==================== design 1
--- src/rtl/hardwired_control_unit.sv ---
// Moore control sequencer for the datapath: fetch T0-T2, then decode into
// reg-reg, immediate, ldi, ld or st execute sequences (T3-T7), plus HALT.
module hardwired_control_unit #(
  parameter int OP_W            = 5,
  parameter bit HALT_ON_ILLEGAL = 1'b0
) (
  input  logic        clk,
  input  logic        clr,
  input  logic [31:0] ir,
  input  logic        mem_ready,
  output logic        PCout, Zlowout, MDRout, Cout, Rout, BAout,
  output logic        MARIn, PCIn, MDRIn, IRIn, YIn, ZIn, RIn,
  output logic        IncPC, read, write,
  output logic        Gra, Grb, Grc,
  output logic        add, subtract, andSignal, orSignal,
  output logic        run
);

  typedef enum logic [3:0] {
    S_RESET, S_T0, S_T1, S_T2, S_T3, S_T4, S_T5, S_T6, S_T7, S_HALT
  } state_t;

  localparam logic [OP_W-1:0] OP_LD   = 5'b00000, OP_LDI  = 5'b00001,
                              OP_ST   = 5'b00010, OP_ADD  = 5'b00011,
                              OP_SUB  = 5'b00100, OP_AND  = 5'b00101,
                              OP_OR   = 5'b00110, OP_ADDI = 5'b01100,
                              OP_ANDI = 5'b01101, OP_ORI  = 5'b01110,
                              OP_NOP  = 5'b11010, OP_HALT = 5'b11011;

  state_t          state_q, state_d;
  logic [OP_W-1:0] op;
  logic            is_ld, is_st, is_ldi, is_rr, is_imm, is_exec;
  logic            fn_add, fn_sub, fn_and, fn_or;
  logic            unused_ir;

  assign op        = ir[31 -: OP_W];
  assign unused_ir = ^ir[31-OP_W:0];

  assign is_ld   = (op == OP_LD);
  assign is_st   = (op == OP_ST);
  assign is_ldi  = (op == OP_LDI);
  assign is_rr   = (op == OP_ADD) || (op == OP_SUB) || (op == OP_AND) || (op == OP_OR);
  assign is_imm  = (op == OP_ADDI) || (op == OP_ANDI) || (op == OP_ORI);
  assign is_exec = is_ld || is_st || is_ldi || is_rr || is_imm;

  // Address arithmetic for ld/ldi/st reuses the adder.
  assign fn_add = (op == OP_ADD) || (op == OP_ADDI) || is_ld || is_ldi || is_st;
  assign fn_sub = (op == OP_SUB);
  assign fn_and = (op == OP_AND) || (op == OP_ANDI);
  assign fn_or  = (op == OP_OR)  || (op == OP_ORI);

  always_comb begin
    state_d = state_q;
    unique case (state_q)
      S_RESET: state_d = S_T0;
      S_T0:    state_d = S_T1;
      S_T1:    state_d = mem_ready ? S_T2 : S_T1;
      S_T2: begin
        if (op == OP_HALT)     state_d = S_HALT;
        else if (is_exec)      state_d = S_T3;
        else if (op == OP_NOP) state_d = S_T0;
        else                   state_d = HALT_ON_ILLEGAL ? S_HALT : S_T0;
      end
      S_T3:    state_d = S_T4;
      S_T4:    state_d = S_T5;
      S_T5:    state_d = (is_ld || is_st) ? S_T6 : S_T0;
      S_T6:    state_d = (is_ld && !mem_ready) ? S_T6 : S_T7;
      S_T7:    state_d = (is_st && !mem_ready) ? S_T7 : S_T0;
      S_HALT:  state_d = S_HALT;
      default: state_d = S_RESET;
    endcase
  end

  always_ff @(posedge clk) begin
    if (clr) state_q <= S_RESET;
    else     state_q <= state_d;
  end

  always_comb begin
    {PCout, Zlowout, MDRout, Cout, Rout, BAout}    = '0;
    {MARIn, PCIn, MDRIn, IRIn, YIn, ZIn, RIn}      = '0;
    {IncPC, read, write, Gra, Grb, Grc}            = '0;
    {add, subtract, andSignal, orSignal}           = '0;
    run = (state_q != S_RESET) && (state_q != S_HALT);
    unique case (state_q)
      S_T0: begin PCout = 1'b1; MARIn = 1'b1; IncPC = 1'b1; ZIn = 1'b1; end
      S_T1: begin Zlowout = 1'b1; MDRIn = 1'b1; read = 1'b1; PCIn = mem_ready; end
      S_T2: begin MDRout = 1'b1; IRIn = 1'b1; end
      S_T3: begin
        Grb = 1'b1; YIn = 1'b1;
        BAout = is_ld || is_st || is_ldi;
        Rout  = !(is_ld || is_st || is_ldi);
      end
      S_T4: begin
        ZIn = 1'b1;
        Grc = is_rr; Rout = is_rr; Cout = !is_rr;
        add = fn_add; subtract = fn_sub; andSignal = fn_and; orSignal = fn_or;
      end
      S_T5: begin
        Zlowout = 1'b1;
        MARIn = is_ld || is_st;
        Gra   = !(is_ld || is_st);
        RIn   = !(is_ld || is_st);
      end
      S_T6: begin
        MDRIn = 1'b1;
        read  = is_ld;
        Gra   = !is_ld; Rout = !is_ld;
      end
      S_T7: begin
        MDRout = 1'b1;
        write  = is_st;
        Gra    = !is_st; RIn = !is_st;
      end
      default: ;
    endcase
  end

endmodule

--- config.mk ---
export PLATFORM = sky130hd
export DESIGN_NAME = hardwired_control_unit
export DESIGN_NICKNAME = d
export VERILOG_FILES = /design/src/rtl/hardwired_control_unit.sv
export SDC_FILE = /design/constraint.sdc
export NUM_CORES = 1
export LEC_CHECK = 0
export ABC_CLOCK_PERIOD_IN_PS = 3200
export CELL_PAD_IN_SITES_DETAIL_PLACEMENT = 1
export CELL_PAD_IN_SITES_GLOBAL_PLACEMENT = 2
export CORE_MARGIN = 10
export CORE_UTILIZATION = 29
export DETAILED_ROUTE_END_ITERATION = 6
export DONT_BUFFER_PORTS = 1
export PLACE_DENSITY_LB_ADDON = 0.1
export SYNTH_ARGS = -nofsm -noshare
export SYNTH_HDL_FRONTEND = slang
export SYNTH_SLANG_ARGS = --single-unit
--- constraint.sdc ---
create_clock -name clk -period 3.2 [get_ports clk]
set_clock_uncertainty 0.2 [all_clocks]
set_input_delay 0.64 -clock clk [delete_from_list [all_inputs] [get_ports clk]]
set_output_delay 0.64 -clock clk [all_outputs]
set_load 0.01 [all_outputs]
==================== design 2
### src/rtl/seq_1101_pkg.sv
// Shared state encodings for the 1101 serial pattern detector.
package seq_1101_pkg;

  localparam int STATE_W = 3;

  typedef enum logic [STATE_W-1:0] {
    S0    = 3'd0,
    S1    = 3'd1,
    S11   = 3'd2,
    S110  = 3'd3,
    S1101 = 3'd4
  } state_t;

endpackage

### src/rtl/seq_1101_sat_counter.sv
// Saturating up-counter: counts inc pulses and parks at all-ones instead of wrapping.
module sat_counter #(
  parameter int WIDTH = 8
) (
  input  logic             clk,
  input  logic             rst,
  input  logic             inc,
  output logic [WIDTH-1:0] count
);

  always_ff @(posedge clk) begin
    if (rst) begin
      count <= '0;
    end else if (inc && (count != '1)) begin
      count <= count + WIDTH'(1);
    end
  end

endmodule

### src/rtl/seq_1101.sv
// Moore detector for the serial pattern 1101 with a saturating match counter.
//
// state | meaning
// S0    | no useful prefix seen
// S1    | seen 1
// S11   | seen 11 (further 1s keep us here)
// S110  | seen 110
// S1101 | pattern complete, out high this cycle
module seq_1101
  import seq_1101_pkg::*;
#(
  parameter int OVERLAP = 1,
  parameter int CNT_W   = 8
) (
  input  logic             clk,
  input  logic             rst,
  input  logic             in,
  output logic             out,
  output logic [CNT_W-1:0] match_count,
  output logic [2:0]       state_o
);

  // Held as plain bits so illegal encodings 5-7 are representable and recovered.
  logic [STATE_W-1:0] state_q;
  state_t             state_nxt;
  logic               hit;

  always_comb begin
    state_nxt = S0;
    case (state_q)
      S0:      state_nxt = in ? S1  : S0;
      S1:      state_nxt = in ? S11 : S0;
      S11:     state_nxt = in ? S11 : S110;
      S110:    state_nxt = in ? S1101 : S0;
      S1101: begin
        if (in) state_nxt = (OVERLAP != 0) ? S11 : S1;
        else    state_nxt = S0;
      end
      default: state_nxt = S0;
    endcase
  end

  assign hit = (state_nxt == S1101);

  always_ff @(posedge clk) begin
    if (rst) begin
      state_q <= S0;
      out     <= 1'b0;
    end else begin
      state_q <= state_nxt;
      out     <= hit;
    end
  end

  assign state_o = state_q;

  sat_counter #(
    .WIDTH (CNT_W)
  ) u_cnt (
    .clk   (clk),
    .rst   (rst),
    .inc   (hit),
    .count (match_count)
  );

endmodule

### config.mk
export PLATFORM = sky130hd
export DESIGN_NAME = seq_1101
export DESIGN_NICKNAME = d
export VERILOG_FILES = /design/src/rtl/seq_1101_pkg.sv /design/src/rtl/seq_1101_sat_counter.sv /design/src/rtl/seq_1101.sv
export SDC_FILE = /design/constraint.sdc
export NUM_CORES = 1
export LEC_CHECK = 0
export ABC_CLOCK_PERIOD_IN_PS = 1300
export CAP_MARGIN = 10
export CORE_AREA = 5 5 42 44
export CTS_CLUSTER_DIAMETER = 150
export CTS_CLUSTER_SIZE = 12
export DETAILED_ROUTE_END_ITERATION = 16
export DIE_AREA = 0 0 47 49
export DONT_BUFFER_PORTS = 1
export SLEW_MARGIN = 15
export SYNTH_ARGS = -nofsm -noshare
export SYNTH_HDL_FRONTEND = slang
export SYNTH_SLANG_ARGS = --single-unit
### constraint.sdc
create_clock -name clk -period 1.3 [get_ports clk]
set_input_delay 0.39 -clock clk [delete_from_list [all_inputs] [get_ports clk]]
set_output_delay 0.39 -clock clk [all_outputs]
set_load 0.01 [all_outputs]
==================== design 3
--- src/rtl/max_scan_if.sv ---
// Handshake and result bundle between the score registers and the max_scan winner finder.
// The master drives the scan request and channel data; the slave returns busy/done and the result.
interface max_scan_if #(
  parameter int N = 4,
  parameter int W = 7
);
  localparam int IW = (N > 1) ? $clog2(N) : 1;

  logic            start;
  logic [N*W-1:0]  bus_in;
  logic [N-1:0]    en_mask;
  logic            busy;
  logic            done;
  logic [N-1:0]    winner;
  logic [IW-1:0]   winner_idx;
  logic [W-1:0]    max_val;
  logic            tie;
  logic            none;

  modport master (
    output start, bus_in, en_mask,
    input  busy, done, winner, winner_idx, max_val, tie, none
  );

  modport slave (
    input  start, bus_in, en_mask,
    output busy, done, winner, winner_idx, max_val, tie, none
  );
endinterface

--- src/rtl/max_scan.sv ---
// Sequential winner finder: snapshots N channels on start, scans one channel per clock,
// and publishes max value, winning channel, tie and no-candidate flags on a done pulse.
module max_scan #(
  parameter int N = 4,
  parameter int W = 7
) (
  input  logic       clk,
  input  logic       rst_n,
  max_scan_if.slave  bus
);
  localparam int IW = (N > 1) ? $clog2(N) : 1;

  typedef enum logic [1:0] {IDLE, SCAN, DONE} state_t;

  state_t          state_q, state_d;
  logic [N*W-1:0]  snapVal_q, snapVal_d;
  logic [N-1:0]    snapMask_q, snapMask_d;
  logic [IW-1:0]   idx_q, idx_d;
  logic [W-1:0]    maxW_q, maxW_d;
  logic [IW-1:0]   win_q, win_d;
  logic [1:0]      cnt_q, cnt_d;
  logic            found_q, found_d;

  logic [W-1:0]    maxVal_q, maxVal_d;
  logic [IW-1:0]   winnerIdx_q, winnerIdx_d;
  logic [N-1:0]    winner_q, winner_d;
  logic            tie_q, tie_d;
  logic            none_q, none_d;

  logic [W-1:0]    chVal;
  logic            chEn;

  always_comb begin
    state_d     = state_q;
    snapVal_d   = snapVal_q;
    snapMask_d  = snapMask_q;
    idx_d       = idx_q;
    maxW_d      = maxW_q;
    win_d       = win_q;
    cnt_d       = cnt_q;
    found_d     = found_q;
    maxVal_d    = maxVal_q;
    winnerIdx_d = winnerIdx_q;
    winner_d    = winner_q;
    tie_d       = tie_q;
    none_d      = none_q;
    chVal       = snapVal_q[idx_q*W +: W];
    chEn        = snapMask_q[idx_q];

    case (state_q)
      IDLE: begin
        if (bus.start) state_d = SCAN;
      end
      SCAN: begin
        if (chEn) begin
          if (!found_q || (chVal > maxW_q)) begin
            maxW_d  = chVal;
            win_d   = idx_q;
            cnt_d   = 2'd1;
            found_d = 1'b1;
          end else if (chVal == maxW_q) begin
            win_d = idx_q;
            cnt_d = (cnt_q == 2'd2) ? 2'd2 : cnt_q + 2'd1;
          end
        end
        // Results load on the final scan edge so they are already valid while done is high.
        if (idx_q == IW'(N-1)) begin
          state_d = DONE;
          if (found_d) begin
            maxVal_d    = maxW_d;
            winnerIdx_d = win_d;
            winner_d    = {{(N-1){1'b0}}, 1'b1} << win_d;
            tie_d       = (cnt_d >= 2'd2);
            none_d      = 1'b0;
          end else begin
            maxVal_d    = '0;
            winnerIdx_d = '0;
            winner_d    = '0;
            tie_d       = 1'b0;
            none_d      = 1'b1;
          end
        end else begin
          idx_d = idx_q + 1'b1;
        end
      end
      DONE: begin
        state_d = bus.start ? SCAN : IDLE;
      end
      default: state_d = IDLE;
    endcase

    // A new snapshot is taken from IDLE or straight out of DONE; start during SCAN is dropped.
    if ((state_q != SCAN) && bus.start) begin
      snapVal_d  = bus.bus_in;
      snapMask_d = bus.en_mask;
      idx_d      = '0;
      maxW_d     = '0;
      win_d      = '0;
      cnt_d      = 2'd0;
      found_d    = 1'b0;
    end
  end

  always_ff @(posedge clk) begin
    if (!rst_n) begin
      state_q     <= IDLE;
      snapVal_q   <= '0;
      snapMask_q  <= '0;
      idx_q       <= '0;
      maxW_q      <= '0;
      win_q       <= '0;
      cnt_q       <= 2'd0;
      found_q     <= 1'b0;
      maxVal_q    <= '0;
      winnerIdx_q <= '0;
      winner_q    <= '0;
      tie_q       <= 1'b0;
      none_q      <= 1'b0;
    end else begin
      state_q     <= state_d;
      snapVal_q   <= snapVal_d;
      snapMask_q  <= snapMask_d;
      idx_q       <= idx_d;
      maxW_q      <= maxW_d;
      win_q       <= win_d;
      cnt_q       <= cnt_d;
      found_q     <= found_d;
      maxVal_q    <= maxVal_d;
      winnerIdx_q <= winnerIdx_d;
      winner_q    <= winner_d;
      tie_q       <= tie_d;
      none_q      <= none_d;
    end
  end

  assign bus.busy       = (state_q != IDLE);
  assign bus.done       = (state_q == DONE);
  assign bus.winner     = winner_q;
  assign bus.winner_idx = winnerIdx_q;
  assign bus.max_val    = maxVal_q;
  assign bus.tie        = tie_q;
  assign bus.none       = none_q;
endmodule

--- src/flat_wrapper.sv ---
// flat-port wrapper written by rule: the top's interface ports become plain ports
module max_scan_flat 
#(
  parameter int N = 4,
  parameter int W = 7
)
  (clk, rst_n, bus_start, bus_bus_in, bus_en_mask, bus_busy, bus_done, bus_winner, bus_winner_idx, bus_max_val, bus_tie, bus_none);
  max_scan_if #(.N(N), .W(W)) bus_i ();
  input  logic clk;
  input  logic rst_n;
  input wire logic [$bits(bus_i.start)-1:0] bus_start;
  input wire logic [$bits(bus_i.bus_in)-1:0] bus_bus_in;
  input wire logic [$bits(bus_i.en_mask)-1:0] bus_en_mask;
  output wire logic [$bits(bus_i.busy)-1:0] bus_busy;
  output wire logic [$bits(bus_i.done)-1:0] bus_done;
  output wire logic [$bits(bus_i.winner)-1:0] bus_winner;
  output wire logic [$bits(bus_i.winner_idx)-1:0] bus_winner_idx;
  output wire logic [$bits(bus_i.max_val)-1:0] bus_max_val;
  output wire logic [$bits(bus_i.tie)-1:0] bus_tie;
  output wire logic [$bits(bus_i.none)-1:0] bus_none;
  assign bus_i.start = bus_start;
  assign bus_i.bus_in = bus_bus_in;
  assign bus_i.en_mask = bus_en_mask;
  assign bus_busy = bus_i.busy;
  assign bus_done = bus_i.done;
  assign bus_winner = bus_i.winner;
  assign bus_winner_idx = bus_i.winner_idx;
  assign bus_max_val = bus_i.max_val;
  assign bus_tie = bus_i.tie;
  assign bus_none = bus_i.none;
  max_scan #(.N(N), .W(W)) u_core (.clk(clk), .rst_n(rst_n), .bus(bus_i));
endmodule
--- config.mk ---
export PLATFORM = sky130hd
export DESIGN_NAME = max_scan_flat
export DESIGN_NICKNAME = d
export VERILOG_FILES = /design/src/rtl/max_scan_if.sv /design/src/rtl/max_scan.sv /design/src/flat_wrapper.sv
export SDC_FILE = /design/constraint.sdc
export NUM_CORES = 1
export LEC_CHECK = 0
export CAP_MARGIN = 20
export CORE_UTILIZATION = 40
export CTS_CLUSTER_DIAMETER = 80
export CTS_CLUSTER_SIZE = 8
export DETAILED_ROUTE_END_ITERATION = 6
export PLACE_DENSITY_LB_ADDON = 0.15
export SLEW_MARGIN = 0
export SYNTH_ARGS = -nofsm -noshare
export SYNTH_HDL_FRONTEND = slang
export SYNTH_SLANG_ARGS = --single-unit
--- constraint.sdc ---
create_clock -name clk -period 6.6 [get_ports clk]
set_input_delay 0.66 -clock clk [delete_from_list [all_inputs] [get_ports clk]]
set_output_delay 0.66 -clock clk [all_outputs]
set_load 0.01 [all_outputs]
==================== design 4
File: config.mk
export PLATFORM = sky130hd
export DESIGN_NAME = proc_core
export DESIGN_NICKNAME = d
export VERILOG_FILES = /design/src/rtl/proc_pkg.sv /design/src/rtl/jump_lut.sv /design/src/rtl/proc_core.sv
export SDC_FILE = /design/constraint.sdc
export NUM_CORES = 1
export LEC_CHECK = 0
export ABC_CLOCK_PERIOD_IN_PS = 15200
export CORE_MARGIN = 5
export CORE_UTILIZATION = 50
export CTS_CLUSTER_DIAMETER = 40
export DETAILED_ROUTE_END_ITERATION = 10
export GPL_ROUTABILITY_DRIVEN = 0
export PLACE_DENSITY = 0.77
export SKIP_LAST_GASP = 1
export SYNTH_ARGS = -nofsm -noshare
export SYNTH_HDL_FRONTEND = slang
export SYNTH_SLANG_ARGS = --single-unit
File: constraint.sdc
create_clock -name clk -period 15.2 [get_ports clk]
set_input_delay 3.8 -clock clk [delete_from_list [all_inputs] [get_ports clk]]
set_output_delay 3.8 -clock clk [all_outputs]
set_load 0.01 [all_outputs]
File: src/rtl/proc_pkg.sv
// Shared types and constants for the multi-cycle 9-bit-ISA core.
package proc_pkg;

    localparam int unsigned INSTR_W = 9;
    localparam int unsigned FIELD_W = 3;
    localparam int unsigned OP_LSB  = 6;
    localparam int unsigned A_LSB   = 3;
    localparam int unsigned B_LSB   = 0;

    typedef enum logic [2:0] {
        OP_ADD = 3'd0,
        OP_XOR = 3'd1,
        OP_AND = 3'd2,
        OP_LDI = 3'd3,
        OP_LD  = 3'd4,
        OP_ST  = 3'd5,
        OP_BZ  = 3'd6,
        OP_SYS = 3'd7
    } op_t;

    typedef enum logic [2:0] {
        IDLE  = 3'd0,
        FETCH = 3'd1,
        EXEC  = 3'd2,
        MEM   = 3'd3,
        HALT  = 3'd4
    } state_t;

    localparam logic [FIELD_W-1:0] SYS_HALT = 3'd0;
    localparam logic [FIELD_W-1:0] SYS_SHL  = 3'd1;
    localparam logic [FIELD_W-1:0] SYS_SHR  = 3'd2;

endpackage

File: src/rtl/jump_lut.sv
// Constant branch-target table: 3-bit index to D-bit PC.
module jump_lut #(
    parameter int unsigned D = 12
) (
    input  logic [2:0]   idx,
    output logic [D-1:0] target_c
);

    always_comb begin
        unique case (idx)
            3'd0: target_c = D'(12'h040);
            3'd1: target_c = D'(12'h080);
            3'd2: target_c = D'(12'h0C0);
            3'd3: target_c = D'(12'h100);
            3'd4: target_c = D'(12'h140);
            3'd5: target_c = D'(12'h180);
            3'd6: target_c = D'(12'h1C0);
            3'd7: target_c = D'(12'hFFF);
        endcase
    end

endmodule

File: src/rtl/proc_core.sv
// Multi-cycle core: FETCH/EXEC/MEM sequencer with start/done handshake and req/ack data memory.
// Optional watchdog abort built when PROC_WATCHDOG_EN is defined.
module proc_core
    import proc_pkg::*;
#(
    parameter int unsigned D          = 12,
    parameter int unsigned W          = 8,
    parameter int unsigned WDOG_LIMIT = 4096
) (
    input  logic               clk,
    input  logic               reset,
    input  logic               start,
    input  logic [D-1:0]       start_addr,
    output logic               done,
    output logic               fault,
    output logic [D-1:0]       imem_addr,
    input  logic [INSTR_W-1:0] imem_data,
    output logic               dm_req,
    output logic               dm_we,
    output logic [W-1:0]       dm_addr,
    output logic [W-1:0]       dm_wdata,
    input  logic [W-1:0]       dm_rdata,
    input  logic               dm_ack,
    output logic [15:0]        instr_cnt
);

    state_t               state, state_d;
    logic [D-1:0]         pc, pc_d, pc_inc, lut_target;
    logic [W-1:0]         rf [8];
    logic [15:0]          instr_cnt_d, cnt_inc;
    logic                 dm_req_d, dm_we_d;
    logic [W-1:0]         dm_addr_d, dm_wdata_d;
    logic [FIELD_W-1:0]   mem_dst, mem_dst_d;
    logic                 rf_we_c;
    logic [FIELD_W-1:0]   rf_waddr_c;
    logic [W-1:0]         rf_wdata_c;
    logic                 start_ok_c;
    op_t                  op;
    logic [FIELD_W-1:0]   f_a, f_b;
    logic [W-1:0]         rf_a, rf_b;

    assign op         = op_t'(imem_data[OP_LSB +: FIELD_W]);
    assign f_a        = imem_data[A_LSB +: FIELD_W];
    assign f_b        = imem_data[B_LSB +: FIELD_W];
    assign rf_a       = rf[f_a];
    assign rf_b       = rf[f_b];
    assign pc_inc     = pc + D'(1);
    assign cnt_inc    = (instr_cnt == 16'hFFFF) ? instr_cnt : instr_cnt + 16'd1;
    assign imem_addr  = pc;
    assign start_ok_c = start && (state == IDLE || state == HALT);

    jump_lut #(.D(D)) u_jump_lut (
        .idx      (f_b),
        .target_c (lut_target)
    );

`ifdef PROC_WATCHDOG_EN
    localparam int unsigned WDOG_W = $clog2(WDOG_LIMIT) + 1;
    logic [WDOG_W-1:0] wdog_cnt;
    logic              wdog_active_c, wdog_hit_c;

    assign wdog_active_c = (state == FETCH) || (state == EXEC) || (state == MEM);
    assign wdog_hit_c    = wdog_active_c && (wdog_cnt == WDOG_W'(WDOG_LIMIT - 1));

    // Cycle budget per run; fault stays set until the next start or reset.
    always_ff @(posedge clk) begin
        if (reset) begin
            wdog_cnt <= '0;
            fault    <= 1'b0;
        end else if (start_ok_c) begin
            wdog_cnt <= '0;
            fault    <= 1'b0;
        end else if (wdog_hit_c) begin
            fault    <= 1'b1;
        end else if (wdog_active_c) begin
            wdog_cnt <= wdog_cnt + WDOG_W'(1);
        end
    end
`else
    assign fault = 1'b0;
`endif

    // Next-state, datapath and register-file write selection.
    always_comb begin
        state_d     = state;
        pc_d        = pc;
        instr_cnt_d = instr_cnt;
        dm_req_d    = dm_req;
        dm_we_d     = dm_we;
        dm_addr_d   = dm_addr;
        dm_wdata_d  = dm_wdata;
        mem_dst_d   = mem_dst;
        rf_we_c     = 1'b0;
        rf_waddr_c  = f_a;
        rf_wdata_c  = '0;

        unique case (state)
            IDLE, HALT: begin
                if (start_ok_c) begin
                    state_d     = FETCH;
                    pc_d        = start_addr;
                    instr_cnt_d = '0;
                end
            end
            FETCH: state_d = EXEC;
            EXEC: begin
                state_d     = FETCH;
                pc_d        = pc_inc;
                instr_cnt_d = cnt_inc;
                unique case (op)
                    OP_ADD: begin rf_we_c = 1'b1; rf_wdata_c = rf_a + rf_b; end
                    OP_XOR: begin rf_we_c = 1'b1; rf_wdata_c = rf_a ^ rf_b; end
                    OP_AND: begin rf_we_c = 1'b1; rf_wdata_c = rf_a & rf_b; end
                    OP_LDI: begin rf_we_c = 1'b1; rf_wdata_c = W'(f_b); end
                    OP_LD, OP_ST: begin
                        state_d     = MEM;
                        pc_d        = pc;
                        instr_cnt_d = instr_cnt;
                        dm_req_d    = 1'b1;
                        dm_we_d     = (op == OP_ST);
                        dm_addr_d   = rf_b;
                        dm_wdata_d  = rf_a;
                        mem_dst_d   = f_a;
                    end
                    OP_BZ: begin
                        if (rf_a == '0) pc_d = lut_target;
                    end
                    OP_SYS: begin
                        case (f_b)
                            SYS_HALT: begin state_d = HALT; pc_d = pc; end
                            SYS_SHL:  begin rf_we_c = 1'b1; rf_wdata_c = rf_a << 1; end
                            SYS_SHR:  begin rf_we_c = 1'b1; rf_wdata_c = rf_a >> 1; end
                            default:  ;
                        endcase
                    end
                endcase
            end
            MEM: begin
                // Request fields stay frozen until the acknowledge.
                if (dm_ack) begin
                    state_d     = FETCH;
                    dm_req_d    = 1'b0;
                    pc_d        = pc_inc;
                    instr_cnt_d = cnt_inc;
                    if (!dm_we) begin
                        rf_we_c    = 1'b1;
                        rf_waddr_c = mem_dst;
                        rf_wdata_c = dm_rdata;
                    end
                end
            end
            default: state_d = IDLE;
        endcase

`ifdef PROC_WATCHDOG_EN
        if (wdog_hit_c) begin
            state_d     = HALT;
            pc_d        = pc;
            instr_cnt_d = instr_cnt;
            dm_req_d    = 1'b0;
            rf_we_c     = 1'b0;
        end
`endif
    end

    always_ff @(posedge clk) begin
        if (reset) begin
            state     <= IDLE;
            pc        <= '0;
            instr_cnt <= '0;
            done      <= 1'b0;
            dm_req    <= 1'b0;
            dm_we     <= 1'b0;
            dm_addr   <= '0;
            dm_wdata  <= '0;
            mem_dst   <= '0;
            for (int i = 0; i < 8; i++) rf[i] <= '0;
        end else begin
            state     <= state_d;
            pc        <= pc_d;
            instr_cnt <= instr_cnt_d;
            done      <= (state_d == HALT);
            dm_req    <= dm_req_d;
            dm_we     <= dm_we_d;
            dm_addr   <= dm_addr_d;
            dm_wdata  <= dm_wdata_d;
            mem_dst   <= mem_dst_d;
            if (rf_we_c) rf[rf_waddr_c] <= rf_wdata_c;
        end
    end

endmodule

==> notes/layouts.md <==
Pictures saved along the way, in no particular order.

Placed cells, one color a class.
image #1
Drawn at 6 px/um. Fill, decap, tap and diode cells in gray.
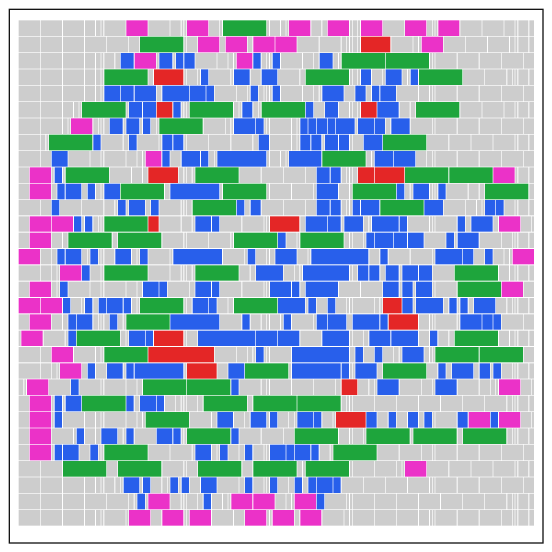
image #2
Drawn at 6 px/um. Fill, decap, tap and diode cells in gray.
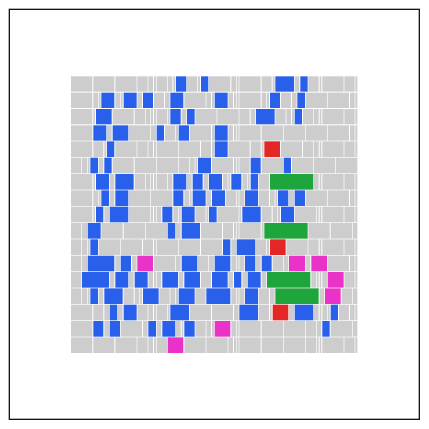
image #3
Drawn at 4 px/um. Fill, decap, tap and diode cells in gray.
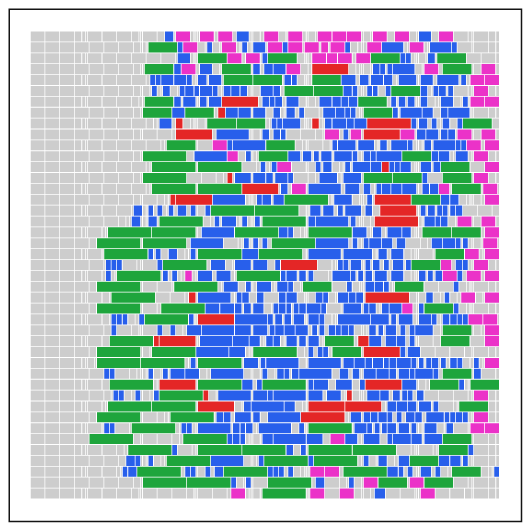
image #4
Drawn at 10 px/um. Fill, decap, tap and diode cells in gray.
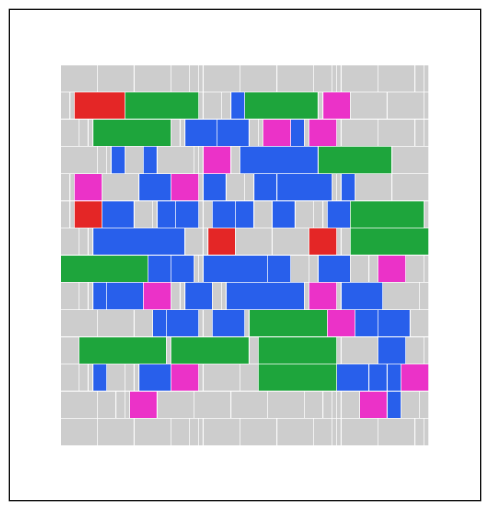
| from | picture |
|---|---|
| design 4 | image #3 |
| design 1 | image #2 |
| design 3 | image #1 |
| design 2 | image #4 |
Of these, fewest sequential cells: image #2
Of these, most cells: image #3

Key to image #1:
legend:
  clock drivers and dummy loads:
    color: red
    cells: 16
    share_of_their_area: 5.5%
  remaining logic cells:
    color: blue
    cells: 244
    share_of_their_area: 45%
  remaining buffers and delay cells:
    color: magenta
    cells: 53
    share_of_their_area: 15%
  registers:
    color: green
    cells: 63
    share_of_their_area: 35%

**Design 2: routing congestion map**

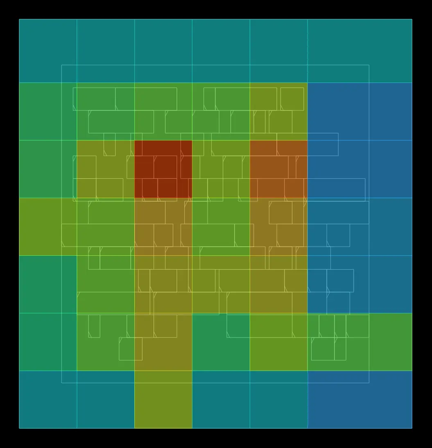
met2 Track Usage GR: 0.1584
final cell utilization of the core: 0.5393
GRT Overall Usage: 0.1150

**Design 2: power grid**

Drawn at 8 px/um. Pins as bars on the die edge.
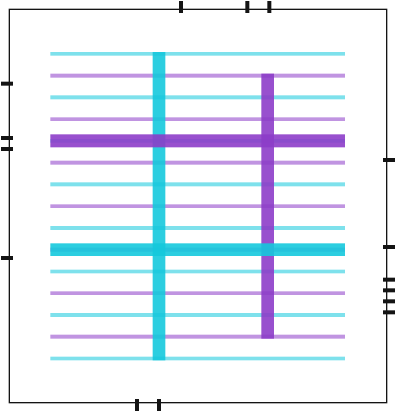
legend:
  VDD:
    color: purple
  VSS:
    color: cyan
met1 rails: 15
rows: 14
met4 straps: 2
signal pins: 15

==> notes.md, design 2 <==
flow finished, numbers: power in sequential cells between 0.3 and 0.4 mW, max reg flops 8, buffers inserted during post-CTS setup optimization 0, most area-hungry cell type in the Yosys netlist dfxtp_1, overall power between 0.6 and 0.7 mW, worst-case headroom to the max-slew limit 0.8458, clk_skew about 2.2 ps, last element of the critical path u_cnt.count[3], minimum setup slack among reg-to-reg paths between 20 and 25 ps, share of power burned in registers 0.541, Netlist cell types 26, yosys cell count 56, fill cell instance count of the final layout ~130, worst setup timing slack at the placement stage between 30 and 40 ps, library cell used as clock root buffer clkbuf_4, main logic family after synthesis simple AND/OR/NAND/NOR gates, tool warnings 27, total overflow reported by the global router 0, result of the run finished, final reports clean, total count of max-transition violations in the final report 0, XOR-XNOR Cells, Area Fraction 0.1223, area of the core region about 1400 um^2, wire length of the first global-routing pass 1945 um, TritonCTS clock tree yes, DIE AREA around 2300 um^2, M1 GR Usage 0.1482, Area contributors post-synth dfxtp_1 42%, xor2_1 11%, nor2_1 5.9%
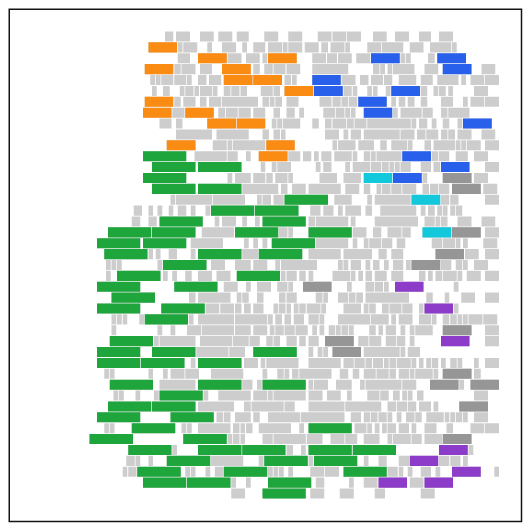
**Above:** design 4 (register map, names as in the netlist).
Drawn at 4 px/um.
legend:
  instr_cnt:
    color: orange
    sequential_cells: 16
    where: top center
  imem_addr:
    color: blue
    sequential_cells: 12
    where: upper right
  dm_wdata:
    color: purple
    sequential_cells: 8
    where: lower right
  state:
    color: cyan
    sequential_cells: 3
  rf:
    color: green
    sequential_cells: 64

**Design 4: clock distribution**

Drawn at 4 px/um.
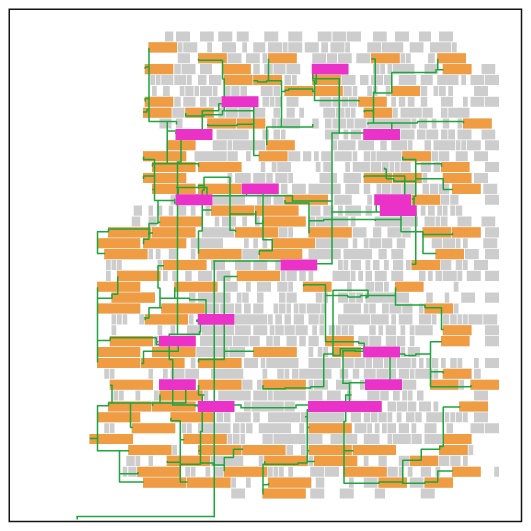
legend:
  flip-flops:
    color: orange
    count: 117
  clock wires:
    color: green
    length: 1,660 um
  clock-net drivers:
    color: magenta
    count: 17
routed clock nets: 18
flops lie: spread over the die

==> notes.md, design 4 <==
flow finished, numbers: Setup Total Neg Slack 0 ps, result of the run finished, final reports clean, Lkg Pwr approximately 3.0 nW, most area-hungry cell type in the Yosys netlist edfxtp_1, wire length of the first global-routing pass 31,530 um, vias in the first global route approximately 6k, routed length per placed instance 20.90 um, type of the worst setup path in2reg, pin count of the biggest net entering global routing slightly above 50, nonclk inv count 19, clock buffers created by TritonCTS 17, Least-Margin Pin Slew 1013 ps, total net switching power 0.2660 mW, share of cells above drive strength 1 0.1127, yosys cell count approximately 710, Top reg by flops rf, TritonCTS clock tree yes, number of max-capacitance violations reported 0, met3 WL post-DR 2149 um, power density over cell area 116.0 nW/um^2, worst-case headroom to the max-slew limit 0.3227
**Design 3: power grid**

Drawn at 4 px/um. Pins as bars on the die edge.
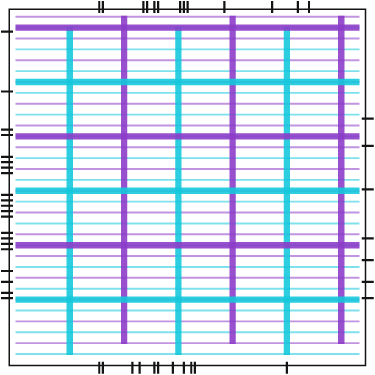
legend:
  VSS:
    color: cyan
  VDD:
    color: purple
met5 straps: 6
rows: 31

**Design 3: clock distribution**

Drawn at 6 px/um.
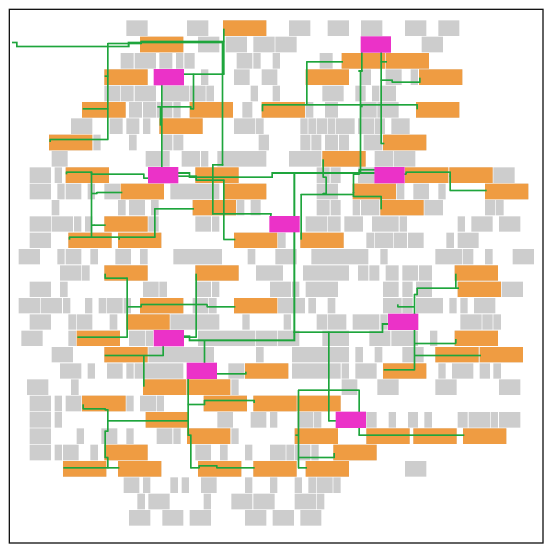
legend:
  flip-flops:
    color: orange
    count: 63
  clock wires:
    color: green
    length: 812 um
  clock-net drivers:
    color: magenta
    count: 9
routed clock nets: 10

==> notes.md, design 3 <==
flow finished, numbers: number of cells on the critical path 7, DIE AREA around 8000 um^2, number of gates resized after cts 0, number of core rows 31, routed vias/inst 5.046, Lkg Pwr roughly 1.4 nW, pin count of the biggest net entering global routing 44, dominant synthesized flop cell dfxtp_1, Cell Chain, Critical Path mux4_1 > ha_1 > and4_1 > o21ai_0 > o21bai_1 > a2111oi_0 > a221o_1, nonclk inv count 10, path depth of the worst reg2reg path 7, total number of multi-input combinational cells approximately 230, Netlist cell types 49, result of the run finished, final reports clean, buffers inserted during post-CTS setup optimization 0, post-synthesis share of cell area spent on and, or, nand and nor gates 0.1814
**Design 1: clock distribution**

Drawn at 8 px/um.
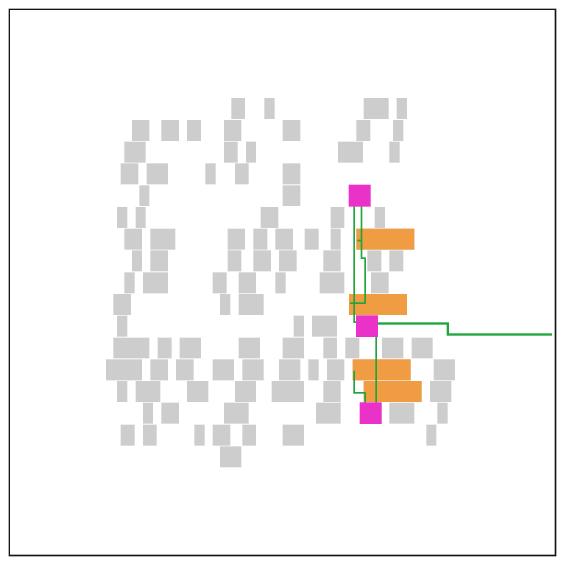
legend:
  flip-flops:
    color: orange
    count: 4
  clock wires:
    color: green
    length: 77.4 um
  clock-net drivers:
    color: magenta
    count: 3
routed clock nets: 4

**Design 1: routing congestion map**

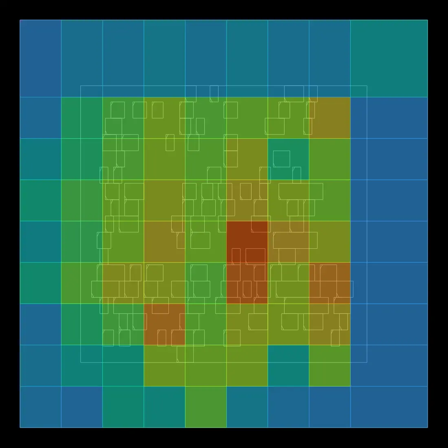
met3 Usage GRT: 0.03752
final cell utilization of the core: 0.3241
GRT Overall Usage: 0.1018

==> notes.md, design 1 <==
flow finished, numbers: logic share of the area 0.7190, fraction of standard cell area that is sequential 0.1117, power density over cell area 400.0 nW/um^2, power in the clock group approximately 0.061 mW, result of the run finished, final reports clean, Placed Cells ~130, Sinks on Clock Net 4, GRT busiest layer met2, most frequently placed logic cell in the final layout nor2_1, number of signal-net buffers in the layout 7, area fraction of the dominant cell type after synthesis 0.1194, nonclk inv count 3, width of the die 68.09 um, part of the cycle the worst path needs 0.8669, vertical die dimension 68.09 um, Register Area approximately 80 um^2, most area-hungry cell type in the Yosys netlist dfxtp_1, Min-Delay Endpoint state_q[1], Least-Margin Pin Slew approximately 440 ps, yosys warns 0, clock share of power 0.212, Reg2Reg Capture Point state_q[3], syn avg cell area approximately 6.5 um^2, buffers inserted during post-CTS setup optimization 0, Reg2Reg Launch Point state_q[3], pin count of the biggest net entering global routing 21, fill cell instance count of the final layout between 300 and 400, final worst hold slack 282.9 ps, Pint between 0.15 and 0.2 mW, top-level I/O count 59

==================== design 5
**Design 5: register map, names as in the netlist**

Drawn at 8 px/um.
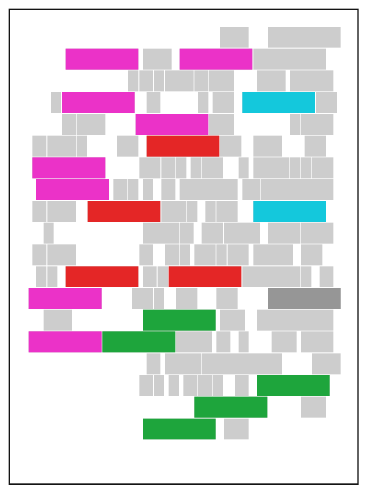

**config.mk**
```make
export PLATFORM = sky130hd
export DESIGN_NAME = ccff_loader
export DESIGN_NICKNAME = d
export VERILOG_FILES = /design/src/rtl/ccff_pkg.sv /design/src/rtl/ccff_crc16.sv /design/src/rtl/ccff_loader.sv
export SDC_FILE = /design/constraint.sdc
export NUM_CORES = 1
export LEC_CHECK = 0
export ABC_CLOCK_PERIOD_IN_PS = 1450
export CORE_ASPECT_RATIO = 1.4
export CORE_MARGIN = 2
export CORE_UTILIZATION = 50
export DETAILED_ROUTE_END_ITERATION = 16
export DONT_BUFFER_PORTS = 1
export PLACE_DENSITY = 0.74
export SLEW_MARGIN = 20
export SYNTH_ARGS = -nofsm -noshare
export SYNTH_HDL_FRONTEND = slang
export SYNTH_SLANG_ARGS = --single-unit
```
**constraint.sdc**
```tcl
create_clock -name prog_clk -period 1.45 [get_ports prog_clk]
set_input_delay 0.3625 -clock prog_clk [delete_from_list [all_inputs] [get_ports prog_clk]]
set_output_delay 0.3625 -clock prog_clk [all_outputs]
set_load 0.01 [all_outputs]
```
**src/rtl/ccff_pkg.sv**
```systemverilog
// Shared definitions for the configuration-chain loader: FSM encoding and CRC constants.
// Latency: n/a (definitions only).
// Backpressure: n/a (definitions only).
package ccff_pkg;

    typedef enum logic [1:0] {
        ST_IDLE      = 2'd0,
        ST_WAIT_WORD = 2'd1,
        ST_SHIFT     = 2'd2,
        ST_DONE      = 2'd3
    } ccff_state_t;

    // CRC-16-CCITT, MSB-first bit-serial form
    localparam logic [15:0] CRC_POLY = 16'h1021;
    localparam logic [15:0] CRC_INIT = 16'hFFFF;

endpackage

```
**src/rtl/ccff_crc16.sv**
```systemverilog
// Bit-serial CRC-16-CCITT accumulator with synchronous clear and enable.
// Latency: one bit folded in per enabled clock edge; crc reflects it the following cycle.
// Backpressure: none; the caller gates accumulation with en.
module ccff_crc16
    import ccff_pkg::*;
(
    input  logic        clk,
    input  logic        rst_n,
    input  logic        clr,
    input  logic        en,
    input  logic        din,
    output logic [15:0] crc
);

    logic        fb;
    logic [15:0] crc_next;

    // One LFSR step: feedback is the outgoing MSB xor the incoming data bit
    always_comb begin
        fb       = crc[15] ^ din;
        crc_next = {crc[14:0], 1'b0} ^ (fb ? CRC_POLY : 16'h0000);
    end

    // Clear wins over enable so a new load always starts from the seed
    always_ff @(posedge clk or negedge rst_n) begin
        if (!rst_n) begin
            crc <= CRC_INIT;
        end else if (clr) begin
            crc <= CRC_INIT;
        end else if (en) begin
            crc <= crc_next;
        end
    end

endmodule

```
**src/rtl/ccff_loader.sv**
```systemverilog
// Loads a serial configuration chain from a word-wide bitstream, LSB first; optional readback CRC under CCFF_LOADER_READBACK_EN.
// Latency: first chain_en the cycle after the first word transfer; CHAIN_LEN shift cycles plus word stalls per load.
// Backpressure: wr_ready only in WAIT_WORD; wr_valid gaps stall the chain (chain_en low) without losing position.
module ccff_loader
    import ccff_pkg::*;
#(
    parameter int CHAIN_LEN = 18,
    parameter int WORD_W    = 8
) (
    input  logic              prog_clk,
    input  logic              prog_reset_n,
    input  logic              start,
    input  logic              abort,
    input  logic              wr_valid,
    input  logic [WORD_W-1:0] wr_data,
    output logic              wr_ready,
    output logic              ccff_head,
    output logic              chain_en,
    input  logic              ccff_tail,
    output logic              busy,
    output logic              done,
    output logic              aborted
`ifdef CCFF_LOADER_READBACK_EN
    ,
    output logic [15:0]       readback_crc
`endif
);

    localparam int CNT_W = $clog2(CHAIN_LEN + 1);
    localparam int IDX_W = $clog2(WORD_W + 1);

    // Values the counters hold during the final shift of the chain / of a word
    localparam logic [CNT_W-1:0] CNT_LAST = CNT_W'(CHAIN_LEN - 1);
    localparam logic [IDX_W-1:0] IDX_LAST = IDX_W'(WORD_W - 1);

    ccff_state_t       state, state_next;
    logic [CNT_W-1:0]  bit_cnt;
    logic [IDX_W-1:0]  bit_idx;
    logic [WORD_W-1:0] shreg;

    logic in_load;
    logic accept_start;
    logic do_abort;
    logic word_xfer;

    always_comb begin
        in_load      = (state == ST_WAIT_WORD) || (state == ST_SHIFT);
        accept_start = (state == ST_IDLE) && start;
        do_abort     = in_load && abort;
        // abort outranks a word arriving in the same cycle
        word_xfer    = (state == ST_WAIT_WORD) && wr_valid && !abort;
    end

    // State register
    always_ff @(posedge prog_clk or negedge prog_reset_n) begin
        if (!prog_reset_n) begin
            state <= ST_IDLE;
        end else begin
            state <= state_next;
        end
    end

    // Next-state: chain length is checked before word length so a short final word ends the load
    always_comb begin
        state_next = state;
        case (state)
            ST_IDLE: begin
                if (start) state_next = ST_WAIT_WORD;
            end
            ST_WAIT_WORD: begin
                if (abort)         state_next = ST_IDLE;
                else if (wr_valid) state_next = ST_SHIFT;
            end
            ST_SHIFT: begin
                if (abort)                   state_next = ST_IDLE;
                else if (bit_cnt == CNT_LAST) state_next = ST_DONE;
                else if (bit_idx == IDX_LAST) state_next = ST_WAIT_WORD;
            end
            ST_DONE: begin
                state_next = ST_IDLE;
            end
            default: begin
                state_next = ST_IDLE;
            end
        endcase
    end

    // Outputs decoded purely from registered state and the registered shift register
    always_comb begin
        chain_en  = (state == ST_SHIFT);
        ccff_head = (state == ST_SHIFT) && shreg[0];
        wr_ready  = (state == ST_WAIT_WORD);
        busy      = in_load;
        done      = (state == ST_DONE);
    end

    // Datapath: word capture, LSB-first shift-out, chain/word position counters, sticky abort flag
    always_ff @(posedge prog_clk or negedge prog_reset_n) begin
        if (!prog_reset_n) begin
            bit_cnt <= '0;
            bit_idx <= '0;
            shreg   <= '0;
            aborted <= 1'b0;
        end else begin
            if (accept_start) begin
                bit_cnt <= '0;
                aborted <= 1'b0;
            end
            if (word_xfer) begin
                shreg   <= wr_data;
                bit_idx <= '0;
            end
            if (state == ST_SHIFT) begin
                shreg   <= shreg >> 1;
                bit_cnt <= bit_cnt + 1'b1;
                bit_idx <= bit_idx + 1'b1;
            end
            if (do_abort) begin
                aborted <= 1'b1;
            end
        end
    end

`ifdef CCFF_LOADER_READBACK_EN
    // Tail bits are folded in on exactly the edges where the chain shifts
    ccff_crc16 u_crc (
        .clk   (prog_clk),
        .rst_n (prog_reset_n),
        .clr   (accept_start),
        .en    (state == ST_SHIFT),
        .din   (ccff_tail),
        .crc   (readback_crc)
    );
`else
    // Tail is only observed by the readback CRC
    logic unused_tail;
    assign unused_tail = ccff_tail;
`endif

endmodule

```
==================== design 6
[src/rtl/imem_loader_pkg.sv]
// ----------------------------------------------------------------------------
// imem_loader_pkg : loader state encodings and default sizing. Rev 1.0
// ----------------------------------------------------------------------------
`default_nettype none

package imem_loader_pkg;

    typedef enum logic [2:0] {
        ST_IDLE  = 3'd0,
        ST_HDR0  = 3'd1,
        ST_HDR1  = 3'd2,
        ST_DATA  = 3'd3,
        ST_FLUSH = 3'd4,
        ST_DONE  = 3'd5,
        ST_ERR   = 3'd6
    } state_e;

    localparam int unsigned DEFAULT_DEPTH_WORDS = 256;
    localparam logic [63:0] DEFAULT_BASE_ADDR   = 64'h0;
    localparam int          DEFAULT_CNT_W       = 16;
    localparam int          HDR_W               = 16;

endpackage

`default_nettype wire

[src/rtl/imem_loader_byte_assembler.sv]
// ----------------------------------------------------------------------------
// imem_loader_byte_assembler : little-endian byte-to-word packer. Rev 1.0
// ----------------------------------------------------------------------------
`default_nettype none

module imem_loader_byte_assembler (
    input  logic        clk_i,
    input  logic        rst_ni,
    input  logic        clr_i,
    input  logic        accept_i,
    input  logic [7:0]  byte_i,
    output logic        word_valid_o,
    output logic [31:0] word_o
);

    logic [1:0]  cnt_q, cnt_d;
    logic [31:0] shift_q, shift_d;

    // Bytes enter at the top and shift down, so b0 ends up in bits [7:0].
    always_comb begin
        cnt_d   = cnt_q;
        shift_d = shift_q;
        if (clr_i) begin
            cnt_d   = 2'd0;
            shift_d = 32'd0;
        end else if (accept_i) begin
            cnt_d   = cnt_q + 2'd1;
            shift_d = {byte_i, shift_q[31:8]};
        end
    end

    always_ff @(posedge clk_i or negedge rst_ni) begin
        if (!rst_ni) begin
            cnt_q   <= 2'd0;
            shift_q <= 32'd0;
        end else begin
            cnt_q   <= cnt_d;
            shift_q <= shift_d;
        end
    end

    assign word_valid_o = accept_i && (cnt_q == 2'd3);
    assign word_o       = {byte_i, shift_q[31:8]};

endmodule

`default_nettype wire

[src/rtl/imem_loader.sv]
// ----------------------------------------------------------------------------
// imem_loader : boot-time instruction memory writer with core reset hold. Rev 1.0
// ----------------------------------------------------------------------------
`default_nettype none

module imem_loader
    import imem_loader_pkg::*;
#(
    parameter int unsigned DEPTH_WORDS = DEFAULT_DEPTH_WORDS,
    parameter logic [63:0] BASE_ADDR   = DEFAULT_BASE_ADDR,
    parameter int          CNT_W       = DEFAULT_CNT_W
) (
    input  logic             CLK,
    input  logic             RST,
    input  logic             start,
    input  logic [7:0]       s_byte,
    input  logic             s_valid,
    output logic             s_ready,
    output logic             imem_we,
    output logic [63:0]      imem_addr,
    output logic [31:0]      imem_wdata,
    output logic             core_rst_n,
    output logic             busy,
    output logic             done,
    output logic             err,
    output logic [CNT_W-1:0] words_loaded
);

    state_e             state_q, state_d;
    logic [CNT_W-1:0]   words_q, words_d;
    logic [CNT_W-1:0]   count_q, count_d;
    logic [7:0]         hdr_lo_q, hdr_lo_d;
    logic               we_q, we_d;
    logic [63:0]        addr_q, addr_d;
    logic [31:0]        wdata_q, wdata_d;

    logic               w_asm_clr;
    logic               w_accept_data;
    logic               w_word_valid;
    logic [31:0]        w_word;
    logic [HDR_W-1:0]   w_hdr_cnt;
    logic               w_start_ok;

    assign s_ready       = (state_q == ST_HDR0) || (state_q == ST_HDR1) || (state_q == ST_DATA);
    assign w_accept_data = s_valid && (state_q == ST_DATA);
    assign w_hdr_cnt     = {s_byte, hdr_lo_q};
    assign w_start_ok    = start && ((state_q == ST_IDLE) || (state_q == ST_DONE) || (state_q == ST_ERR));

    imem_loader_byte_assembler u_asm (
        .clk_i        (CLK),
        .rst_ni       (RST),
        .clr_i        (w_asm_clr),
        .accept_i     (w_accept_data),
        .byte_i       (s_byte),
        .word_valid_o (w_word_valid),
        .word_o       (w_word)
    );

    always_comb begin
        state_d   = state_q;
        words_d   = words_q;
        count_d   = count_q;
        hdr_lo_d  = hdr_lo_q;
        we_d      = 1'b0;
        addr_d    = addr_q;
        wdata_d   = wdata_q;
        w_asm_clr = 1'b0;

        case (state_q)
            ST_IDLE, ST_DONE, ST_ERR: begin
                if (w_start_ok) begin
                    state_d   = ST_HDR0;
                    words_d   = '0;
                    w_asm_clr = 1'b1;
                end
            end
            ST_HDR0: begin
                if (s_valid) begin
                    hdr_lo_d = s_byte;
                    state_d  = ST_HDR1;
                end
            end
            ST_HDR1: begin
                if (s_valid) begin
                    count_d = CNT_W'(w_hdr_cnt);
                    if (w_hdr_cnt == '0) begin
                        state_d = ST_DONE;
                    end else if (32'(w_hdr_cnt) > 32'(DEPTH_WORDS)) begin
                        state_d = ST_ERR;
                    end else begin
                        state_d = ST_DATA;
                    end
                end
            end
            ST_DATA: begin
                // Address uses the pre-increment count; the strobe and the
                // count update land on the same edge.
                if (w_word_valid) begin
                    we_d    = 1'b1;
                    wdata_d = w_word;
                    addr_d  = BASE_ADDR + {{(62-CNT_W){1'b0}}, words_q, 2'b00};
                    words_d = words_q + CNT_W'(1);
                    if (words_q == count_q - CNT_W'(1)) begin
                        state_d = ST_FLUSH;
                    end
                end
            end
            ST_FLUSH: begin
                state_d = ST_DONE;
            end
            default: begin
                state_d = ST_IDLE;
            end
        endcase
    end

    always_ff @(posedge CLK or negedge RST) begin
        if (!RST) begin
            state_q  <= ST_IDLE;
            words_q  <= '0;
            count_q  <= '0;
            hdr_lo_q <= 8'd0;
            we_q     <= 1'b0;
            addr_q   <= 64'd0;
            wdata_q  <= 32'd0;
        end else begin
            state_q  <= state_d;
            words_q  <= words_d;
            count_q  <= count_d;
            hdr_lo_q <= hdr_lo_d;
            we_q     <= we_d;
            addr_q   <= addr_d;
            wdata_q  <= wdata_d;
        end
    end

    assign imem_we      = we_q;
    assign imem_addr    = addr_q;
    assign imem_wdata   = wdata_q;
    assign words_loaded = words_q;
    assign busy         = s_ready || (state_q == ST_FLUSH);
    assign done         = (state_q == ST_DONE);
    assign core_rst_n   = (state_q == ST_DONE);
    assign err          = (state_q == ST_ERR);

endmodule

`default_nettype wire

[config.mk]
export PLATFORM = sky130hd
export DESIGN_NAME = imem_loader
export DESIGN_NICKNAME = d
export VERILOG_FILES = /design/src/rtl/imem_loader_pkg.sv /design/src/rtl/imem_loader_byte_assembler.sv /design/src/rtl/imem_loader.sv
export SDC_FILE = /design/constraint.sdc
export NUM_CORES = 1
export LEC_CHECK = 0
export ABC_CLOCK_PERIOD_IN_PS = 3870
export CAP_MARGIN = 20
export CORE_ASPECT_RATIO = 0.8
export CORE_MARGIN = 10
export CORE_UTILIZATION = 35
export CTS_CLUSTER_DIAMETER = 40
export CTS_CLUSTER_SIZE = 25
export DETAILED_ROUTE_END_ITERATION = 10
export DONT_BUFFER_PORTS = 1
export PLACE_DENSITY = 0.6
export SYNTH_ARGS = -nofsm -noshare
export SYNTH_HDL_FRONTEND = slang
export SYNTH_SLANG_ARGS = --single-unit
[constraint.sdc]
create_clock -name CLK -period 3.87 [get_ports CLK]
set_input_delay 0.5805 -clock CLK [delete_from_list [all_inputs] [get_ports CLK]]
set_output_delay 0.5805 -clock CLK [all_outputs]
set_load 0.005 [all_outputs]
==================== design 7
==> src/rtl/instruction_fetch_queue_pkg.sv <==
// Shared types and constants for the instruction fetch queue.
//   INSTRBITWIDTH    : width of one fetched instruction word.
//   DEF_ADDRBITWIDTH : default address width; also the width of the address
//                      field kept alongside each buffered instruction.
//   fetch_state_t    : RUN (presenting instructions) / WAIT_BRANCH (holding
//                      output until an unresolved branch resolves).
//   fetch_entry_t    : one FIFO entry, instruction plus its word address.
package instruction_fetch_queue_pkg;

  localparam int INSTRBITWIDTH    = 16;
  localparam int DEF_ADDRBITWIDTH = 16;

  typedef enum logic [0:0] {
    RUN         = 1'b0,
    WAIT_BRANCH = 1'b1
  } fetch_state_t;

  typedef struct packed {
    logic [INSTRBITWIDTH-1:0]    instr;
    logic [DEF_ADDRBITWIDTH-1:0] addr;
  } fetch_entry_t;

endpackage

==> src/rtl/instruction_fetch_queue_if.sv <==
// Bus bundle between the fetch queue, instruction memory, the decoder and
// the branch unit.
//   master : the fetch queue (drives memory requests and decoder outputs).
//   slave  : the environment (memory, decoder, branch unit).
interface instruction_fetch_queue_if
  import instruction_fetch_queue_pkg::*;
#(
  parameter int ADDRBITWIDTH = DEF_ADDRBITWIDTH
);
  logic                     InstMemReqValid;
  logic                     InstMemReqReady;
  logic [ADDRBITWIDTH-1:0]  InstMemReqAddr;
  logic                     InstMemRespValid;
  logic [INSTRBITWIDTH-1:0] InstMemRespData;
  logic [INSTRBITWIDTH-1:0] InstructionOut;
  logic                     InstructionOutValid;
  logic [ADDRBITWIDTH-1:0]  InstructionOutPCPlusOne;
  logic                     IssueReady;
  logic                     BranchStall;
  logic                     BranchResolveValid;
  logic                     BranchTaken;
  logic [ADDRBITWIDTH-1:0]  BranchTarget;

  modport master (
    output InstMemReqValid, InstMemReqAddr,
    output InstructionOut, InstructionOutValid, InstructionOutPCPlusOne,
    input  InstMemReqReady, InstMemRespValid, InstMemRespData,
    input  IssueReady, BranchStall, BranchResolveValid, BranchTaken, BranchTarget
  );

  modport slave (
    input  InstMemReqValid, InstMemReqAddr,
    input  InstructionOut, InstructionOutValid, InstructionOutPCPlusOne,
    output InstMemReqReady, InstMemRespValid, InstMemRespData,
    output IssueReady, BranchStall, BranchResolveValid, BranchTaken, BranchTarget
  );
endinterface

==> src/rtl/instruction_fetch_queue_fetch_fifo.sv <==
// Synchronous FIFO for fetched instructions, plus its overflow checker.
//   clk, rst     : clock, synchronous active-high reset.
//   push_i/data  : write one entry (ignored while flush_i is high).
//   pop_i        : drop the head entry (ignored when empty).
//   flush_i      : clear all entries.
//   head_o       : head entry, read straight from the storage registers.
//   count_o      : number of valid entries (0..DEPTH).
module instruction_fetch_queue_fetch_fifo #(
  parameter int DEPTH = 4,
  parameter int WIDTH = 32,
  parameter int PW    = $clog2(DEPTH),
  parameter int CW    = $clog2(DEPTH) + 1
) (
  input  logic             clk,
  input  logic             rst,
  input  logic             push_i,
  input  logic [WIDTH-1:0] push_data_i,
  input  logic             pop_i,
  input  logic             flush_i,
  output logic [WIDTH-1:0] head_o,
  output logic [CW-1:0]    count_o
);
  logic [WIDTH-1:0] mem_q [DEPTH];
  logic [PW-1:0]    wr_ptr_q;
  logic [PW-1:0]    rd_ptr_q;
  logic [CW-1:0]    count_q;
  logic             do_push_s;
  logic             do_pop_s;

  // Qualify push/pop against flush and empty.
  always_comb begin
    do_push_s = push_i && !flush_i;
    do_pop_s  = pop_i && (count_q != {CW{1'b0}});
  end

  // Storage, pointers and occupancy.
  always_ff @(posedge clk) begin
    if (rst) begin
      wr_ptr_q <= {PW{1'b0}};
      rd_ptr_q <= {PW{1'b0}};
      count_q  <= {CW{1'b0}};
      for (int i = 0; i < DEPTH; i++) mem_q[i] <= {WIDTH{1'b0}};
    end else if (flush_i) begin
      wr_ptr_q <= {PW{1'b0}};
      rd_ptr_q <= {PW{1'b0}};
      count_q  <= {CW{1'b0}};
    end else begin
      if (do_push_s) begin
        mem_q[wr_ptr_q] <= push_data_i;
        wr_ptr_q        <= wr_ptr_q + {{(PW-1){1'b0}}, 1'b1};
      end
      if (do_pop_s) rd_ptr_q <= rd_ptr_q + {{(PW-1){1'b0}}, 1'b1};
      count_q <= count_q + CW'(do_push_s) - CW'(do_pop_s);
    end
  end

  assign head_o  = mem_q[rd_ptr_q];
  assign count_o = count_q;

  instruction_fetch_queue_fifo_chk #(.DEPTH(DEPTH), .CW(CW)) u_chk (
    .clk     (clk),
    .rst     (rst),
    .push_i  (push_i),
    .pop_i   (pop_i),
    .flush_i (flush_i),
    .count_i (count_q)
  );
endmodule

// Overflow checker: the fetch credit scheme must never push into a full FIFO
// unless the head is popped in the same cycle.
module instruction_fetch_queue_fifo_chk #(
  parameter int DEPTH = 4,
  parameter int CW    = 3
) (
  input logic          clk,
  input logic          rst,
  input logic          push_i,
  input logic          pop_i,
  input logic          flush_i,
  input logic [CW-1:0] count_i
);
  no_overflow_a : assert property (@(posedge clk) disable iff (rst)
    !(push_i && !flush_i && !pop_i && (count_i == CW'(DEPTH))));
endmodule

==> src/rtl/instruction_fetch_queue.sv <==
// Fetch stage: owns the PC, issues in-order instruction-memory reads, buffers
// responses and presents one instruction (with its PC+1) per cycle to the
// decoder. Holds output while a decoded branch is unresolved and flushes on a
// taken redirect.
//   clk, rst : clock, synchronous active-high reset.
//   bus      : instruction_fetch_queue_if.master (memory, decoder, branch unit).
//   StallCycleCount, FlushCount : only when IFQ_PERF_COUNTER_EN is defined;
//              saturating counts of WAIT_BRANCH cycles and taken flushes.
// ADDRBITWIDTH must not exceed DEF_ADDRBITWIDTH (entry address field width).
module instruction_fetch_queue
  import instruction_fetch_queue_pkg::*;
#(
  parameter int                      ADDRBITWIDTH = DEF_ADDRBITWIDTH,
  parameter int                      QUEUEDEPTH   = 4,
  parameter logic [ADDRBITWIDTH-1:0] RESETVECTOR  = {ADDRBITWIDTH{1'b0}}
) (
  input  logic        clk,
  input  logic        rst,
  instruction_fetch_queue_if.master bus
`ifdef IFQ_PERF_COUNTER_EN
  ,
  output logic [15:0] StallCycleCount,
  output logic [15:0] FlushCount
`endif
);
  localparam int CW = $clog2(QUEUEDEPTH) + 1;
  // Stale responses can pile up across back-to-back flushes; give headroom.
  localparam int DW = CW + 4;
  localparam logic [ADDRBITWIDTH-1:0] ONE_A = {{(ADDRBITWIDTH-1){1'b0}}, 1'b1};

  fetch_state_t            state_q, state_d;
  logic [ADDRBITWIDTH-1:0] pc_q, pc_d;
  logic [CW-1:0]           outstanding_q, outstanding_d;
  logic [DW-1:0]           drop_q, drop_d;
  logic [CW-1:0]           count_s;
  fetch_entry_t            head_s;
  fetch_entry_t            push_entry_s;
  logic                    flush_s, out_valid_s, pop_s, req_valid_s, req_fire_s;
  logic                    resp_live_s, push_s;
  logic [ADDRBITWIDTH-1:0] resp_addr_s;

  // State register.
  always_ff @(posedge clk) begin
    if (rst) state_q <= RUN;
    else     state_q <= state_d;
  end

  // FSM next state and handshake decode.
  always_comb begin
    state_d     = state_q;
    flush_s     = 1'b0;
    out_valid_s = 1'b0;
    case (state_q)
      RUN: begin
        out_valid_s = !rst && (count_s != {CW{1'b0}});
        if (out_valid_s && bus.IssueReady && bus.BranchStall) state_d = WAIT_BRANCH;
        else                                                  state_d = RUN;
      end
      WAIT_BRANCH: begin
        if (bus.BranchResolveValid) begin
          flush_s = bus.BranchTaken;
          state_d = RUN;
        end else begin
          state_d = WAIT_BRANCH;
        end
      end
      default: state_d = RUN;
    endcase
    pop_s       = out_valid_s && bus.IssueReady;
    // Credit: every buffered or in-flight (non-stale) fetch owns a FIFO slot.
    req_valid_s = !rst && !flush_s &&
                  (({1'b0, count_s} + {1'b0, outstanding_q}) < (CW+1)'(QUEUEDEPTH));
    req_fire_s  = req_valid_s && bus.InstMemReqReady;
    resp_live_s = bus.InstMemRespValid && (drop_q == {DW{1'b0}});
    push_s      = resp_live_s && !flush_s;
    // Oldest live in-flight request sits outstanding words behind the PC.
    resp_addr_s = pc_q - ADDRBITWIDTH'(outstanding_q);
    push_entry_s.instr = bus.InstMemRespData;
    push_entry_s.addr  = DEF_ADDRBITWIDTH'(resp_addr_s);
  end

  // PC, in-flight and stale-response bookkeeping next state.
  always_comb begin
    pc_d          = pc_q;
    outstanding_d = outstanding_q;
    drop_d        = drop_q;
    if (flush_s) begin
      pc_d          = bus.BranchTarget;
      outstanding_d = {CW{1'b0}};
      // Everything still in flight becomes stale; a response landing now is one of them.
      drop_d        = drop_q + DW'(outstanding_q) - DW'(bus.InstMemRespValid);
    end else begin
      if (req_fire_s) pc_d = pc_q + ONE_A;
      else            pc_d = pc_q;
      outstanding_d = outstanding_q + CW'(req_fire_s) - CW'(resp_live_s);
      if (bus.InstMemRespValid && (drop_q != {DW{1'b0}})) drop_d = drop_q - {{(DW-1){1'b0}}, 1'b1};
      else                                                drop_d = drop_q;
    end
  end

  // Datapath registers.
  always_ff @(posedge clk) begin
    if (rst) begin
      pc_q          <= RESETVECTOR;
      outstanding_q <= {CW{1'b0}};
      drop_q        <= {DW{1'b0}};
    end else begin
      pc_q          <= pc_d;
      outstanding_q <= outstanding_d;
      drop_q        <= drop_d;
    end
  end

  instruction_fetch_queue_fetch_fifo #(
    .DEPTH (QUEUEDEPTH),
    .WIDTH ($bits(fetch_entry_t))
  ) u_fifo (
    .clk         (clk),
    .rst         (rst),
    .push_i      (push_s),
    .push_data_i (push_entry_s),
    .pop_i       (pop_s),
    .flush_i     (flush_s),
    .head_o      (head_s),
    .count_o     (count_s)
  );

  assign bus.InstMemReqValid         = req_valid_s;
  assign bus.InstMemReqAddr          = pc_q;
  assign bus.InstructionOutValid     = out_valid_s;
  assign bus.InstructionOut          = out_valid_s ? head_s.instr : {INSTRBITWIDTH{1'b0}};
  assign bus.InstructionOutPCPlusOne = out_valid_s ? (ADDRBITWIDTH'(head_s.addr) + ONE_A)
                                                   : {ADDRBITWIDTH{1'b0}};

`ifdef IFQ_PERF_COUNTER_EN
  logic [15:0] stall_cnt_q;
  logic [15:0] flush_cnt_q;

  // Saturating stall-cycle and flush counters.
  always_ff @(posedge clk) begin
    if (rst) begin
      stall_cnt_q <= 16'h0000;
      flush_cnt_q <= 16'h0000;
    end else begin
      if ((state_q == WAIT_BRANCH) && (stall_cnt_q != 16'hFFFF)) stall_cnt_q <= stall_cnt_q + 16'h0001;
      if (flush_s && (flush_cnt_q != 16'hFFFF)) flush_cnt_q <= flush_cnt_q + 16'h0001;
    end
  end

  assign StallCycleCount = stall_cnt_q;
  assign FlushCount      = flush_cnt_q;
`endif
endmodule

==> src/flat_wrapper.sv <==
// flat-port wrapper written by rule: the top's interface ports become plain ports
module instruction_fetch_queue_flat import instruction_fetch_queue_pkg::*;
#(
  parameter int                      ADDRBITWIDTH = DEF_ADDRBITWIDTH,
  parameter int                      QUEUEDEPTH   = 4,
  parameter logic [ADDRBITWIDTH-1:0] RESETVECTOR  = {ADDRBITWIDTH{1'b0}}
)
  (clk, rst, bus_InstMemReqValid, bus_InstMemReqAddr, bus_InstructionOut, bus_InstructionOutValid, bus_InstructionOutPCPlusOne, bus_InstMemReqReady, bus_InstMemRespValid, bus_InstMemRespData, bus_IssueReady, bus_BranchStall, bus_BranchResolveValid, bus_BranchTaken, bus_BranchTarget);
  instruction_fetch_queue_if #(.ADDRBITWIDTH(ADDRBITWIDTH)) bus_i ();
  input  logic clk;
  input  logic rst;
  output wire logic [$bits(bus_i.InstMemReqValid)-1:0] bus_InstMemReqValid;
  output wire logic [$bits(bus_i.InstMemReqAddr)-1:0] bus_InstMemReqAddr;
  output wire logic [$bits(bus_i.InstructionOut)-1:0] bus_InstructionOut;
  output wire logic [$bits(bus_i.InstructionOutValid)-1:0] bus_InstructionOutValid;
  output wire logic [$bits(bus_i.InstructionOutPCPlusOne)-1:0] bus_InstructionOutPCPlusOne;
  input wire logic [$bits(bus_i.InstMemReqReady)-1:0] bus_InstMemReqReady;
  input wire logic [$bits(bus_i.InstMemRespValid)-1:0] bus_InstMemRespValid;
  input wire logic [$bits(bus_i.InstMemRespData)-1:0] bus_InstMemRespData;
  input wire logic [$bits(bus_i.IssueReady)-1:0] bus_IssueReady;
  input wire logic [$bits(bus_i.BranchStall)-1:0] bus_BranchStall;
  input wire logic [$bits(bus_i.BranchResolveValid)-1:0] bus_BranchResolveValid;
  input wire logic [$bits(bus_i.BranchTaken)-1:0] bus_BranchTaken;
  input wire logic [$bits(bus_i.BranchTarget)-1:0] bus_BranchTarget;
  assign bus_InstMemReqValid = bus_i.InstMemReqValid;
  assign bus_InstMemReqAddr = bus_i.InstMemReqAddr;
  assign bus_InstructionOut = bus_i.InstructionOut;
  assign bus_InstructionOutValid = bus_i.InstructionOutValid;
  assign bus_InstructionOutPCPlusOne = bus_i.InstructionOutPCPlusOne;
  assign bus_i.InstMemReqReady = bus_InstMemReqReady;
  assign bus_i.InstMemRespValid = bus_InstMemRespValid;
  assign bus_i.InstMemRespData = bus_InstMemRespData;
  assign bus_i.IssueReady = bus_IssueReady;
  assign bus_i.BranchStall = bus_BranchStall;
  assign bus_i.BranchResolveValid = bus_BranchResolveValid;
  assign bus_i.BranchTaken = bus_BranchTaken;
  assign bus_i.BranchTarget = bus_BranchTarget;
  instruction_fetch_queue #(.ADDRBITWIDTH(ADDRBITWIDTH), .QUEUEDEPTH(QUEUEDEPTH), .RESETVECTOR(RESETVECTOR)) u_core (.clk(clk), .rst(rst), .bus(bus_i));
endmodule
==> config.mk <==
export PLATFORM = sky130hd
export DESIGN_NAME = instruction_fetch_queue_flat
export DESIGN_NICKNAME = d
export VERILOG_FILES = /design/src/rtl/instruction_fetch_queue_pkg.sv /design/src/rtl/instruction_fetch_queue_if.sv /design/src/rtl/instruction_fetch_queue_fetch_fifo.sv /design/src/rtl/instruction_fetch_queue.sv /design/src/flat_wrapper.sv
export SDC_FILE = /design/constraint.sdc
export NUM_CORES = 1
export LEC_CHECK = 0
export CORE_MARGIN = 2
export CORE_UTILIZATION = 59
export CTS_BUF_LIST = sky130_fd_sc_hd__clkbuf_4
export CTS_CLUSTER_SIZE = 8
export DETAILED_ROUTE_END_ITERATION = 16
export PLACE_DENSITY = 0.82
export SLEW_MARGIN = 20
export SYNTH_ARGS = -nofsm -noshare
export SYNTH_HDL_FRONTEND = slang
export SYNTH_SLANG_ARGS = --single-unit
==> constraint.sdc <==
create_clock -name clk -period 3.71 [get_ports clk]
set_input_delay 0.742 -clock clk [delete_from_list [all_inputs] [get_ports clk]]
set_output_delay 0.742 -clock clk [all_outputs]
set_load 0.1 [all_outputs]
==================== design 8
==> config.mk <==
export PLATFORM = sky130hd
export DESIGN_NAME = stream_unpacker
export DESIGN_NICKNAME = d
export VERILOG_FILES = /design/src/rtl/stream_unpacker.sv
export SDC_FILE = /design/constraint.sdc
export NUM_CORES = 1
export LEC_CHECK = 0
export CORE_ASPECT_RATIO = 0.7
export CORE_MARGIN = 1
export CORE_UTILIZATION = 50
export DETAILED_ROUTE_END_ITERATION = 7
export DONT_BUFFER_PORTS = 1
export GPL_ROUTABILITY_DRIVEN = 0
export GPL_TIMING_DRIVEN = 0
export MAX_ROUTING_LAYER = met4
export PLACE_DENSITY_LB_ADDON = 0.3
export SYNTH_ARGS = -nofsm -noshare
export SYNTH_HDL_FRONTEND = slang
export SYNTH_SLANG_ARGS = --single-unit
==> constraint.sdc <==
create_clock -name clk -period 4.2 [get_ports clk]
set_input_delay 0.63 -clock clk [delete_from_list [all_inputs] [get_ports clk]]
set_output_delay 0.63 -clock clk [all_outputs]
set_load 0.005 [all_outputs]
==> src/rtl/stream_unpacker.sv <==
`default_nettype none
// ============================================================================
//  Module      : stream_unpacker
//  Description : Pops words from an upstream circular buffer and emits them
//                as word_size/out_size narrower slices on a ready/valid
//                stream. Counts fully emitted words (16-bit, wrapping).
//                Compile-time option UNPACKER_MSB_FIRST_EN selects
//                MSB-slice-first ordering; the default is LSB-slice-first.
//  Revision    : 1.0 - initial release
// ============================================================================
module stream_unpacker #(
    parameter int word_size = 32,
    parameter int out_size  = 8
) (
    input  logic                 clk,
    input  logic                 rst,
    input  logic                 empty,
    output logic                 rd,
    input  logic [word_size-1:0] data_in,
    output logic [out_size-1:0]  out_data,
    output logic                 out_valid,
    input  logic                 out_ready,
    output logic [15:0]          word_count
);

    localparam int                 c_N        = word_size / out_size;
    localparam int                 c_IDX_W    = $clog2(c_N);
    localparam logic [c_IDX_W-1:0] c_LAST_IDX = c_IDX_W'(c_N - 1);

    localparam logic [1:0] c_ST_IDLE = 2'd0;
    localparam logic [1:0] c_ST_WAIT = 2'd1;
    localparam logic [1:0] c_ST_SEND = 2'd2;

    logic [1:0]           r_state;
    logic [1:0]           w_next_state;
    logic [word_size-1:0] r_shift;
    logic [word_size-1:0] w_shifted;
    logic [c_IDX_W-1:0]   r_idx;
    logic [15:0]          r_word_count;
    logic                 w_accept;
    logic                 w_last;

    // The current slice always sits at the output end of the shift register,
    // so advancing to the next slice is a fixed shift rather than a wide mux.
`ifdef UNPACKER_MSB_FIRST_EN
    assign out_data  = r_shift[word_size-1 -: out_size];
    assign w_shifted = r_shift << out_size;
`else
    assign out_data  = r_shift[out_size-1:0];
    assign w_shifted = r_shift >> out_size;
`endif

    assign w_last     = (r_idx == c_LAST_IDX);
    assign out_valid  = (r_state == c_ST_SEND);
    assign word_count = r_word_count;

    // Next-state and read-strobe decode; rd is forced low during reset.
    always_comb begin
        w_next_state = r_state;
        rd           = 1'b0;
        w_accept     = 1'b0;
        case (r_state)
            c_ST_IDLE: begin
                if (!empty) begin
                    rd           = 1'b1;
                    w_next_state = c_ST_WAIT;
                end
            end
            c_ST_WAIT: begin
                w_next_state = c_ST_SEND;
            end
            c_ST_SEND: begin
                if (out_ready) begin
                    w_accept = 1'b1;
                    if (w_last) begin
                        // Prefetch the next word while the last slice goes out
                        // so only one bubble cycle separates words.
                        if (!empty) begin
                            rd           = 1'b1;
                            w_next_state = c_ST_WAIT;
                        end else begin
                            w_next_state = c_ST_IDLE;
                        end
                    end
                end
            end
            default: begin
                w_next_state = c_ST_IDLE;
            end
        endcase
        if (rst) begin
            rd = 1'b0;
        end
    end

    // State register.
    always_ff @(posedge clk) begin
        if (rst) begin
            r_state <= c_ST_IDLE;
        end else begin
            r_state <= w_next_state;
        end
    end

    // Word capture in WAIT and slice advance on each accepted slice.
    always_ff @(posedge clk) begin
        if (rst) begin
            r_shift <= '0;
            r_idx   <= '0;
        end else if (r_state == c_ST_WAIT) begin
            r_shift <= data_in;
            r_idx   <= '0;
        end else if (w_accept) begin
            r_shift <= w_shifted;
            if (!w_last) begin
                r_idx <= r_idx + 1'b1;
            end
        end
    end

    // Completed-word counter, wrapping naturally at 16 bits.
    always_ff @(posedge clk) begin
        if (rst) begin
            r_word_count <= '0;
        end else if (w_accept && w_last) begin
            r_word_count <= r_word_count + 16'd1;
        end
    end

endmodule
`default_nettype wire

==> notes/layouts.md <==
Pictures saved along the way, in no particular order.

Routing congestion map.
(a)
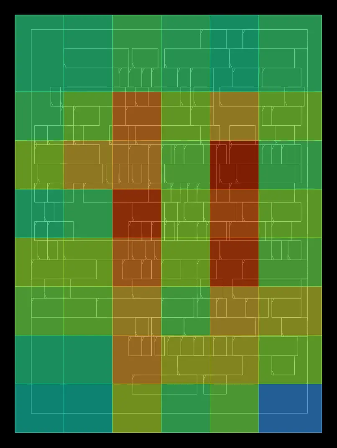
(b)
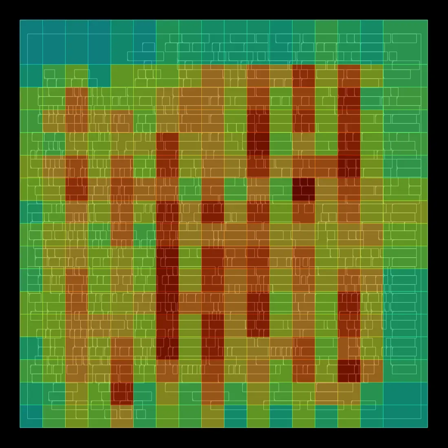
(c)
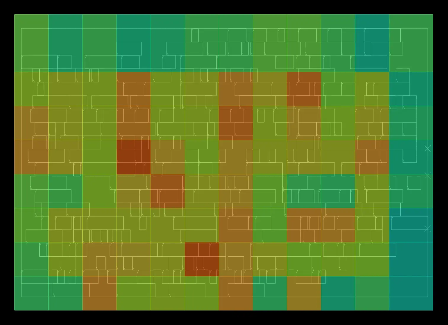
(d)
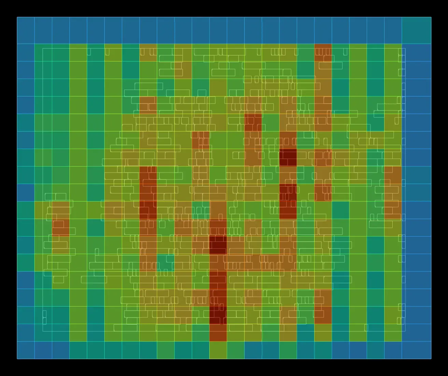
(a) is design 5.
(b) is design 7.
(c) is design 8.
(d) is design 6.
- lowest utilization: (d)
- lowest track usage: (d)

**Design 6: power grid**

Drawn at 2 px/um. Pins as bars on the die edge.
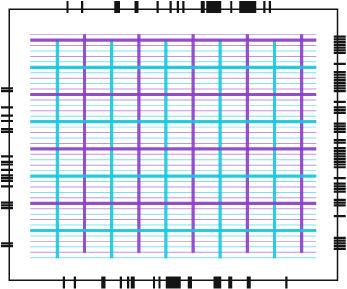
legend:
  VDD:
    color: purple
  VSS:
    color: cyan
met1 rails: 42
rows: 41

==> notes.md, design 6 <==
flow finished, numbers: yosys warns 0, tool warnings 28, clock share of power 0.382, number of gates resized after cts 0, result of the run finished, final reports clean, total buffers and inverters traversed by the critical path 1, main logic family after synthesis simple AND/OR/NAND/NOR gates, clock-pin slew reported for the worst setup and hold paths after clock tree synthesis 60 ps, setup slack of the critical path after layout 880.9 ps, number of standard cells in the layout, taps in and fillers out 756, vertical die dimension ~130 um, Setup crit start kind flip-flop, minimum clock period approximately 3000 ps, net switching share of the total power 0.3086, area added between synthesis and finish 12.71%, width of the die around 160 um, worst-case clock buffer depth 2, Critical Path Max Stage Delay about 530 ps, total area of multi-input combinational cells about 2500 um^2, overall via count from detail_route approximately 3.7k, Antenna Cells 0, most frequently placed logic cell in the final layout dfrtp_1, pin count of the biggest net entering global routing 119, max reg flops 32, vias in the first global route 3,712
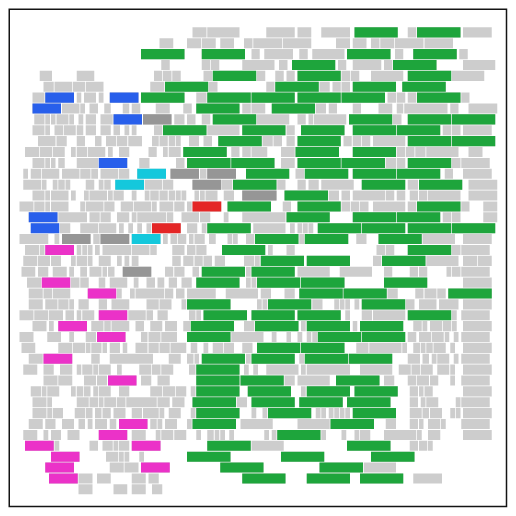
**Above:** design 7 (register map, names as in the netlist).
Drawn at 4 px/um.
legend:
  u_core.drop_q:
    color: blue
    sequential_cells: 7
    where: upper left
  u_core.bus.InstMemReqAddr:
    color: magenta
    sequential_cells: 16
    where: lower left
  u_core.u_fifo.count_o:
    color: cyan
    sequential_cells: 3
  u_core.u_fifo.mem_q:
    color: green
    sequential_cells: 128
  u_core.u_fifo.wr_ptr_q:
    color: red
    sequential_cells: 2
not colored: 8

**Design 7: placed cells, one color a class**

Drawn at 4 px/um. Fill, decap, tap and diode cells in gray.
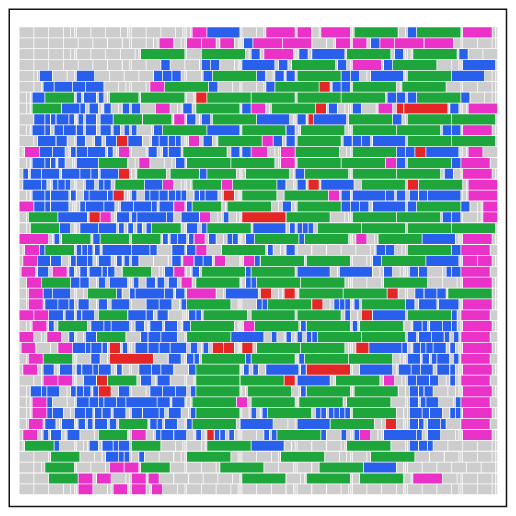
legend:
  registers:
    color: green
    cells: 164
    share_of_their_area: 45%
  clock drivers and dummy loads:
    color: red
    cells: 32
    share_of_their_area: 3.2%
  remaining buffers and delay cells:
    color: magenta
    cells: 115
    share_of_their_area: 14%
  remaining logic cells:
    color: blue
    cells: 512
    share_of_their_area: 37%

==> notes.md, design 7 <==
flow finished, numbers: CP Capture Type primary output, XOR-XNOR Cells, Area Fraction 0.05678, Top reg by flops u_core.u_fifo.mem_q, post-synthesis share of cell area spent on and, or, nand and nor gates 0.1965, logic share of the area 0.3512, cell occurring most often along the worst timing path and3_1, Worst path top cell family by delay multiplexers, result of the run finished, final reports clean, slowest stage cell, crit path mux4_2, max reg flops 128, Routability Congestion 0.8821, synthesized netlist cell count between 700 and 800, worst-case headroom to the max-slew limit 0.3443, DRT met1 WL 7271 um, number of core rows roughly 43, most frequently placed logic cell in the final layout edfxtp_1, vertical die dimension between 100 and 150 um, wire length of the first global-routing pass 28,830 um, sequential fraction of the synthesis area 0.5381, Reg2Reg Capture Point u_core.drop_q[6], relative contribution of combinational cells to total power 0.469
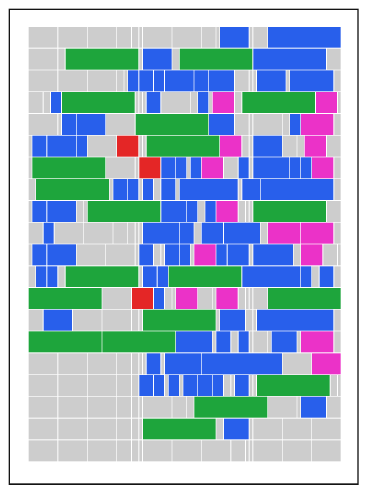
**Above:** design 5 (placed cells, one color a class).
Drawn at 8 px/um. Fill, decap, tap and diode cells in gray.
legend:
  registers:
    color: green
    cells: 20
    share_of_their_area: 38%
  remaining logic cells:
    color: blue
    cells: 82
    share_of_their_area: 50%
  remaining buffers and delay cells:
    color: magenta
    cells: 16
    share_of_their_area: 11%
  clock-net drivers:
    color: red
    cells: 3
    share_of_their_area: 1.7%

About 'register map, names as in the netlist' of design 5:
legend:
  state:
    color: cyan
    sequential_cells: 2
  bit_cnt:
    color: green
    sequential_cells: 5
    where: bottom center
  shreg:
    color: magenta
    sequential_cells: 8
  bit_idx:
    color: red
    sequential_cells: 4
    where: center
not colored: 1

==> notes.md, design 5 <==
flow finished, numbers: result of the run complete, but fails checks, violations in the final reports negative setup slack, Setup crit start state[0], highest metal used met4, mux share of post-synthesis cell area 0.09206, power in sequential cells around 0.9 mW, minimum clock period between 1500 and 2000 ps, Netlist cell types 23, slowest stage cell, crit path dfrtp_1, commonest non-fill, non-tap cells in the layout 20 x nand2_1, 20 x dfrtp_1, 15 x o21ai_0, 11 x buf_4, 10 x mux2i_1, worst setup timing slack at the placement stage -14.15 ps, M1 GR Usage 0.1892, post-synthesis share of cell area spent on and, or, nand and nor gates 0.1623, worst supply voltage drop on vdd 988.2 uV, and-or/or-and share of the synthesized area 0.1185, wire length on met2 roughly 1100 um, Final setup violation count 4, Sinks on Clock Net 20, synthesized area between 1000 and 1500 um^2, share of cells above drive strength 1 0.2645, max reg flops 8, Setup Total Neg Slack -236.5 ps, clock buffers created by TritonCTS 3, Cell Chain, Critical Path inv_2 > ha_2, setup slack of the critical path after layout -74.36 ps, area added between synthesis and finish 23.01%, Crit path arrival time roughly 1200 ps, post-route DRC violation count 0, Reg2Reg Launch Point state[1], dominant synthesized flop cell dfrtp_1
**Design 8: placed cells, one color a class**

Drawn at 6 px/um. Fill, decap, tap and diode cells in gray.
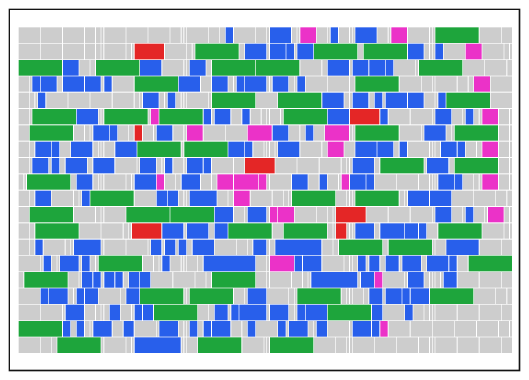
legend:
  remaining buffers and delay cells:
    color: magenta
    cells: 24
    share_of_their_area: 6.8%
  remaining logic cells:
    color: blue
    cells: 169
    share_of_their_area: 48%
  registers:
    color: green
    cells: 52
    share_of_their_area: 42%
  clock drivers and dummy loads:
    color: red
    cells: 7
    share_of_their_area: 3.1%

**Design 8: register map, names as in the netlist**

Drawn at 6 px/um.
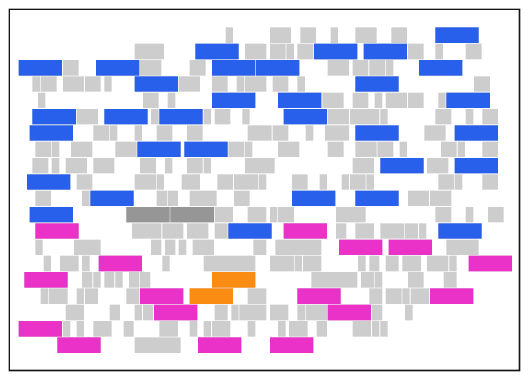
legend:
  word_count:
    color: magenta
    sequential_cells: 16
  r_shift:
    color: blue
    sequential_cells: 32
  r_state:
    color: orange
    sequential_cells: 2
not colored: 2

==> notes.md, design 8 <==
flow finished, numbers: most area-hungry cell type in the Yosys netlist dfxtp_1, worst-path maximum fanout 10, result of the run complete, but fails checks, instance area after placement 2467 um^2, TritonCTS clock tree yes, violations in the final reports design-rule violations, most numerous cell in the Yosys netlist dfxtp_1, clock-pin slew reported for the worst setup and hold paths after clock tree synthesis around 90 ps, Min-Delay Endpoint r_state[0], minimum clock period roughly 2500 ps, unrepaired setup endpoints after global routing no, Final non-clock buffer share 0.06637, router iterations before antenna repair 6, post-route DRC violation count 3, Placed Cells 300, yosys stat chip area about 2400 um^2, number of core rows 20, worst-case clock buffer depth 2, Top reg by flops r_shift, total net switching power 0.2422 mW


==> screenshots <==
Power grid.
shot_01.png
Drawn at 3 px/um. Pins as bars on the die edge.
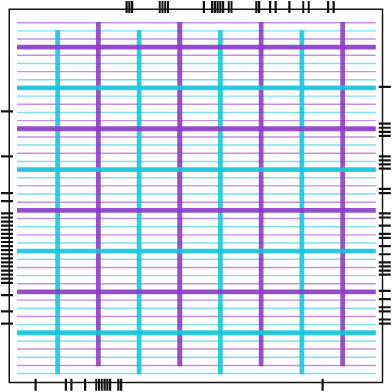
shot_02.png
Drawn at 3 px/um. Pins as bars on the die edge.
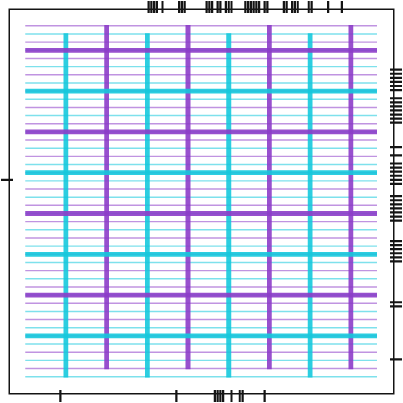
shot_03.png
Drawn at 4 px/um. Pins as bars on the die edge.
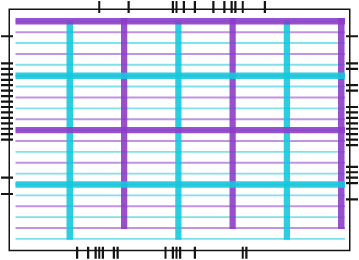
shot_04.png
Drawn at 6 px/um. Pins as bars on the die edge.
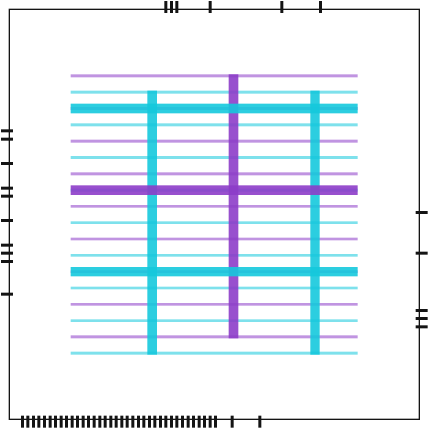
shot_05.png
Drawn at 6 px/um. Pins as bars on the die edge.
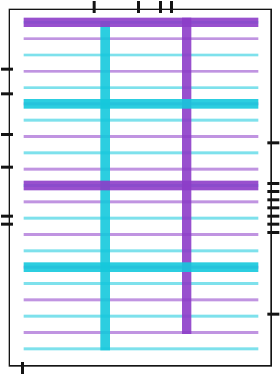
design 4: shot_02.png
design 7: shot_01.png
design 8: shot_03.png
design 1: shot_04.png
design 5: shot_05.png
Of these, fewest pins: shot_05.png
Of these, smallest die: shot_05.png

Key to shot_01.png:
legend:
  VDD:
    color: purple
  VSS:
    color: cyan
rows: 43
met1 rails: 44
signal pins: 90


## Gallery

Clock distribution.
picture 1
Drawn at 6 px/um.
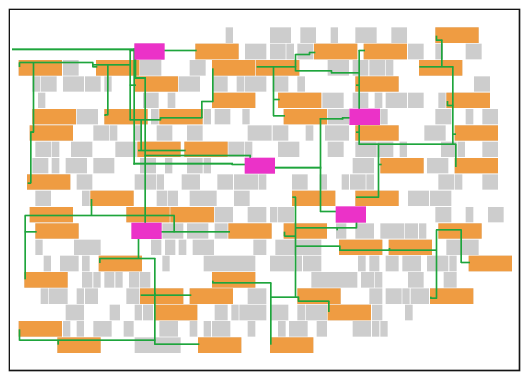
picture 2
Drawn at 3 px/um.
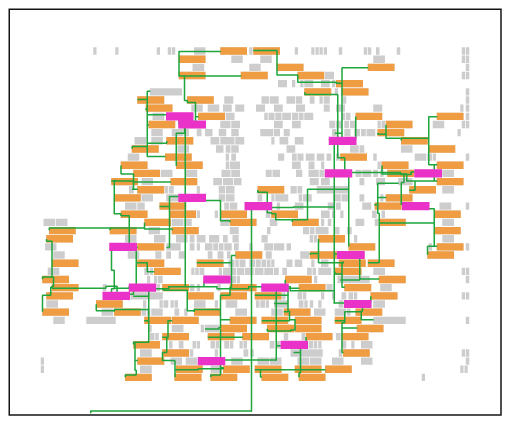
picture 3
Drawn at 12 px/um.
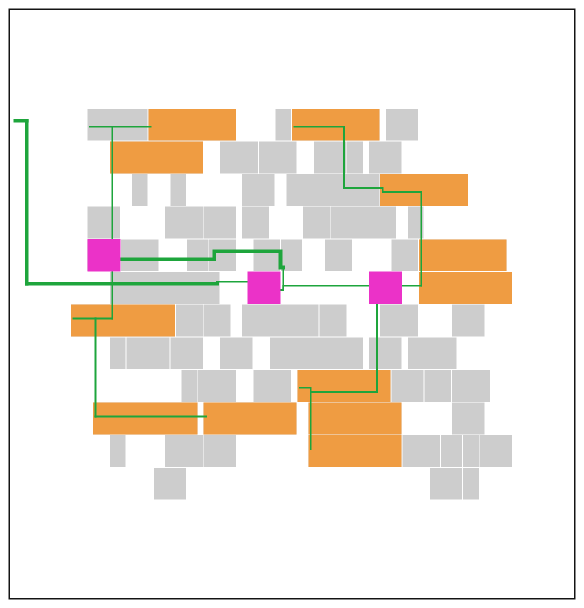
picture 4
Drawn at 4 px/um.
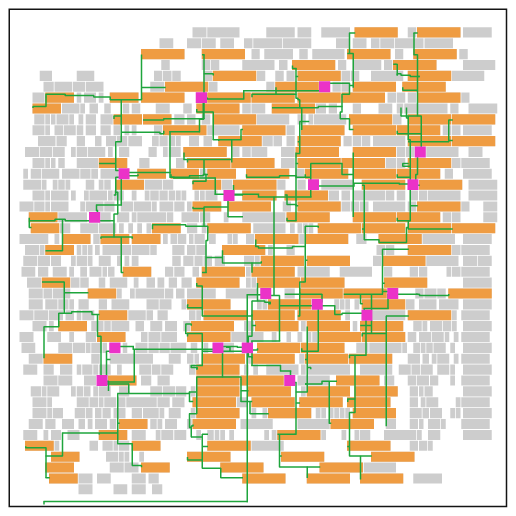
picture 5
Drawn at 10 px/um.
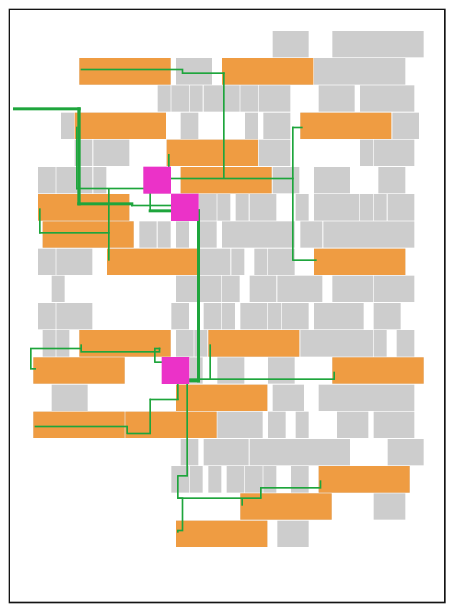
For design 7, see picture 4.
For design 6, see picture 2.
For design 8, see picture 1.
For design 2, see picture 3.
For design 5, see picture 5.
The one with the fewest sequential cells is picture 3.
The one with the largest die is picture 2.

Key to picture 5:
legend:
  flip-flops:
    color: orange
    count: 20
  clock wires:
    color: green
    length: 236 um
  clock-net drivers:
    color: magenta
    count: 3
routed clock nets: 4
flops lie: spread over the die

Power figures rest on the tool's default switching activity, not on a simulated workload.
